# wb_burst_master_flat

### Gate-type map, wb_burst_master_flat

Scale: 4 px per um.
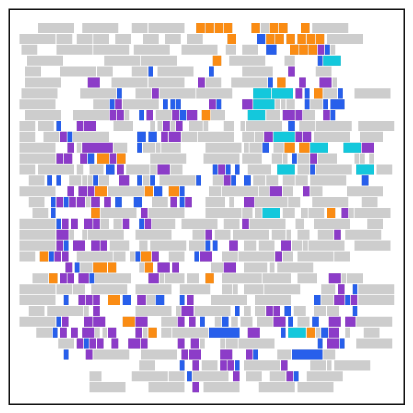

==> src/rtl/wb_burst_master_if.sv <==
// Wishbone B4 pipelined bus bundle between wb_burst_master and its slave.
// datW/adr/sel/cyc/stb/we/lock flow master->slave; datR/ack/stall/err/rty flow back.
interface wb_burst_master_if #(
    parameter int WB_BUS_WIDTH  = 16,
    parameter int WB_ADDR_WIDTH = 32
) ();
    logic [WB_BUS_WIDTH-1:0]   datW;
    logic [WB_BUS_WIDTH-1:0]   datR;
    logic [WB_ADDR_WIDTH-1:0]  adr;
    logic [WB_BUS_WIDTH/8-1:0] sel;
    logic                      cyc;
    logic                      stb;
    logic                      we;
    logic                      lock;
    logic                      ack;
    logic                      stall;
    logic                      err;
    logic                      rty;

    modport master (
        output datW, adr, sel, cyc, stb, we, lock,
        input  datR, ack, stall, err, rty
    );

    modport slave (
        input  datW, adr, sel, cyc, stb, we, lock,
        output datR, ack, stall, err, rty
    );
endinterface

==> src/rtl/wb_burst_master.sv <==
// Wishbone B4 pipelined burst master: one valid/ready burst request, back-to-back beats, rty restart, err abort.
// Optional ack timeout is compiled in when WB_MASTER_TIMEOUT_EN is defined.
module wb_burst_master #(
    parameter int WB_BUS_WIDTH   = 16,
    parameter int WB_ADDR_WIDTH  = 32,
    parameter int MAX_BURST      = 8,
`ifdef WB_MASTER_TIMEOUT_EN
    parameter int TIMEOUT_CYCLES = 255,
`endif
    parameter int RETRY_LIMIT    = 3
) (
    input  logic                         wb_clk_i,
    input  logic                         wb_reset_n_i,
    input  logic                         req_valid_i,
    output logic                         req_ready_o,
    input  logic                         req_we_i,
    input  logic [WB_ADDR_WIDTH-1:0]     req_addr_i,
    input  logic [$clog2(MAX_BURST)-1:0] req_len_i,
    input  logic [WB_BUS_WIDTH-1:0]      wr_data_i,
    input  logic                         wr_valid_i,
    output logic                         wr_ready_o,
    output logic [WB_BUS_WIDTH-1:0]      rd_data_o,
    output logic                         rd_valid_o,
    output logic                         done_o,
    output logic                         err_o,
    wb_burst_master_if.master            wb
);
    localparam int LEN_W = $clog2(MAX_BURST);
    localparam int SEL_W = WB_BUS_WIDTH / 8;
    localparam int CNT_W = LEN_W + 1;
    localparam int RTY_W = (RETRY_LIMIT < 1) ? 1 : $clog2(RETRY_LIMIT + 1);

    localparam logic [1:0] S_IDLE  = 2'd0;
    localparam logic [1:0] S_ISSUE = 2'd1;
    localparam logic [1:0] S_WAIT  = 2'd2;
    localparam logic [1:0] S_RETRY = 2'd3;

    logic [1:0]               state_q, state_d;
    logic [WB_ADDR_WIDTH-1:0] addr_q, addr_d;
    logic [WB_ADDR_WIDTH-1:0] startAddr_q, startAddr_d;
    logic [LEN_W-1:0]         len_q, len_d;
    logic                     we_q, we_d;
    logic [CNT_W-1:0]         issuedCnt_q, issuedCnt_d;
    logic [CNT_W-1:0]         ackedCnt_q, ackedCnt_d;
    logic [RTY_W-1:0]         retryCnt_q, retryCnt_d;
    logic [WB_BUS_WIDTH-1:0]  rdData_q, rdData_d;
    logic                     rdValid_q, rdValid_d;
    logic                     done_q, done_d;
    logic                     err_q, err_d;
    logic                     ready_q, ready_d;

    logic             cyc, stb, issue, ackV, errV, rtyV, failTmo;
    logic [CNT_W-1:0] beats, issuedInc, ackedInc;

    assign cyc       = (state_q == S_ISSUE) || (state_q == S_WAIT);
    assign stb       = (state_q == S_ISSUE) && (!we_q || wr_valid_i);
    assign issue     = stb && !wb.stall;
    assign ackV      = cyc && wb.ack;
    assign errV      = cyc && wb.err;
    assign rtyV      = cyc && wb.rty;
    assign beats     = {1'b0, len_q} + CNT_W'(1);
    assign issuedInc = issuedCnt_q + CNT_W'(issue);
    assign ackedInc  = ackedCnt_q + CNT_W'(ackV);

`ifdef WB_MASTER_TIMEOUT_EN
    localparam int TMO_W = $clog2(TIMEOUT_CYCLES + 1);
    logic [TMO_W-1:0] tmoCnt_q, tmoCnt_d;

    // Idle bus cycles only count while acks are owed; any issue or ack restarts the window.
    always_comb begin
        tmoCnt_d = '0;
        failTmo  = 1'b0;
        if (cyc && !issue && !ackV && ((issuedCnt_q != ackedCnt_q) || (state_q == S_WAIT))) begin
            tmoCnt_d = tmoCnt_q + TMO_W'(1);
            failTmo  = (tmoCnt_q == TMO_W'(TIMEOUT_CYCLES - 1));
        end
    end

    always_ff @(posedge wb_clk_i or negedge wb_reset_n_i) begin
        if (!wb_reset_n_i) tmoCnt_q <= '0;
        else               tmoCnt_q <= tmoCnt_d;
    end
`else
    assign failTmo = 1'b0;
`endif

    always_comb begin
        state_d     = state_q;
        addr_d      = addr_q;
        startAddr_d = startAddr_q;
        len_d       = len_q;
        we_d        = we_q;
        issuedCnt_d = issuedCnt_q;
        ackedCnt_d  = ackedCnt_q;
        retryCnt_d  = retryCnt_q;
        rdData_d    = rdData_q;
        rdValid_d   = 1'b0;
        done_d      = 1'b0;
        err_d       = 1'b0;
        case (state_q)
            S_IDLE: begin
                if (req_valid_i && ready_q) begin
                    state_d     = S_ISSUE;
                    addr_d      = req_addr_i;
                    startAddr_d = req_addr_i;
                    len_d       = req_len_i;
                    we_d        = req_we_i;
                    issuedCnt_d = '0;
                    ackedCnt_d  = '0;
                    retryCnt_d  = '0;
                end
            end
            S_ISSUE, S_WAIT: begin
                // err outranks rty, which outranks ack; a losing ack is dropped.
                if (errV || (rtyV && (we_q || retryCnt_q == RTY_W'(RETRY_LIMIT)))) begin
                    state_d = S_IDLE;
                    done_d  = 1'b1;
                    err_d   = 1'b1;
                end else if (rtyV) begin
                    state_d    = S_RETRY;
                    retryCnt_d = retryCnt_q + RTY_W'(1);
                end else begin
                    if (issue) begin
                        addr_d      = addr_q + WB_ADDR_WIDTH'(SEL_W);
                        issuedCnt_d = issuedInc;
                    end
                    ackedCnt_d = ackedInc;
                    if (ackV && !we_q) begin
                        rdValid_d = 1'b1;
                        rdData_d  = wb.datR;
                    end
                    if (ackV && (ackedInc == beats)) begin
                        state_d = S_IDLE;
                        done_d  = 1'b1;
                    end else if (failTmo) begin
                        state_d = S_IDLE;
                        done_d  = 1'b1;
                        err_d   = 1'b1;
                    end else if (issue && (issuedInc == beats)) begin
                        state_d = S_WAIT;
                    end
                end
            end
            S_RETRY: begin
                state_d     = S_ISSUE;
                addr_d      = startAddr_q;
                issuedCnt_d = '0;
                ackedCnt_d  = '0;
            end
            default: state_d = S_IDLE;
        endcase
    end

    // ready_q mirrors "next state is IDLE" so req_ready_o stays low until the first clock after reset.
    assign ready_d = (state_d == S_IDLE);

    always_ff @(posedge wb_clk_i or negedge wb_reset_n_i) begin
        if (!wb_reset_n_i) begin
            state_q     <= S_IDLE;
            addr_q      <= '0;
            startAddr_q <= '0;
            len_q       <= '0;
            we_q        <= 1'b0;
            issuedCnt_q <= '0;
            ackedCnt_q  <= '0;
            retryCnt_q  <= '0;
            rdData_q    <= '0;
            rdValid_q   <= 1'b0;
            done_q      <= 1'b0;
            err_q       <= 1'b0;
            ready_q     <= 1'b0;
        end else begin
            state_q     <= state_d;
            addr_q      <= addr_d;
            startAddr_q <= startAddr_d;
            len_q       <= len_d;
            we_q        <= we_d;
            issuedCnt_q <= issuedCnt_d;
            ackedCnt_q  <= ackedCnt_d;
            retryCnt_q  <= retryCnt_d;
            rdData_q    <= rdData_d;
            rdValid_q   <= rdValid_d;
            done_q      <= done_d;
            err_q       <= err_d;
            ready_q     <= ready_d;
        end
    end

    // Write data passes straight through; upstream holds it while wr_ready_o is low.
    assign wb.cyc      = cyc;
    assign wb.stb      = stb;
    assign wb.adr      = addr_q;
    assign wb.datW     = (stb && we_q) ? wr_data_i : '0;
    assign wb.sel      = {SEL_W{cyc}};
    assign wb.we       = cyc && we_q;
    assign wb.lock     = cyc && (len_q != '0);
    assign wr_ready_o  = we_q && issue;
    assign req_ready_o = ready_q;
    assign rd_data_o   = rdData_q;
    assign rd_valid_o  = rdValid_q;
    assign done_o      = done_q;
    assign err_o       = err_q;
endmodule

==> src/flat_wrapper.sv <==
// flat-port wrapper written by rule: the top's interface ports become plain ports
module wb_burst_master_flat 
#(
    parameter int WB_BUS_WIDTH   = 16,
    parameter int WB_ADDR_WIDTH  = 32,
    parameter int MAX_BURST      = 8,

    parameter int RETRY_LIMIT    = 3
)
  (wb_clk_i, wb_reset_n_i, req_valid_i, req_ready_o, req_we_i, req_addr_i, req_len_i, wr_data_i, wr_valid_i, wr_ready_o, rd_data_o, rd_valid_o, done_o, err_o, wb_datW, wb_adr, wb_sel, wb_cyc, wb_stb, wb_we, wb_lock, wb_datR, wb_ack, wb_stall, wb_err, wb_rty);
  wb_burst_master_if #(.WB_BUS_WIDTH(WB_BUS_WIDTH), .WB_ADDR_WIDTH(WB_ADDR_WIDTH)) wb_i ();
  input  logic wb_clk_i;
  input  logic wb_reset_n_i;
  input  logic req_valid_i;
  output logic req_ready_o;
  input  logic req_we_i;
  input  logic [WB_ADDR_WIDTH-1:0] req_addr_i;
  input  logic [$clog2(MAX_BURST)-1:0] req_len_i;
  input  logic [WB_BUS_WIDTH-1:0] wr_data_i;
  input  logic wr_valid_i;
  output logic wr_ready_o;
  output logic [WB_BUS_WIDTH-1:0] rd_data_o;
  output logic rd_valid_o;
  output logic done_o;
  output logic err_o;
  output wire logic [$bits(wb_i.datW)-1:0] wb_datW;
  output wire logic [$bits(wb_i.adr)-1:0] wb_adr;
  output wire logic [$bits(wb_i.sel)-1:0] wb_sel;
  output wire logic [$bits(wb_i.cyc)-1:0] wb_cyc;
  output wire logic [$bits(wb_i.stb)-1:0] wb_stb;
  output wire logic [$bits(wb_i.we)-1:0] wb_we;
  output wire logic [$bits(wb_i.lock)-1:0] wb_lock;
  input wire logic [$bits(wb_i.datR)-1:0] wb_datR;
  input wire logic [$bits(wb_i.ack)-1:0] wb_ack;
  input wire logic [$bits(wb_i.stall)-1:0] wb_stall;
  input wire logic [$bits(wb_i.err)-1:0] wb_err;
  input wire logic [$bits(wb_i.rty)-1:0] wb_rty;
  assign wb_datW = wb_i.datW;
  assign wb_adr = wb_i.adr;
  assign wb_sel = wb_i.sel;
  assign wb_cyc = wb_i.cyc;
  assign wb_stb = wb_i.stb;
  assign wb_we = wb_i.we;
  assign wb_lock = wb_i.lock;
  assign wb_i.datR = wb_datR;
  assign wb_i.ack = wb_ack;
  assign wb_i.stall = wb_stall;
  assign wb_i.err = wb_err;
  assign wb_i.rty = wb_rty;
  wb_burst_master #(.WB_BUS_WIDTH(WB_BUS_WIDTH), .WB_ADDR_WIDTH(WB_ADDR_WIDTH), .MAX_BURST(MAX_BURST), .RETRY_LIMIT(RETRY_LIMIT)) u_core (.wb_clk_i(wb_clk_i), .wb_reset_n_i(wb_reset_n_i), .req_valid_i(req_valid_i), .req_ready_o(req_ready_o), .req_we_i(req_we_i), .req_addr_i(req_addr_i), .req_len_i(req_len_i), .wr_data_i(wr_data_i), .wr_valid_i(wr_valid_i), .wr_ready_o(wr_ready_o), .rd_data_o(rd_data_o), .rd_valid_o(rd_valid_o), .done_o(done_o), .err_o(err_o), .wb(wb_i));
endmodule
==> config.mk <==
export PLATFORM = sky130hd
export DESIGN_NAME = wb_burst_master_flat
export DESIGN_NICKNAME = d
export VERILOG_FILES = /design/src/rtl/wb_burst_master_if.sv /design/src/rtl/wb_burst_master.sv /design/src/flat_wrapper.sv
export SDC_FILE = /design/constraint.sdc
export NUM_CORES = 1
export LEC_CHECK = 0
export CORE_MARGIN = 2
export CORE_UTILIZATION = 64
export CTS_BUF_LIST = sky130_fd_sc_hd__clkbuf_4 sky130_fd_sc_hd__clkbuf_8 sky130_fd_sc_hd__clkbuf_16
export DETAILED_ROUTE_END_ITERATION = 10
export DONT_BUFFER_PORTS = 1
export PLACE_DENSITY = 0.81
export SLEW_MARGIN = 40
export SYNTH_ARGS = -nofsm -noshare
export SYNTH_HDL_FRONTEND = slang
export SYNTH_SLANG_ARGS = --single-unit
==> constraint.sdc <==
create_clock -name wb_clk_i -period 3 [get_ports wb_clk_i]
set_input_delay 0.6 -clock wb_clk_i [delete_from_list [all_inputs] [get_ports wb_clk_i]]
set_output_delay 0.6 -clock wb_clk_i [all_outputs]
set_load 0.02 [all_outputs]
# tick_scheduler_flat

==> src/rtl/tick_pkg.sv <==
// Shared types and helpers for the tick scheduler: board clock, config payload
// and the frequency-to-half-period conversion.
package tick_pkg;

  localparam int unsigned CLK_HZ_BOARD = 100_000_000;
  localparam int unsigned TICK_DIV_W   = 27;

  typedef struct packed {
    logic [TICK_DIV_W-1:0] half;
    logic                  en;
  } tick_cfg_t;

  // Half-period reload value (cycles minus one) for a target frequency.
  function automatic int unsigned hz_to_half(input int unsigned hz,
                                             input int unsigned clk_hz = CLK_HZ_BOARD);
    return clk_hz / (2 * hz) - 1;
  endfunction

  function automatic int unsigned ch_w(input int unsigned n_ch);
    return (n_ch > 1) ? 32'($clog2(n_ch)) : 1;
  endfunction

endpackage

==> src/rtl/tick_scheduler_if.sv <==
// Runtime configuration port of the tick scheduler (valid/ready request channel).
interface tick_scheduler_if import tick_pkg::*; #(
  parameter int unsigned N_CH  = 4,
  parameter int unsigned DIV_W = TICK_DIV_W
);
  localparam int unsigned CH_W = ch_w(N_CH);

  logic             cfg_valid;
  logic             cfg_ready;
  logic [CH_W-1:0]  cfg_ch;
  logic [DIV_W-1:0] cfg_half;
  logic             cfg_en;

  modport master (output cfg_valid, cfg_ch, cfg_half, cfg_en, input cfg_ready);
  modport slave  (input cfg_valid, cfg_ch, cfg_half, cfg_en, output cfg_ready);

endinterface

==> src/rtl/tick_channel.sv <==
// One clock-enable channel: half-period counter, square wave, rising-edge strobe
// and a single-entry shadow config that lands at the next toggle boundary.
module tick_channel import tick_pkg::*; #(
  parameter int unsigned      DIV_W      = TICK_DIV_W,
  parameter logic [DIV_W-1:0] RESET_HALF = '0,
  parameter logic             RESET_EN   = 1'b1
) (
  input  logic      clk_in,
  input  logic      reset,
  input  logic      wr,
  input  tick_cfg_t wr_cfg,
  output logic      clk_out,
  output logic      tick,
  output logic      pending
);

  logic [DIV_W-1:0] cnt, cnt_nxt;
  logic [DIV_W-1:0] half, half_nxt;
  logic             en, en_nxt;
  logic             clk_out_nxt;
  logic             pending_nxt;
  tick_cfg_t        shadow, shadow_nxt;

  // Next-state: a disabled channel adopts a pending config at once, an enabled
  // one only at terminal count so the running half-period is never cut short.
  always_comb begin
    cnt_nxt     = cnt;
    half_nxt    = half;
    en_nxt      = en;
    clk_out_nxt = clk_out;
    pending_nxt = pending;
    shadow_nxt  = shadow;

    if (wr) begin
      shadow_nxt  = wr_cfg;
      pending_nxt = 1'b1;
    end

    if (!en) begin
      cnt_nxt     = '0;
      clk_out_nxt = 1'b0;
      if (pending) begin
        half_nxt    = DIV_W'(shadow.half);
        en_nxt      = shadow.en;
        pending_nxt = 1'b0;
      end
    end else if (cnt == half) begin
      cnt_nxt = '0;
      if (pending) begin
        half_nxt    = DIV_W'(shadow.half);
        en_nxt      = shadow.en;
        pending_nxt = 1'b0;
        clk_out_nxt = shadow.en & ~clk_out;
      end else begin
        clk_out_nxt = ~clk_out;
      end
    end else begin
      cnt_nxt = cnt + DIV_W'(1);
    end
  end

  always_ff @(posedge clk_in) begin
    if (reset) begin
      cnt     <= '0;
      half    <= RESET_HALF;
      en      <= RESET_EN;
      clk_out <= 1'b0;
      tick    <= 1'b0;
      pending <= 1'b0;
      shadow  <= '0;
    end else begin
      cnt     <= cnt_nxt;
      half    <= half_nxt;
      en      <= en_nxt;
      clk_out <= clk_out_nxt;
      tick    <= clk_out_nxt & ~clk_out;
      pending <= pending_nxt;
      shadow  <= shadow_nxt;
    end
  end

endmodule

==> src/rtl/tick_scheduler.sv <==
// N_CH programmable clock-enable channels with a shared valid/ready config port;
// this level only decodes the target channel and steers the write strobes.
module tick_scheduler import tick_pkg::*; #(
  parameter int unsigned     CLK_HZ     = CLK_HZ_BOARD,
  parameter int unsigned     N_CH       = 4,
  parameter int unsigned     DEFAULT_HZ = 60,
  parameter logic [N_CH-1:0] RESET_EN   = '1,
  parameter int unsigned     DIV_W      = TICK_DIV_W
) (
  input  logic             clk_in,
  input  logic             reset,
  tick_scheduler_if.slave  cfg,
  output logic [N_CH-1:0]  clk_out,
  output logic [N_CH-1:0]  tick,
  output logic [N_CH-1:0]  pending
);

  localparam int unsigned      CH_W       = ch_w(N_CH);
  localparam logic [DIV_W-1:0] RESET_HALF = DIV_W'(hz_to_half(DEFAULT_HZ, CLK_HZ));

  logic            ready;
  logic [N_CH-1:0] wr;
  tick_cfg_t       wr_cfg;

  // Out-of-range channel numbers match nothing, so they are always ready and dropped.
  always_comb begin
    ready = 1'b1;
    wr    = '0;
    for (int unsigned i = 0; i < N_CH; i++) begin
      if (cfg.cfg_ch == CH_W'(i)) ready = ~pending[i];
    end
    for (int unsigned i = 0; i < N_CH; i++) begin
      wr[i] = cfg.cfg_valid & ready & (cfg.cfg_ch == CH_W'(i));
    end
  end

  assign cfg.cfg_ready = ready;
  assign wr_cfg        = '{half: TICK_DIV_W'(cfg.cfg_half), en: cfg.cfg_en};

  for (genvar i = 0; i < N_CH; i++) begin : g_ch
    tick_channel #(
      .DIV_W      (DIV_W),
      .RESET_HALF (RESET_HALF),
      .RESET_EN   (RESET_EN[i])
    ) u_ch (
      .clk_in  (clk_in),
      .reset   (reset),
      .wr      (wr[i]),
      .wr_cfg  (wr_cfg),
      .clk_out (clk_out[i]),
      .tick    (tick[i]),
      .pending (pending[i])
    );
  end

endmodule

==> src/flat_wrapper.sv <==
// flat-port wrapper written by rule: the top's interface ports become plain ports
module tick_scheduler_flat import tick_pkg::*;
#(
  parameter int unsigned     CLK_HZ     = CLK_HZ_BOARD,
  parameter int unsigned     N_CH       = 4,
  parameter int unsigned     DEFAULT_HZ = 60,
  parameter logic [N_CH-1:0] RESET_EN   = '1,
  parameter int unsigned     DIV_W      = TICK_DIV_W
)
  (clk_in, reset, clk_out, tick, pending, cfg_cfg_valid, cfg_cfg_ch, cfg_cfg_half, cfg_cfg_en, cfg_cfg_ready);
  tick_scheduler_if #(.N_CH(N_CH), .DIV_W(DIV_W)) cfg_i ();
  input  logic clk_in;
  input  logic reset;
  output logic [N_CH-1:0] clk_out;
  output logic [N_CH-1:0] tick;
  output logic [N_CH-1:0] pending;
  input wire logic [$bits(cfg_i.cfg_valid)-1:0] cfg_cfg_valid;
  input wire logic [$bits(cfg_i.cfg_ch)-1:0] cfg_cfg_ch;
  input wire logic [$bits(cfg_i.cfg_half)-1:0] cfg_cfg_half;
  input wire logic [$bits(cfg_i.cfg_en)-1:0] cfg_cfg_en;
  output wire logic [$bits(cfg_i.cfg_ready)-1:0] cfg_cfg_ready;
  assign cfg_i.cfg_valid = cfg_cfg_valid;
  assign cfg_i.cfg_ch = cfg_cfg_ch;
  assign cfg_i.cfg_half = cfg_cfg_half;
  assign cfg_i.cfg_en = cfg_cfg_en;
  assign cfg_cfg_ready = cfg_i.cfg_ready;
  tick_scheduler #(.CLK_HZ(CLK_HZ), .N_CH(N_CH), .DEFAULT_HZ(DEFAULT_HZ), .RESET_EN(RESET_EN), .DIV_W(DIV_W)) u_core (.clk_in(clk_in), .reset(reset), .cfg(cfg_i), .clk_out(clk_out), .tick(tick), .pending(pending));
endmodule
==> config.mk <==
export PLATFORM = sky130hd
export DESIGN_NAME = tick_scheduler_flat
export DESIGN_NICKNAME = d
export VERILOG_FILES = /design/src/rtl/tick_pkg.sv /design/src/rtl/tick_scheduler_if.sv /design/src/rtl/tick_channel.sv /design/src/rtl/tick_scheduler.sv /design/src/flat_wrapper.sv
export SDC_FILE = /design/constraint.sdc
export NUM_CORES = 1
export LEC_CHECK = 0
export ABC_CLOCK_PERIOD_IN_PS = 2300
export CAP_MARGIN = 20
export CORE_MARGIN = 2
export CORE_UTILIZATION = 45
export DETAILED_ROUTE_END_ITERATION = 10
export DONT_BUFFER_PORTS = 1
export PLACE_DENSITY = 0.66
export SLEW_MARGIN = 20
export SYNTH_ARGS = -nofsm -noshare
export SYNTH_HDL_FRONTEND = slang
export SYNTH_SLANG_ARGS = --single-unit
==> constraint.sdc <==
create_clock -name clk_in -period 2.3 [get_ports clk_in]
set_clock_uncertainty 0.05 [all_clocks]
set_input_delay 0.23 -clock clk_in [delete_from_list [all_inputs] [get_ports clk_in]]
set_output_delay 0.23 -clock clk_in [all_outputs]
set_load 0.02 [all_outputs]
# fwd_hazard_scoreboard

### src/rtl/fwd_hazard_scoreboard.sv
// Forwarding and hazard scoreboard for the 16-bit pipeline.
// A shift-register table follows every in-flight writer from EX down to R_DEPTH.
// For each decode-stage source operand the block does two things. It computes a
// forward select that EX uses one cycle later. It stalls decode when the
// youngest matching producer will not have its result ready in time.
module fwd_hazard_scoreboard #(
   parameter int AW       = 4,
   parameter int NUM_SRC  = 2,
   parameter int DEPTH    = 3,
   parameter int ZERO_REG = 0,
   parameter int CNT_W    = 16,
   localparam int SW      = $clog2(DEPTH + 1)
) (
   input  logic                  clk,
   input  logic                  rst_n,
   input  logic                  id_valid,
   input  logic                  id_regwrite,
   input  logic [AW-1:0]         id_rd,
   input  logic [SW-1:0]         id_lat,
   input  logic [NUM_SRC*AW-1:0] id_src,
   input  logic [NUM_SRC-1:0]    id_src_used,
   input  logic                  hold,
   output logic                  stall,
   output logic [NUM_SRC*SW-1:0] ex_fwd_sel,
   output logic [CNT_W-1:0]      stall_cnt
);

   localparam logic [AW-1:0] ZERO_RD  = AW'(ZERO_REG);
   localparam logic [SW-1:0] DEPTH_SW = SW'(DEPTH);

   logic [DEPTH-1:0]          t_valid_q, t_valid_d;
   logic [DEPTH-1:0][AW-1:0]  t_rd_q,    t_rd_d;
   logic [DEPTH-1:0][SW-1:0]  t_lat_q,   t_lat_d;
   logic [NUM_SRC*SW-1:0]     fwd_sel_q, fwd_sel_d;
   logic [CNT_W-1:0]          stall_cnt_q, stall_cnt_d;

   logic [NUM_SRC-1:0]        src_hazard;
   logic [NUM_SRC*SW-1:0]     id_sel;
   logic [SW-1:0]             lat_clamped;
   logic                      alloc;

   // Per source: find the youngest matching writer, then decide between forwarding and stalling
   always_comb begin
      src_hazard = '0;
      id_sel     = '0;
      for (int i = 0; i < NUM_SRC; i++) begin
         logic [AW-1:0] src;
         logic          found;
         src   = id_src[i*AW +: AW];
         found = 1'b0;
         if (id_valid && id_src_used[i] && (src != ZERO_RD)) begin
            for (int j = 0; j < DEPTH; j++) begin
               if (!found && t_valid_q[j] && (t_rd_q[j] == src)) begin
                  found = 1'b1;
                  if (t_lat_q[j] <= SW'(j + 1)) begin
                     id_sel[i*SW +: SW] = SW'(j + 1);
                  end else begin
                     src_hazard[i] = 1'b1;
                  end
               end
            end
         end
      end
   end

   // Clamp the incoming latency into 1..DEPTH and decide whether ID allocates an entry
   always_comb begin
      lat_clamped = id_lat;
      if (id_lat == '0) begin
         lat_clamped = SW'(1);
      end else if (id_lat > DEPTH_SW) begin
         lat_clamped = DEPTH_SW;
      end
      alloc = id_valid && id_regwrite && (id_rd != ZERO_RD);
      stall = (|src_hazard) && !hold;
   end

   // Next state: freeze on hold, otherwise advance the table and insert either a bubble or the ID writer
   always_comb begin
      t_valid_d   = t_valid_q;
      t_rd_d      = t_rd_q;
      t_lat_d     = t_lat_q;
      fwd_sel_d   = fwd_sel_q;
      stall_cnt_d = stall_cnt_q;
      if (!hold) begin
         for (int j = 1; j < DEPTH; j++) begin
            t_valid_d[j] = t_valid_q[j-1];
            t_rd_d[j]    = t_rd_q[j-1];
            t_lat_d[j]   = t_lat_q[j-1];
         end
         if (stall) begin
            t_valid_d[0] = 1'b0;
            fwd_sel_d    = '0;
            if (stall_cnt_q != {CNT_W{1'b1}}) begin
               stall_cnt_d = stall_cnt_q + CNT_W'(1);
            end
         end else begin
            t_valid_d[0] = alloc;
            t_rd_d[0]    = id_rd;
            t_lat_d[0]   = lat_clamped;
            fwd_sel_d    = id_sel;
         end
      end
   end

   // State registers; reset drops every in-flight writer
   always_ff @(posedge clk or negedge rst_n) begin
      if (!rst_n) begin
         t_valid_q   <= '0;
         t_rd_q      <= '0;
         t_lat_q     <= '0;
         fwd_sel_q   <= '0;
         stall_cnt_q <= '0;
      end else begin
         t_valid_q   <= t_valid_d;
         t_rd_q      <= t_rd_d;
         t_lat_q     <= t_lat_d;
         fwd_sel_q   <= fwd_sel_d;
         stall_cnt_q <= stall_cnt_d;
      end
   end

   assign ex_fwd_sel = fwd_sel_q;
   assign stall_cnt  = stall_cnt_q;

endmodule

### config.mk
export PLATFORM = sky130hd
export DESIGN_NAME = fwd_hazard_scoreboard
export DESIGN_NICKNAME = d
export VERILOG_FILES = /design/src/rtl/fwd_hazard_scoreboard.sv
export SDC_FILE = /design/constraint.sdc
export NUM_CORES = 1
export LEC_CHECK = 0
export CORE_UTILIZATION = 60
export DETAILED_ROUTE_END_ITERATION = 10
export DONT_BUFFER_PORTS = 1
export GPL_TIMING_DRIVEN = 0
export PLACE_DENSITY = 0.76
export SLEW_MARGIN = 10
export SYNTH_ARGS = -nofsm -noshare
export SYNTH_HDL_FRONTEND = slang
export SYNTH_SLANG_ARGS = --single-unit
### constraint.sdc
create_clock -name clk -period 3.1 [get_ports clk]
set_input_delay 0.31 -clock clk [delete_from_list [all_inputs] [get_ports clk]]
set_output_delay 0.31 -clock clk [all_outputs]
set_load 0.01 [all_outputs]

==> layout pictures side by side <==
Clock wiring as the flow saved it.
shot_01.png
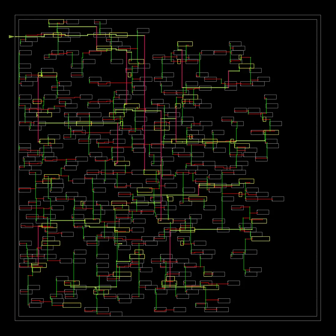
shot_02.png
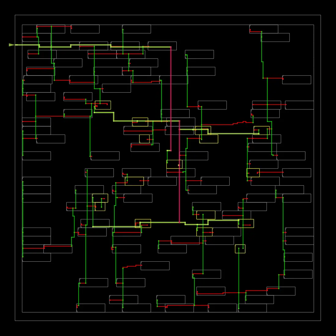
shot_03.png
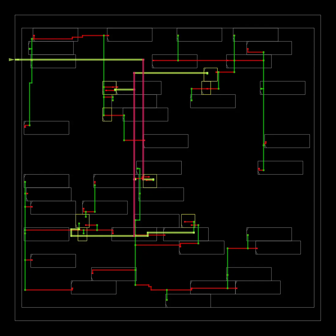
wb_burst_master_flat is shot_02.png.
fwd_hazard_scoreboard is shot_03.png.
tick_scheduler_flat is shot_01.png.
The one with the fewest clock buffers is shot_03.png.
The one with the fewest sequential cells is shot_03.png.

### Wiring by layer, fwd_hazard_scoreboard

Scale: 4 px per um. Two of the layers only.
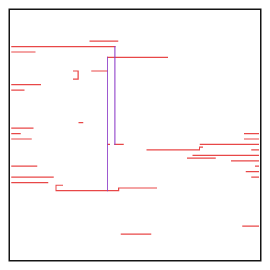
met3: drawn in red, wire length 225 um. met4: drawn in purple, wire length 57.8 um.

==> metrics.yaml, fwd_hazard_scoreboard <==
whs_ns: 0.0860
startpoint: "t_rd_q[2]"
pg_clk_w: 0.000252
top_usage_layer: "met2"
antenna_left: 0
max_freq_mhz: 395
fp.dieW_um: 62.5
crit_fanout: 10
hold_viol: 0
post_cts_resized: 0
synthArstFlopShare_pct: 100
yosys-stat-cells: 188
r2r_end: "t_lat_q[0]"
via_per_inst: 6.18
swShare_pct: 29.5
status: "finished clean"
seq_share_pct: 41.8
ff_type: "dfrtp_1"
drt_iter0_drc: 106
area_leaders: "dfrtp_1, xor2_1, mux2_2"
crit_slowest_cell: "dfrtp_1"
ys_ff: 39
clock-root-buffer: "clkbuf_4"
drv_cap: 0
fp_nets: 210
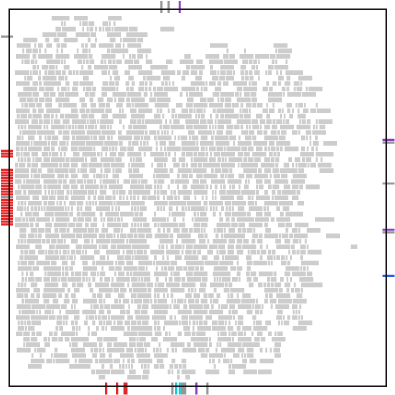
*Pin map, tick_scheduler_flat*
Scale: 2 px per um. Pins as bars across the die edge, other pins in grey.
reset: drawn in blue, pins 1, direction input, edge east. cfg_cfg_ch: drawn in cyan, pins 2, direction input, edge south. tick: drawn in purple, pins 4, direction output, edge 2 east, 1 south, 1 north. cfg_cfg_half: drawn in red, pins 27, direction input, edge 23 west, 4 south.
All pins by edge: 25 west, 12 south, 6 east, 3 north.

==> metrics.yaml, tick_scheduler_flat <==
status: "finished clean"
yosys-stat-area_mm2: 0.0152
post_cts_resized: 0
reg_top3: "u_core.g_ch.u_ch.shadow x112, u_core.g_ch.u_ch.cnt x108, u_core.g_ch.u_ch.half x108"
synth.distinct_cells: 44
areaGrowthSynthToFinish_pct: 26.0
crit_chain: "inv_1, o21ai_0, o21ai_0, buf_4"
largest_class: "logic gates"
ys_sh_xor_pct: 12.0
max_freq_mhz: 453
vdd_drop_max_mv: 0.637
crit_type: "flip-flop to primary output"
core_mm2: 0.0334
pg_seq_w: 0.00611
crit_buf_inv: 2
comb_cell_power_w: 0.000627
startpoint: "u_core.g_ch[0].u_ch.pending"
fp_nets: 1781
simple_gate_area_share_pct: 25.6
die_y_um: 188
num_io_pins: 46
grt_antenna_before_repair: 7
top_cell_area_share_pct: 45.3
grt_use_total_pct: 22.7
r2r_end: "u_core.g_ch[2].u_ch.shadow[13]"
nNonClkBuffers: 256
met2_usage_pct: 37.7
slowest_delay_ns: 0.51
largest_register_ff_count: 112
top_power_group: "the clock network"
fin_crit_sh_pct: 96.0
crit_arrival_ns: 1.93
synth_seq_share_pct: 45.3
via_per_inst: 5.19
hold_class: "input pin to flip-flop"
hold_viol: 0
final_cell_mix: "dfxtp_1, nand2_1, dlygate4sd3_1, nor2_1, xor2_1"
sequentialPowerShare_pct: 47.0
synthTopLogicFamily: "simple AND/OR/NAND/NOR gates"
reg2reg_slack_ns: 0.13
ff_type: "dfxtp_1"
synth_area_per_cell_um2: 8.71
drt-met1-wl_um: 17500
vias: 12500
drt_first_pass_iters: 5
antenna_cells: 5
area_leaders: "dfxtp_1, xor2_1, mux2i_1"
cts_buffers: 36
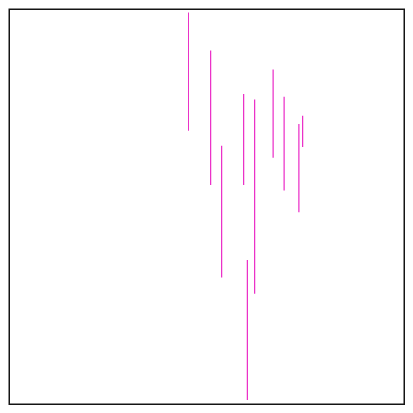
*M4 wires, wb_burst_master_flat*
Scale: 4 px per um.
The layer carries 275 um of wire. The layer holds 2.0% of the routed length. The wires run mostly vertical.

Notes on 'Gate-type map' of wb_burst_master_flat above:
adder and majority cells: drawn in cyan, cells 12. AND and OR gates: drawn in orange, cells 42. inverting AOI/OAI gates: drawn in purple, cells 136. NAND gates: drawn in blue, cells 91, where spread over the die.

==> metrics.yaml, wb_burst_master_flat <==
p_clk_share_pct: 12.3
edf_count: 0
postPlaceCellArea_mm2: 0.00579
syn_inst: 582
slew-limit-headroom_pct: 50.5
final_cell_mix: "dfrtp_1, o21ai_0, nand2_1, mux2_2, nor2_1"
final-seq-area_mm2: 0.00250
fin_skew_ns: 0.0219
hold_viol: 0
postRouteWirelength_um: 13900
top_usage_layer: "met2"
p_sw_w: 0.00354
top_cells_by_count: "dfrtp_1, o21ai_0, nand2_1"
synth_warnings: 0
die_y_um: 98.4
rows: 34
ctsHoldBuffers: 1
fin_crit_sh_pct: 93.4
crit_buf_inv: 3
r2r_end: "u_core.req_ready_o"
dp_slack_ns: 0.207
buf_share_pct: 2.15
grt_use_met1_pct: 37.6
fp_util_pct: 65.7
cellLeakagePower_nw: 2.57
cts_sinks: 100
crit_slowest_cell: "dfrtp_1"
swShare_pct: 49.0
crit_fanout: 28
top_cell_area_share_pct: 43.9
powerDensity_mw_per_mm2: 1200
mux_share_pct: 10.8
status: "finished clean"
gp_congestion: 0.893
synthTopLogicFamily: "AND-OR/OR-AND gates"
synth_area_leader_cell: "dfrtp_1"
fp.dieW_um: 98.4
drt-met1-wl_um: 5350
antenna_cells: 0
dr_wl_met2_um: 7080
worst_slack_ns: 0.199
min_period_ns: 2.80
clock-root-buffer: "clkbuf_8"
logic_area_mm2: 0.00300
grt_use_total_pct: 29.0
htreeDepth: 3
slew_violations: 0
die_area_mm2: 0.00967

# seq_divider

<file path="config.mk">
export PLATFORM = sky130hd
export DESIGN_NAME = seq_divider
export DESIGN_NICKNAME = d
export VERILOG_FILES = /design/src/rtl/seq_divider.sv
export SDC_FILE = /design/constraint.sdc
export NUM_CORES = 1
export LEC_CHECK = 0
export CORE_MARGIN = 8
export CORE_UTILIZATION = 50
export CTS_CLUSTER_DIAMETER = 150
export CTS_CLUSTER_SIZE = 30
export DETAILED_ROUTE_END_ITERATION = 12
export PLACE_DENSITY = 0.84
export SLEW_MARGIN = 20
export SYNTH_ARGS = -nofsm -noshare
export SYNTH_HDL_FRONTEND = slang
export SYNTH_SLANG_ARGS = --single-unit
</file>
<file path="constraint.sdc">
create_clock -name clk -period 3.05 [get_ports clk]
set_clock_uncertainty 0.1 [all_clocks]
set_input_delay 0.7625 -clock clk [delete_from_list [all_inputs] [get_ports clk]]
set_output_delay 0.7625 -clock clk [all_outputs]
set_load 0.005 [all_outputs]
</file>
<file path="src/rtl/seq_divider.sv">
// Sequential unsigned divider, one quotient bit per cycle.
// mode selects restoring (0) or non-restoring (1) iteration; divide-by-zero completes in one cycle.
module seq_divider #(
  parameter int unsigned WIDTH = 8
) (
  input  logic             clk,
  input  logic             rst_n,
  input  logic             start,
  input  logic             mode,
  input  logic [WIDTH-1:0] dividend,
  input  logic [WIDTH-1:0] divisor,
  output logic             busy,
  output logic             done,
  output logic [WIDTH-1:0] quotient,
  output logic [WIDTH-1:0] remainder,
  output logic             div_by_zero
);

  typedef enum logic [1:0] {IDLE, RUN, FIX, DONE} state_t;

  state_t           state, nxt;
  logic [WIDTH:0]   a, a_sh, a_sub, a_it, a_fix, m_ext;
  logic [WIDTH-1:0] q, q_sh, q_it, m;
  logic [5:0]       cnt;
  logic             mode_r, load, last;

  assign m_ext = {1'b0, m};
  assign busy  = (state == RUN) || (state == FIX);
  assign done  = (state == DONE);
  assign load  = start && ((state == IDLE) || (state == DONE));
  assign last  = (cnt == 6'(WIDTH - 1));

  // The top bit of A is dropped by the shift; arithmetic stays correct modulo
  // 2^(WIDTH+1) because every post-add/subtract value fits the signed range.
  always_comb begin
    a_sh  = {a[WIDTH-1:0], q[WIDTH-1]};
    q_sh  = {q[WIDTH-2:0], 1'b0};
    a_sub = a_sh - m_ext;
    a_it  = a_sub;
    q_it  = q_sh;
    if (!mode_r) begin
      if (a_sub[WIDTH]) begin
        a_it = a_sh;
        q_it = q_sh;
      end else begin
        a_it = a_sub;
        q_it = q_sh | WIDTH'(1);
      end
    end else begin
      a_it = a[WIDTH] ? (a_sh + m_ext) : a_sub;
      q_it = {q_sh[WIDTH-1:1], ~a_it[WIDTH]};
    end
    a_fix = a[WIDTH] ? (a + m_ext) : a;
  end

  always_comb begin
    nxt = state;
    case (state)
      IDLE: if (start) nxt = (divisor == '0) ? DONE : RUN;
      RUN:  if (last) nxt = mode_r ? FIX : DONE;
      FIX:  nxt = DONE;
      DONE: nxt = start ? ((divisor == '0) ? DONE : RUN) : IDLE;
      default: nxt = IDLE;
    endcase
  end

  always_ff @(posedge clk) begin
    if (!rst_n) begin
      state       <= IDLE;
      a           <= '0;
      q           <= '0;
      m           <= '0;
      cnt         <= '0;
      mode_r      <= 1'b0;
      quotient    <= '0;
      remainder   <= '0;
      div_by_zero <= 1'b0;
    end else begin
      state <= nxt;
      if (load) begin
        a           <= '0;
        q           <= dividend;
        m           <= divisor;
        mode_r      <= mode;
        cnt         <= '0;
        div_by_zero <= (divisor == '0);
        if (divisor == '0) begin
          quotient  <= '0;
          remainder <= dividend;
        end
      end else if (state == RUN) begin
        a   <= a_it;
        q   <= q_it;
        cnt <= cnt + 6'd1;
        if (last && !mode_r) begin
          quotient  <= q_it;
          remainder <= a_it[WIDTH-1:0];
        end
      end else if (state == FIX) begin
        a         <= a_fix;
        quotient  <= q;
        remainder <= a_fix[WIDTH-1:0];
      end
    end
  end

endmodule

</file>
# prog_mealy_fsm

## src/rtl/fsm_pkg.sv

```systemverilog
// Shared types and entry helpers for the table-driven Mealy FSM.
// A table entry is {next_state, out}, with next_state in the upper bits.
package fsm_pkg;

  localparam int FIELD_W = 32;

  typedef enum logic [1:0] {
    STEP_HOLD,
    STEP_ADVANCE,
    STEP_RECOVER
  } step_e;

  function automatic int entry_w(int sw, int out_w);
    return sw + out_w;
  endfunction

  function automatic logic [FIELD_W-1:0] out_mask(int out_w);
    return (FIELD_W'(1) << out_w) - FIELD_W'(1);
  endfunction

  function automatic logic [FIELD_W-1:0] pack_entry(logic [FIELD_W-1:0] nxt,
                                                    logic [FIELD_W-1:0] out,
                                                    int out_w);
    return (nxt << out_w) | (out & out_mask(out_w));
  endfunction

  function automatic logic [FIELD_W-1:0] unpack_next(logic [FIELD_W-1:0] e, int out_w);
    return e >> out_w;
  endfunction

  function automatic logic [FIELD_W-1:0] unpack_out(logic [FIELD_W-1:0] e, int out_w);
    return e & out_mask(out_w);
  endfunction

  // State encodings at or above num_states are illegal.
  function automatic logic state_in_range(logic [FIELD_W-1:0] s, int num_states);
    return s < FIELD_W'(num_states);
  endfunction

endpackage

```

## src/rtl/fsm_table_ram.sv

```systemverilog
// Transition/output table: synchronous write, synchronous reset to a fixed entry,
// asynchronous read. Reads beyond the populated depth return zero.
module fsm_table_ram #(
  parameter int            DEPTH     = 10,
  parameter int            AW        = 4,
  parameter int            EW        = 4,
  parameter logic [EW-1:0] RST_ENTRY = '0
) (
  input  logic          clk,
  input  logic          rst,
  input  logic          we,
  input  logic [AW-1:0] waddr,
  input  logic [EW-1:0] wdata,
  input  logic [AW-1:0] raddr,
  output logic [EW-1:0] rdata
);

  localparam logic [AW:0] DEPTH_L = (AW+1)'(DEPTH);

  logic [EW-1:0] mem [DEPTH];

  always_ff @(posedge clk) begin
    if (rst) begin
      for (int i = 0; i < DEPTH; i++) mem[i] <= RST_ENTRY;
    end else if (we) begin
      mem[waddr] <= wdata;
    end
  end

  assign rdata = ({1'b0, raddr} < DEPTH_L) ? mem[raddr] : '0;

endmodule

```

## src/rtl/prog_mealy_fsm.sv

```systemverilog
// Run-time programmable Mealy FSM: state register, range checks, sticky error
// flag and an optional registered output around a {state, x}-indexed table.
//
// step mode    | meaning
// STEP_HOLD    | en=0, state holds
// STEP_ADVANCE | en=1, legal state and legal next: take table next
// STEP_RECOVER | en=1, illegal state or next: go to RESET_STATE, flag err
module prog_mealy_fsm
  import fsm_pkg::*;
#(
  parameter  int NUM_STATES  = 5,
  parameter  int IN_W        = 1,
  parameter  int OUT_W       = 1,
  parameter  int RESET_STATE = 0,
  parameter  int OUT_REG     = 0,
  localparam int SW          = $clog2(NUM_STATES),
  localparam int AW          = SW + IN_W,
  localparam int EW          = entry_w(SW, OUT_W)
) (
  input  logic             clk,
  input  logic             rst,
  input  logic             en,
  input  logic [IN_W-1:0]  x,
  output logic [OUT_W-1:0] y,
  output logic [SW-1:0]    state_o,
  input  logic             cfg_we,
  input  logic [AW-1:0]    cfg_addr,
  input  logic [EW-1:0]    cfg_data,
  output logic             err,
  input  logic             err_clr
);

  localparam int            DEPTH     = NUM_STATES * (2 ** IN_W);
  localparam logic [SW-1:0] RST_STATE = SW'(RESET_STATE);
  localparam logic [EW-1:0] RST_ENTRY = EW'(pack_entry(FIELD_W'(RESET_STATE), '0, OUT_W));

  logic [SW-1:0]      state, state_d;
  logic [EW-1:0]      rd_entry;
  logic [FIELD_W-1:0] nxt_full;
  logic [SW-1:0]      e_next;
  logic [OUT_W-1:0]   e_out;
  logic               cur_legal, nxt_legal, addr_legal;
  logic               err_set;
  step_e              step;

  fsm_table_ram #(
    .DEPTH     (DEPTH),
    .AW        (AW),
    .EW        (EW),
    .RST_ENTRY (RST_ENTRY)
  ) u_table (
    .clk   (clk),
    .rst   (rst),
    .we    (cfg_we && addr_legal),
    .waddr (cfg_addr),
    .wdata (cfg_data),
    .raddr ({state, x}),
    .rdata (rd_entry)
  );

  assign cur_legal  = state_in_range(FIELD_W'(state), NUM_STATES);
  assign addr_legal = state_in_range(FIELD_W'(cfg_addr) >> IN_W, NUM_STATES);
  assign nxt_full   = unpack_next(FIELD_W'(rd_entry), OUT_W);
  assign nxt_legal  = state_in_range(nxt_full, NUM_STATES);
  assign e_next     = SW'(nxt_full);
  // An upset state must not leak a stale table output.
  assign e_out      = cur_legal ? OUT_W'(unpack_out(FIELD_W'(rd_entry), OUT_W)) : '0;

  always_ff @(posedge clk) begin
    if (rst) state <= RST_STATE;
    else     state <= state_d;
  end

  always_comb begin
    step    = STEP_HOLD;
    state_d = state;
    err_set = cfg_we && !addr_legal;
    if (en) begin
      if (cur_legal && nxt_legal) step = STEP_ADVANCE;
      else                        step = STEP_RECOVER;
    end
    case (step)
      STEP_ADVANCE: state_d = e_next;
      STEP_RECOVER: begin
        state_d = RST_STATE;
        err_set = 1'b1;
      end
      default: state_d = state;
    endcase
  end

  always_ff @(posedge clk) begin
    if (rst)          err <= 1'b0;
    else if (err_set) err <= 1'b1;
    else if (err_clr) err <= 1'b0;
  end

  generate
    if (OUT_REG != 0) begin : g_out_reg
      logic [OUT_W-1:0] y_q;
      always_ff @(posedge clk) begin
        if (rst)     y_q <= '0;
        else if (en) y_q <= e_out;
      end
      assign y = y_q;
    end else begin : g_out_comb
      assign y = e_out;
    end
  endgenerate

  assign state_o = state;

endmodule

```

## config.mk

```make
export PLATFORM = sky130hd
export DESIGN_NAME = prog_mealy_fsm
export DESIGN_NICKNAME = d
export VERILOG_FILES = /design/src/rtl/fsm_pkg.sv /design/src/rtl/fsm_table_ram.sv /design/src/rtl/prog_mealy_fsm.sv
export SDC_FILE = /design/constraint.sdc
export NUM_CORES = 1
export LEC_CHECK = 0
export CAP_MARGIN = 5
export CORE_MARGIN = 5
export CORE_UTILIZATION = 55
export CTS_BUF_LIST = sky130_fd_sc_hd__clkbuf_8
export CTS_CLUSTER_DIAMETER = 80
export DETAILED_ROUTE_END_ITERATION = 12
export PLACE_DENSITY_LB_ADDON = 0.15
export REMOVE_ABC_BUFFERS = 1
export SLEW_MARGIN = 0
export SYNTH_ARGS = -nofsm -noshare
export SYNTH_HDL_FRONTEND = slang
export SYNTH_SLANG_ARGS = --single-unit
```

## constraint.sdc

```tcl
create_clock -name clk -period 2.4 [get_ports clk]
set_clock_uncertainty 0.1 [all_clocks]
set_input_delay 0.36 -clock clk [delete_from_list [all_inputs] [get_ports clk]]
set_output_delay 0.36 -clock clk [all_outputs]
set_load 0.05 [all_outputs]
```

# calc_sched

--- src/rtl/calc_sched.sv ---
// Two-requester round-robin scheduler around a shared combinational calculator.
// Optional build macro CALC_SCHED_SAT_EN saturates overflowing results.
module calc_sched #(
  parameter int W     = 16,
  parameter int CNT_W = 8
) (
  input  logic                clk,
  input  logic                rst_n,
  input  logic                req0_valid,
  output logic                req0_ready,
  input  logic [2:0]          req0_op,
  input  logic signed [W-1:0] req0_a,
  input  logic signed [W-1:0] req0_b,
  input  logic                req1_valid,
  output logic                req1_ready,
  input  logic [2:0]          req1_op,
  input  logic signed [W-1:0] req1_a,
  input  logic signed [W-1:0] req1_b,
  output logic                rsp_valid,
  input  logic                rsp_ready,
  output logic                rsp_id,
  output logic signed [W-1:0] rsp_r,
  output logic                rsp_ovf,
  output logic [CNT_W-1:0]    ovf_cnt,
  output logic                busy
);

  typedef enum logic [1:0] {IDLE = 2'd0, EXEC = 2'd1, RESP = 2'd2} state_e;

  state_e              state_q, state_d;
  logic                last_grant_q, last_grant_d;
  logic [2:0]          op_q, op_d;
  logic signed [W-1:0] a_q, a_d, b_q, b_d;
  logic                id_q, id_d;
  logic                rsp_valid_q, rsp_valid_d;
  logic                rsp_id_q, rsp_id_d;
  logic signed [W-1:0] rsp_r_q, rsp_r_d;
  logic                rsp_ovf_q, rsp_ovf_d;
  logic [CNT_W-1:0]    ovf_cnt_q, ovf_cnt_d;
  logic                grant0_s, grant1_s;
  logic signed [W-1:0] calc_r_s, res_r_s;
  logic                calc_ovf_s;

  // Shared datapath: returns {ovf, r}; |min| wraps to min and flags overflow.
  function automatic logic [W:0] comb_calc(input logic [2:0] op,
                                           input logic signed [W-1:0] a,
                                           input logic signed [W-1:0] b);
    logic signed [W-1:0] r;
    logic                ovf;
    r   = '0;
    ovf = 1'b0;
    case (op)
      3'b000, 3'b100: begin
        r   = a + b;
        ovf = (a[W-1] == b[W-1]) && (r[W-1] != a[W-1]);
      end
      3'b001: begin
        r   = a - b;
        ovf = (a[W-1] != b[W-1]) && (r[W-1] != a[W-1]);
      end
      3'b101: begin
        r   = b - a;
        ovf = (a[W-1] != b[W-1]) && (r[W-1] != b[W-1]);
      end
      3'b010, 3'b011: begin
        r   = b[W-1] ? -b : b;
        ovf = b[W-1] && r[W-1];
      end
      3'b110, 3'b111: begin
        r   = a[W-1] ? -a : a;
        ovf = a[W-1] && r[W-1];
      end
      default: begin
        r   = '0;
        ovf = 1'b0;
      end
    endcase
    return {ovf, r};
  endfunction

  assign {calc_ovf_s, calc_r_s} = comb_calc(op_q, a_q, b_q);

`ifdef CALC_SCHED_SAT_EN
  localparam logic signed [W-1:0] MAX_S = {1'b0, {(W-1){1'b1}}};
  localparam logic signed [W-1:0] MIN_S = {1'b1, {(W-1){1'b0}}};
  assign res_r_s = calc_ovf_s ? (calc_r_s[W-1] ? MAX_S : MIN_S) : calc_r_s;
`else
  assign res_r_s = calc_r_s;
`endif

  // Round-robin grant, only offered while idle; ties go away from last_grant.
  always_comb begin
    grant0_s = 1'b0;
    grant1_s = 1'b0;
    if (state_q == IDLE) begin
      grant0_s = req0_valid && (!req1_valid || last_grant_q);
      grant1_s = req1_valid && (!req0_valid || !last_grant_q);
    end else begin
      grant0_s = 1'b0;
      grant1_s = 1'b0;
    end
  end

  // Next-state and register updates for the IDLE -> EXEC -> RESP sequence.
  always_comb begin
    state_d      = state_q;
    last_grant_d = last_grant_q;
    op_d         = op_q;
    a_d          = a_q;
    b_d          = b_q;
    id_d         = id_q;
    rsp_valid_d  = rsp_valid_q;
    rsp_id_d     = rsp_id_q;
    rsp_r_d      = rsp_r_q;
    rsp_ovf_d    = rsp_ovf_q;
    ovf_cnt_d    = ovf_cnt_q;
    case (state_q)
      IDLE: begin
        if (grant0_s || grant1_s) begin
          op_d         = grant1_s ? req1_op : req0_op;
          a_d          = grant1_s ? req1_a  : req0_a;
          b_d          = grant1_s ? req1_b  : req0_b;
          id_d         = grant1_s;
          last_grant_d = grant1_s;
          state_d      = EXEC;
        end else begin
          state_d = IDLE;
        end
      end
      EXEC: begin
        rsp_r_d     = res_r_s;
        rsp_ovf_d   = calc_ovf_s;
        rsp_id_d    = id_q;
        rsp_valid_d = 1'b1;
        state_d     = RESP;
      end
      RESP: begin
        if (rsp_valid_q && rsp_ready) begin
          rsp_valid_d = 1'b0;
          if (rsp_ovf_q && (ovf_cnt_q != {CNT_W{1'b1}})) begin
            ovf_cnt_d = ovf_cnt_q + {{(CNT_W-1){1'b0}}, 1'b1};
          end else begin
            ovf_cnt_d = ovf_cnt_q;
          end
          state_d = IDLE;
        end else begin
          state_d = RESP;
        end
      end
      default: begin
        state_d     = IDLE;
        rsp_valid_d = 1'b0;
      end
    endcase
  end

  // State and datapath registers; reset discards any in-flight operation.
  always_ff @(posedge clk or negedge rst_n) begin
    if (!rst_n) begin
      state_q      <= IDLE;
      last_grant_q <= 1'b1;
      op_q         <= 3'b000;
      a_q          <= '0;
      b_q          <= '0;
      id_q         <= 1'b0;
      rsp_valid_q  <= 1'b0;
      rsp_id_q     <= 1'b0;
      rsp_r_q      <= '0;
      rsp_ovf_q    <= 1'b0;
      ovf_cnt_q    <= '0;
    end else begin
      state_q      <= state_d;
      last_grant_q <= last_grant_d;
      op_q         <= op_d;
      a_q          <= a_d;
      b_q          <= b_d;
      id_q         <= id_d;
      rsp_valid_q  <= rsp_valid_d;
      rsp_id_q     <= rsp_id_d;
      rsp_r_q      <= rsp_r_d;
      rsp_ovf_q    <= rsp_ovf_d;
      ovf_cnt_q    <= ovf_cnt_d;
    end
  end

  assign req0_ready = grant0_s;
  assign req1_ready = grant1_s;
  assign rsp_valid  = rsp_valid_q;
  assign rsp_id     = rsp_id_q;
  assign rsp_r      = rsp_r_q;
  assign rsp_ovf    = rsp_ovf_q;
  assign ovf_cnt    = ovf_cnt_q;
  assign busy       = (state_q != IDLE);

endmodule
--- config.mk ---
export PLATFORM = sky130hd
export DESIGN_NAME = calc_sched
export DESIGN_NICKNAME = d
export VERILOG_FILES = /design/src/rtl/calc_sched.sv
export SDC_FILE = /design/constraint.sdc
export NUM_CORES = 1
export LEC_CHECK = 0
export CORE_ASPECT_RATIO = 0.5
export CORE_MARGIN = 1.5
export CORE_UTILIZATION = 30
export DETAILED_ROUTE_END_ITERATION = 6
export SETUP_SLACK_MARGIN = 0.3
export SYNTH_ARGS = -nofsm -noshare
export SYNTH_HDL_FRONTEND = slang
export SYNTH_SLANG_ARGS = --single-unit
--- constraint.sdc ---
create_clock -name clk -period 4.3 [get_ports clk]
set_clock_uncertainty 0.2 [all_clocks]
set_input_delay 1.29 -clock clk [delete_from_list [all_inputs] [get_ports clk]]
set_output_delay 1.29 -clock clk [all_outputs]
set_load 0.05 [all_outputs]
# coef_load_ctrl

**src/rtl/coef_load_ctrl.sv**
```systemverilog
// Coefficient load / calc sequencer for the four sub-filter RAMs behind module_selector.
// Every output is registered. The next value of each register is computed in one combinational block.
module coef_load_ctrl #(
    parameter int NUM_MOD      = 4,
    parameter int TAPS_PER_MOD = 10,
    parameter int DATA_W       = 16,
    parameter int ADDR_W       = 4,
    parameter int SEL_W        = 2
) (
    input  logic              iClk,
    input  logic              iRst,
    input  logic              iCoefUpdate,
    input  logic              iCoefValid,
    input  logic [DATA_W-1:0] iCoefData,
    output logic              oCoefReady,
    input  logic              iSampleValid,
    output logic [SEL_W-1:0]  oModuleSel,
    output logic              oCsnRam,
    output logic              oWrnRam,
    output logic [ADDR_W-1:0] oAddrRam,
    output logic [DATA_W-1:0] oWtDtRam,
    output logic              oEnMul,
    output logic              oEnAddAcc,
    output logic              oLoadDone,
    output logic              oCalcDone,
    output logic              oBusy
);

    typedef enum logic [1:0] {S_IDLE = 2'd0, S_LOAD = 2'd1, S_CALC = 2'd2} state_t;

    state_t            r_state, w_nxt_state;
    logic [SEL_W-1:0]  r_sel, w_nxt_sel, w_inc_sel;
    logic [ADDR_W-1:0] r_addr, w_nxt_addr, w_inc_addr;
    logic              r_loaded, w_nxt_loaded;
    logic              r_coef_ready, w_nxt_coef_ready;
    logic [SEL_W-1:0]  r_mod_sel, w_nxt_mod_sel;
    logic              r_csn, w_nxt_csn;
    logic              r_wrn, w_nxt_wrn;
    logic [ADDR_W-1:0] r_addr_ram, w_nxt_addr_ram;
    logic [DATA_W-1:0] r_wt_dt, w_nxt_wt_dt;
    logic              r_en_mul, w_nxt_en_mul;
    logic              r_en_acc, w_nxt_en_acc;
    logic              r_load_done, w_nxt_load_done;
    logic              r_calc_done, w_nxt_calc_done;
    logic              r_busy, w_nxt_busy;
    logic              w_last, w_accept;

    assign w_last     = (r_sel == SEL_W'(NUM_MOD - 1)) && (r_addr == ADDR_W'(TAPS_PER_MOD - 1));
    assign w_accept   = iCoefValid && r_coef_ready;
    assign w_inc_addr = (r_addr == ADDR_W'(TAPS_PER_MOD - 1)) ? '0 : r_addr + ADDR_W'(1);
    assign w_inc_sel  = (r_addr == ADDR_W'(TAPS_PER_MOD - 1)) ? r_sel + SEL_W'(1) : r_sel;

    always_ff @(posedge iClk) begin
        if (iRst) begin
            r_state      <= S_IDLE;
            r_sel        <= '0;
            r_addr       <= '0;
            r_loaded     <= 1'b0;
            r_coef_ready <= 1'b0;
            r_mod_sel    <= '0;
            r_csn        <= 1'b1;
            r_wrn        <= 1'b1;
            r_addr_ram   <= '0;
            r_wt_dt      <= '0;
            r_en_mul     <= 1'b0;
            r_en_acc     <= 1'b0;
            r_load_done  <= 1'b0;
            r_calc_done  <= 1'b0;
            r_busy       <= 1'b0;
        end else begin
            r_state      <= w_nxt_state;
            r_sel        <= w_nxt_sel;
            r_addr       <= w_nxt_addr;
            r_loaded     <= w_nxt_loaded;
            r_coef_ready <= w_nxt_coef_ready;
            r_mod_sel    <= w_nxt_mod_sel;
            r_csn        <= w_nxt_csn;
            r_wrn        <= w_nxt_wrn;
            r_addr_ram   <= w_nxt_addr_ram;
            r_wt_dt      <= w_nxt_wt_dt;
            r_en_mul     <= w_nxt_en_mul;
            r_en_acc     <= w_nxt_en_acc;
            r_load_done  <= w_nxt_load_done;
            r_calc_done  <= w_nxt_calc_done;
            r_busy       <= w_nxt_busy;
        end
    end

    always_comb begin
        w_nxt_state      = r_state;
        w_nxt_sel        = r_sel;
        w_nxt_addr       = r_addr;
        w_nxt_loaded     = r_loaded;
        w_nxt_coef_ready = 1'b0;
        w_nxt_mod_sel    = '0;
        w_nxt_csn        = 1'b1;
        w_nxt_wrn        = 1'b1;
        w_nxt_addr_ram   = '0;
        w_nxt_wt_dt      = '0;
        w_nxt_en_mul     = 1'b0;
        w_nxt_en_acc     = 1'b0;
        w_nxt_load_done  = 1'b0;
        w_nxt_calc_done  = 1'b0;
        w_nxt_busy       = 1'b0;
        case (r_state)
            S_IDLE: begin
                w_nxt_sel  = '0;
                w_nxt_addr = '0;
                if (iCoefUpdate) begin
                    w_nxt_state      = S_LOAD;
                    w_nxt_loaded     = 1'b0;
                    w_nxt_coef_ready = 1'b1;
                    w_nxt_busy       = 1'b1;
                end else if (iSampleValid && r_loaded) begin
                    // First read beat goes out with the transition; counters track the beat on the bus.
                    w_nxt_state  = S_CALC;
                    w_nxt_csn    = 1'b0;
                    w_nxt_en_mul = 1'b1;
                    w_nxt_en_acc = 1'b1;
                    w_nxt_busy   = 1'b1;
                end
            end
            S_LOAD: begin
                w_nxt_coef_ready = 1'b1;
                w_nxt_busy       = 1'b1;
                w_nxt_mod_sel    = r_mod_sel;
                w_nxt_addr_ram   = r_addr_ram;
                w_nxt_wt_dt      = r_wt_dt;
                if (w_accept) begin
                    w_nxt_csn      = 1'b0;
                    w_nxt_wrn      = 1'b0;
                    w_nxt_mod_sel  = r_sel;
                    w_nxt_addr_ram = r_addr;
                    w_nxt_wt_dt    = iCoefData;
                    w_nxt_sel      = w_inc_sel;
                    w_nxt_addr     = w_inc_addr;
                    if (w_last) begin
                        // Ready drops on the 40th accept edge so a 41st word can never be taken.
                        w_nxt_state      = S_IDLE;
                        w_nxt_sel        = '0;
                        w_nxt_addr       = '0;
                        w_nxt_loaded     = 1'b1;
                        w_nxt_coef_ready = 1'b0;
                        w_nxt_busy       = 1'b0;
                        w_nxt_load_done  = 1'b1;
                    end
                end
            end
            S_CALC: begin
                if (w_last) begin
                    w_nxt_state     = S_IDLE;
                    w_nxt_sel       = '0;
                    w_nxt_addr      = '0;
                    w_nxt_calc_done = 1'b1;
                end else begin
                    w_nxt_sel      = w_inc_sel;
                    w_nxt_addr     = w_inc_addr;
                    w_nxt_csn      = 1'b0;
                    w_nxt_en_mul   = 1'b1;
                    w_nxt_en_acc   = 1'b1;
                    w_nxt_busy     = 1'b1;
                    w_nxt_mod_sel  = w_inc_sel;
                    w_nxt_addr_ram = w_inc_addr;
                end
            end
            default: begin
                w_nxt_state = S_IDLE;
                w_nxt_sel   = '0;
                w_nxt_addr  = '0;
            end
        endcase
    end

    assign oCoefReady = r_coef_ready;
    assign oModuleSel = r_mod_sel;
    assign oCsnRam    = r_csn;
    assign oWrnRam    = r_wrn;
    assign oAddrRam   = r_addr_ram;
    assign oWtDtRam   = r_wt_dt;
    assign oEnMul     = r_en_mul;
    assign oEnAddAcc  = r_en_acc;
    assign oLoadDone  = r_load_done;
    assign oCalcDone  = r_calc_done;
    assign oBusy      = r_busy;

endmodule

```
**config.mk**
```make
export PLATFORM = sky130hd
export DESIGN_NAME = coef_load_ctrl
export DESIGN_NICKNAME = d
export VERILOG_FILES = /design/src/rtl/coef_load_ctrl.sv
export SDC_FILE = /design/constraint.sdc
export NUM_CORES = 1
export LEC_CHECK = 0
export ABC_AREA = 1
export CAP_MARGIN = 0
export CORE_MARGIN = 1.5
export CORE_UTILIZATION = 47
export CTS_CLUSTER_DIAMETER = 100
export CTS_CLUSTER_SIZE = 24
export DETAILED_ROUTE_END_ITERATION = 10
export HOLD_SLACK_MARGIN = 0.08
export PLACE_DENSITY = 0.79
export SETUP_SLACK_MARGIN = 0.4
export SLEW_MARGIN = 20
export SYNTH_ARGS = -nofsm -noshare
export SYNTH_HDL_FRONTEND = slang
export SYNTH_SLANG_ARGS = --single-unit
```
**constraint.sdc**
```tcl
create_clock -name iClk -period 1.44 [get_ports iClk]
set_input_delay 0.288 -clock iClk [delete_from_list [all_inputs] [get_ports iClk]]
set_output_delay 0.288 -clock iClk [all_outputs]
set_load 0.1 [all_outputs]
```
### Gate-type map, seq_divider

Scale: 4 px per um.
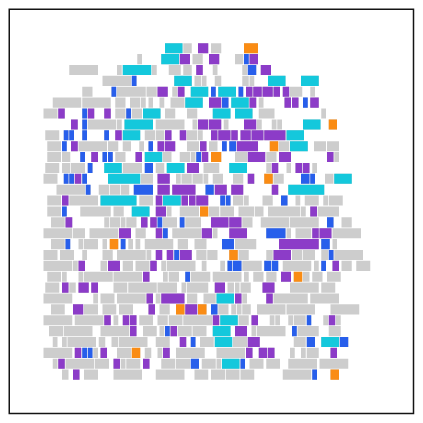
adder and majority cells: drawn in cyan, cells 34. AND and OR gates: drawn in orange, cells 13. NAND gates: drawn in blue, cells 66. inverting AOI/OAI gates: drawn in purple, cells 120.

==> metrics.yaml, seq_divider <==
status: "finished with violations"
violations: "negative setup slack"
tap_cells: 99
gp_congestion: 0.985
powerDensity_mw_per_mm2: 1080
cts.clk_slew.worst_paths_ns: 0.10
grt_max_degree: 30
pg_seq_w: 0.00101
comb_cell_power_w: 0.00352
final_cell_mix: "nor2_1, dfxtp_1, a21oi_1, nand2_1, buf_4"
met3_usage_pct: 3.25
p_clk_share_pct: 8.4
dp_hpwl_um: 8610
rsz0062_at_grt: "yes"
synth_area_leader_cell: "dfxtp_1"
most_common_cell: "nor2_1"
clkbuf_count: 5
dp_slack_ns: -0.134
seq_share_pct: 22.4
critPathCaptureType: "flip-flop"
crit_top_cell: "a21oi_1"
hold_start: "quotient[7]"
warning_count: 40
drive_gt1_share_pct: 16.4
crit_arrival_ns: 3.18
startpoint: "q[7]"
fp_nets: 510
reg2reg_slack_ns: -0.04
setup_viol: 3
cellLeakagePower_nw: 1.82
whs_ns: 0.364
top_cell_area_share_pct: 28.5
final_common_cell: "nor2_1"
worstReg2RegStart: "q[7]"
grt_antenna_before_repair: 0
worst_slack_ns: -0.0361
synth_area_per_cell_um2: 7.86
fp_util_pct: 50.5
synth.cell_area_mm2: 0.00359
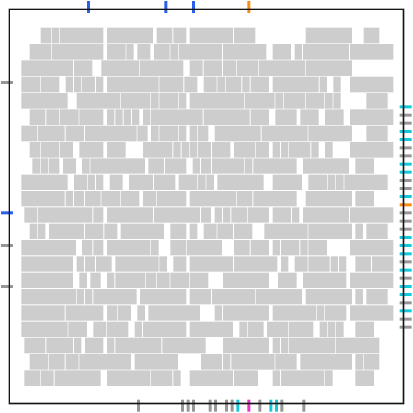
*Pin map, coef_load_ctrl*
Scale: 6 px per um. Pins as bars across the die edge, other pins in grey.
oModuleSel: drawn in orange, pins 2, direction output, edge 1 east, 1 north. oAddrRam: drawn in blue, pins 4, direction output, edge 3 north, 1 west. iCoefData: drawn in cyan, pins 16, direction input, edge 13 east, 3 south. oLoadDone: drawn in magenta, pins 1, direction output, edge south.
All pins by edge: 28 east, 15 south, 4 west, 4 north.
die width: 65.5 um
port bufs: 50

==> metrics.yaml, coef_load_ctrl <==
vdd_drop_max_mv: 0.849
met2_usage_pct: 48.2
crit_chain: "inv_4, ha_4, nand3_4, inv_6, nand3_1, a21oi_2"
drive_gt1_share_pct: 60.9
fin_skew_ns: 0.00446
top_power_group: "combinational logic"
crit_buf_inv: 2
nMultiInputCombCells: 155
clk_latency_ns: 0.29
synth_warnings: 0
whs_ns: 0.511
largest_class: "logic gates"
startpoint_type: "flip-flop"
clock_area_share_pct: 2.59
top_cell_area_share_pct: 41.5
final_cell_area_mm2: 0.00333
top_layer: "met4"
fillers: 152
yosys-stat-area_mm2: 0.00183
buf_share_pct: 32.1
r2r_cells: 6
largest_register_ff_count: 16
cts_setup_buffers: 9
pg_seq_w: 0.00115
ys_sh_aoi_pct: 15.6
crit_slowest_cell: "dfxtp_4"
startpoint: "r_state[0]"
cp_num_cells: 6
crit_fanout: 6
cts.clk_slew.worst_paths_ns: 0.07
die_area_mm2: 0.00428
logic_area_mm2: 0.00115
synthAdderAreaFrac_pct: 4.78
status: "finished clean"
ys_ff: 38
p_sw_w: 0.00112
dp_hpwl_um: 3370
grt_use_met1_pct: 27.6
postPlaceCellArea_mm2: 0.00283
cts_buffer_depth: 2
synth.cell_area_mm2: 0.00183
drt_first_pass_iters: 5
final_nets: 332
hold_start: "oWtDtRam[8]"
grt_use_total_pct: 25.4
crit_end: "oAddrRam[0]"
antenna_left: 0
comb_cell_power_w: 0.00116
wire_per_inst_um: 18.6
swShare_pct: 36.6
postRouteWirelength_um: 6560
post_cts_resized: 20
worst_slack_ns: 0.0797
area_leaders: "dfxtp_1, nand2_1, nor2_1"
drc_errors: 0
hold_viol: 0
core_mm2: 0.00372
ys_sh_xor_pct: 0.478
tap_cells: 48
pg_clk_w: 0.000752
cts_tree: "done"
via_per_inst: 5.47
top_usage_layer: "met2"
ff_type: "dfxtp_1"
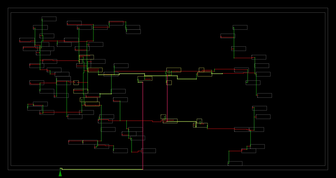
*Clock wiring as the flow saved it, calc_sched*
P_clk: 0.000788 W
Clock Sinks: 66
sequential cells: 66
clkbuf count: 9
total CTS buffers: 9

==> metrics.yaml, calc_sched <==
worst_slack_ns: 0.594
p_comb_share_pct: 5.6
crit_type: "input pin to primary output"
final_cell_mix: "nand2_1, clkdlybuf4s50_1, nor2_1, dfrtp_1"
hold_end: "last_grant_q"
yosys-stat-cells: 783
whs_ns: 0.269
ys_sh_xor_pct: 6.93
top_layer: "met4"
clock_area_share_pct: 3.98
logic_area_mm2: 0.00402
antenna_left: 0
largest_class: "logic gates"
max_freq_mhz: 270
grt_use_total_pct: 20.1
status: "finished clean"
startpoint_type: "input pin"
buf_share_pct: 15.0
p_clk_share_pct: 52.8
swShare_pct: 23.9
warning_count: 56
top_cells_by_count: "nand2_1, nor2_1, dfrtp_1"
comb_cell_power_w: 0.0000838
clk_latency_ns: 0.34
synthAdderAreaFrac_pct: 10.9
sequentialPowerShare_pct: 41.6
worstMarginPinSlew_ns: 0.912
synth_area_per_cell_um2: 7.75
inverters: 49
areaGrowthSynthToFinish_pct: 25.8
cts_setup_buffers: 0
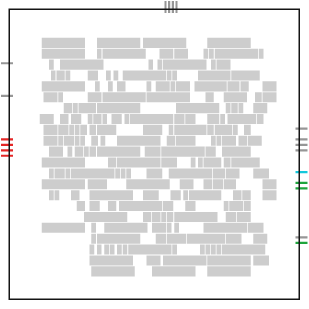
*Pin map, prog_mealy_fsm*
Scale: 4 px per um. Pins as bars across the die edge, other pins in grey.
state_o: drawn in green, pins 3, direction output, edge east. y: drawn in cyan, pins 1, direction output, edge east. cfg_addr: drawn in red, pins 4, direction input, edge west.
All pins by edge: 9 east, 6 west, 4 north.
die height: 72.1 um
port bufs: 18
die width: 72.1 um

==> metrics.yaml, prog_mealy_fsm <==
top_layer: "met4"
synth.cell_area_mm2: 0.00212
min_path_cells: 2
grt_max_degree: 14
final_common_cell: "nor2_1"
edf_count: 40
grt_pass1_wl_um: 7580
ff_type: "edfxtp_1"
setup_tns_ns: 0
antenna_left: 0
synth_area_leader_cell: "edfxtp_1"
drt-met1-wl_um: 2020
top_cell_area_share_pct: 56.6
top_usage_layer: "met2"
cts_setup_buffers: 0
hold_viol: 0
status: "finished clean"
flops: 44
p_comb_share_pct: 15.0
synth.distinct_cells: 33
cellLeakagePower_nw: 0.887
crit_arrival_ns: 1.86
drive_gt1_share_pct: 18.8
dp_slack_ns: 0.0217
dr_wl_met2_um: 2200
worstMarginPinSlew_ns: 0.497


==> notes/layouts.md <==
Pictures saved along the way, in no particular order.

Wiring by layer.
picture 1
Scale: 1.5 px per um. Two of the layers only.
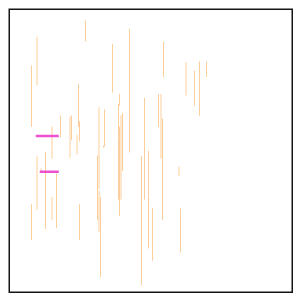
picture 2
Scale: 4 px per um. Two of the layers only.
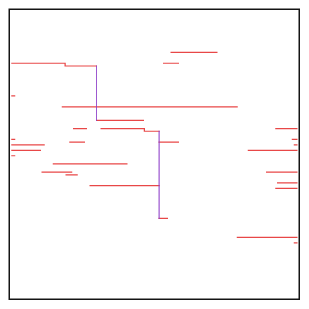
picture 3
Scale: 3 px per um. Two of the layers only.
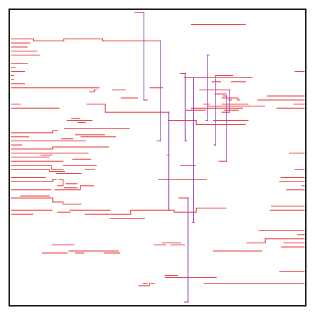
picture 4
Scale: 4 px per um. Two of the layers only.
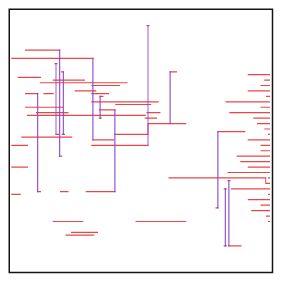
picture 5
Scale: 3 px per um. Two of the layers only.
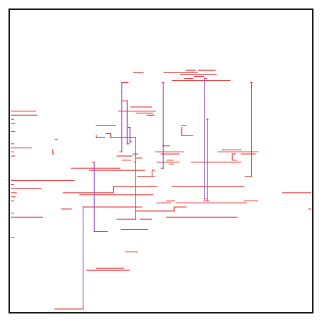
picture 6
Scale: 2 px per um. Two of the layers only.
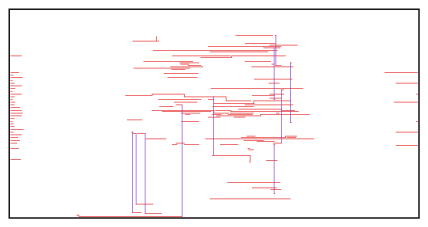
Of these, least wire: picture 2
Of these, smallest die: picture 4
picture 2: prog_mealy_fsm
picture 5: seq_divider
picture 3: wb_burst_master_flat
picture 6: calc_sched
picture 4: coef_load_ctrl
picture 1: tick_scheduler_flat


==> layout pictures side by side <==
Gate-type map.
(a)
Scale: 6 px per um.
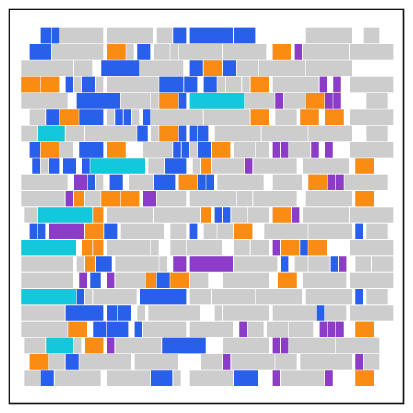
(b)
Scale: 6 px per um.
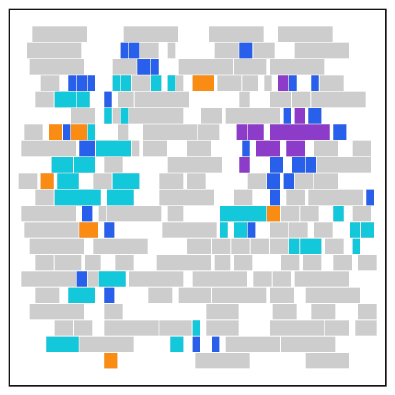
(c)
Scale: 2 px per um.
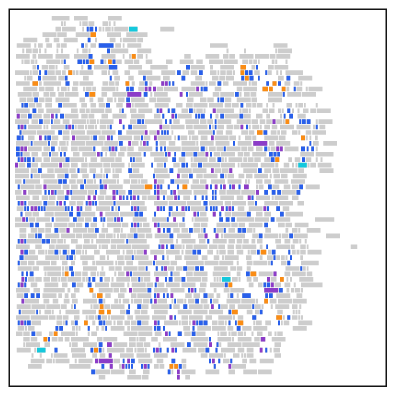
(d)
Scale: 4 px per um.
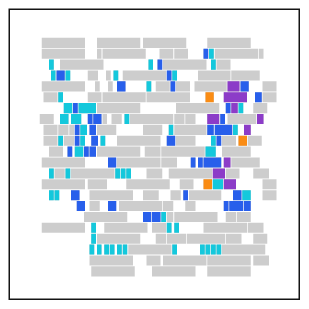
(e)
Scale: 2 px per um.
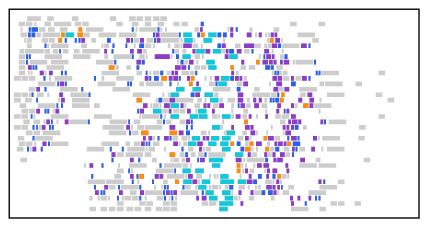
For fwd_hazard_scoreboard, see (b).
For coef_load_ctrl, see (a).
For tick_scheduler_flat, see (c).
For prog_mealy_fsm, see (d).
For calc_sched, see (e).
- most cells: (c)
- largest die: (c)

Key to (a):
NOR gates: drawn in purple, cells 35, where spread over the die. NAND gates: drawn in blue, cells 69. inverting AOI/OAI gates: drawn in orange, cells 42, where spread over the die. adder and majority cells: drawn in cyan, cells 7.

Power and IR drop assume default switching activity.
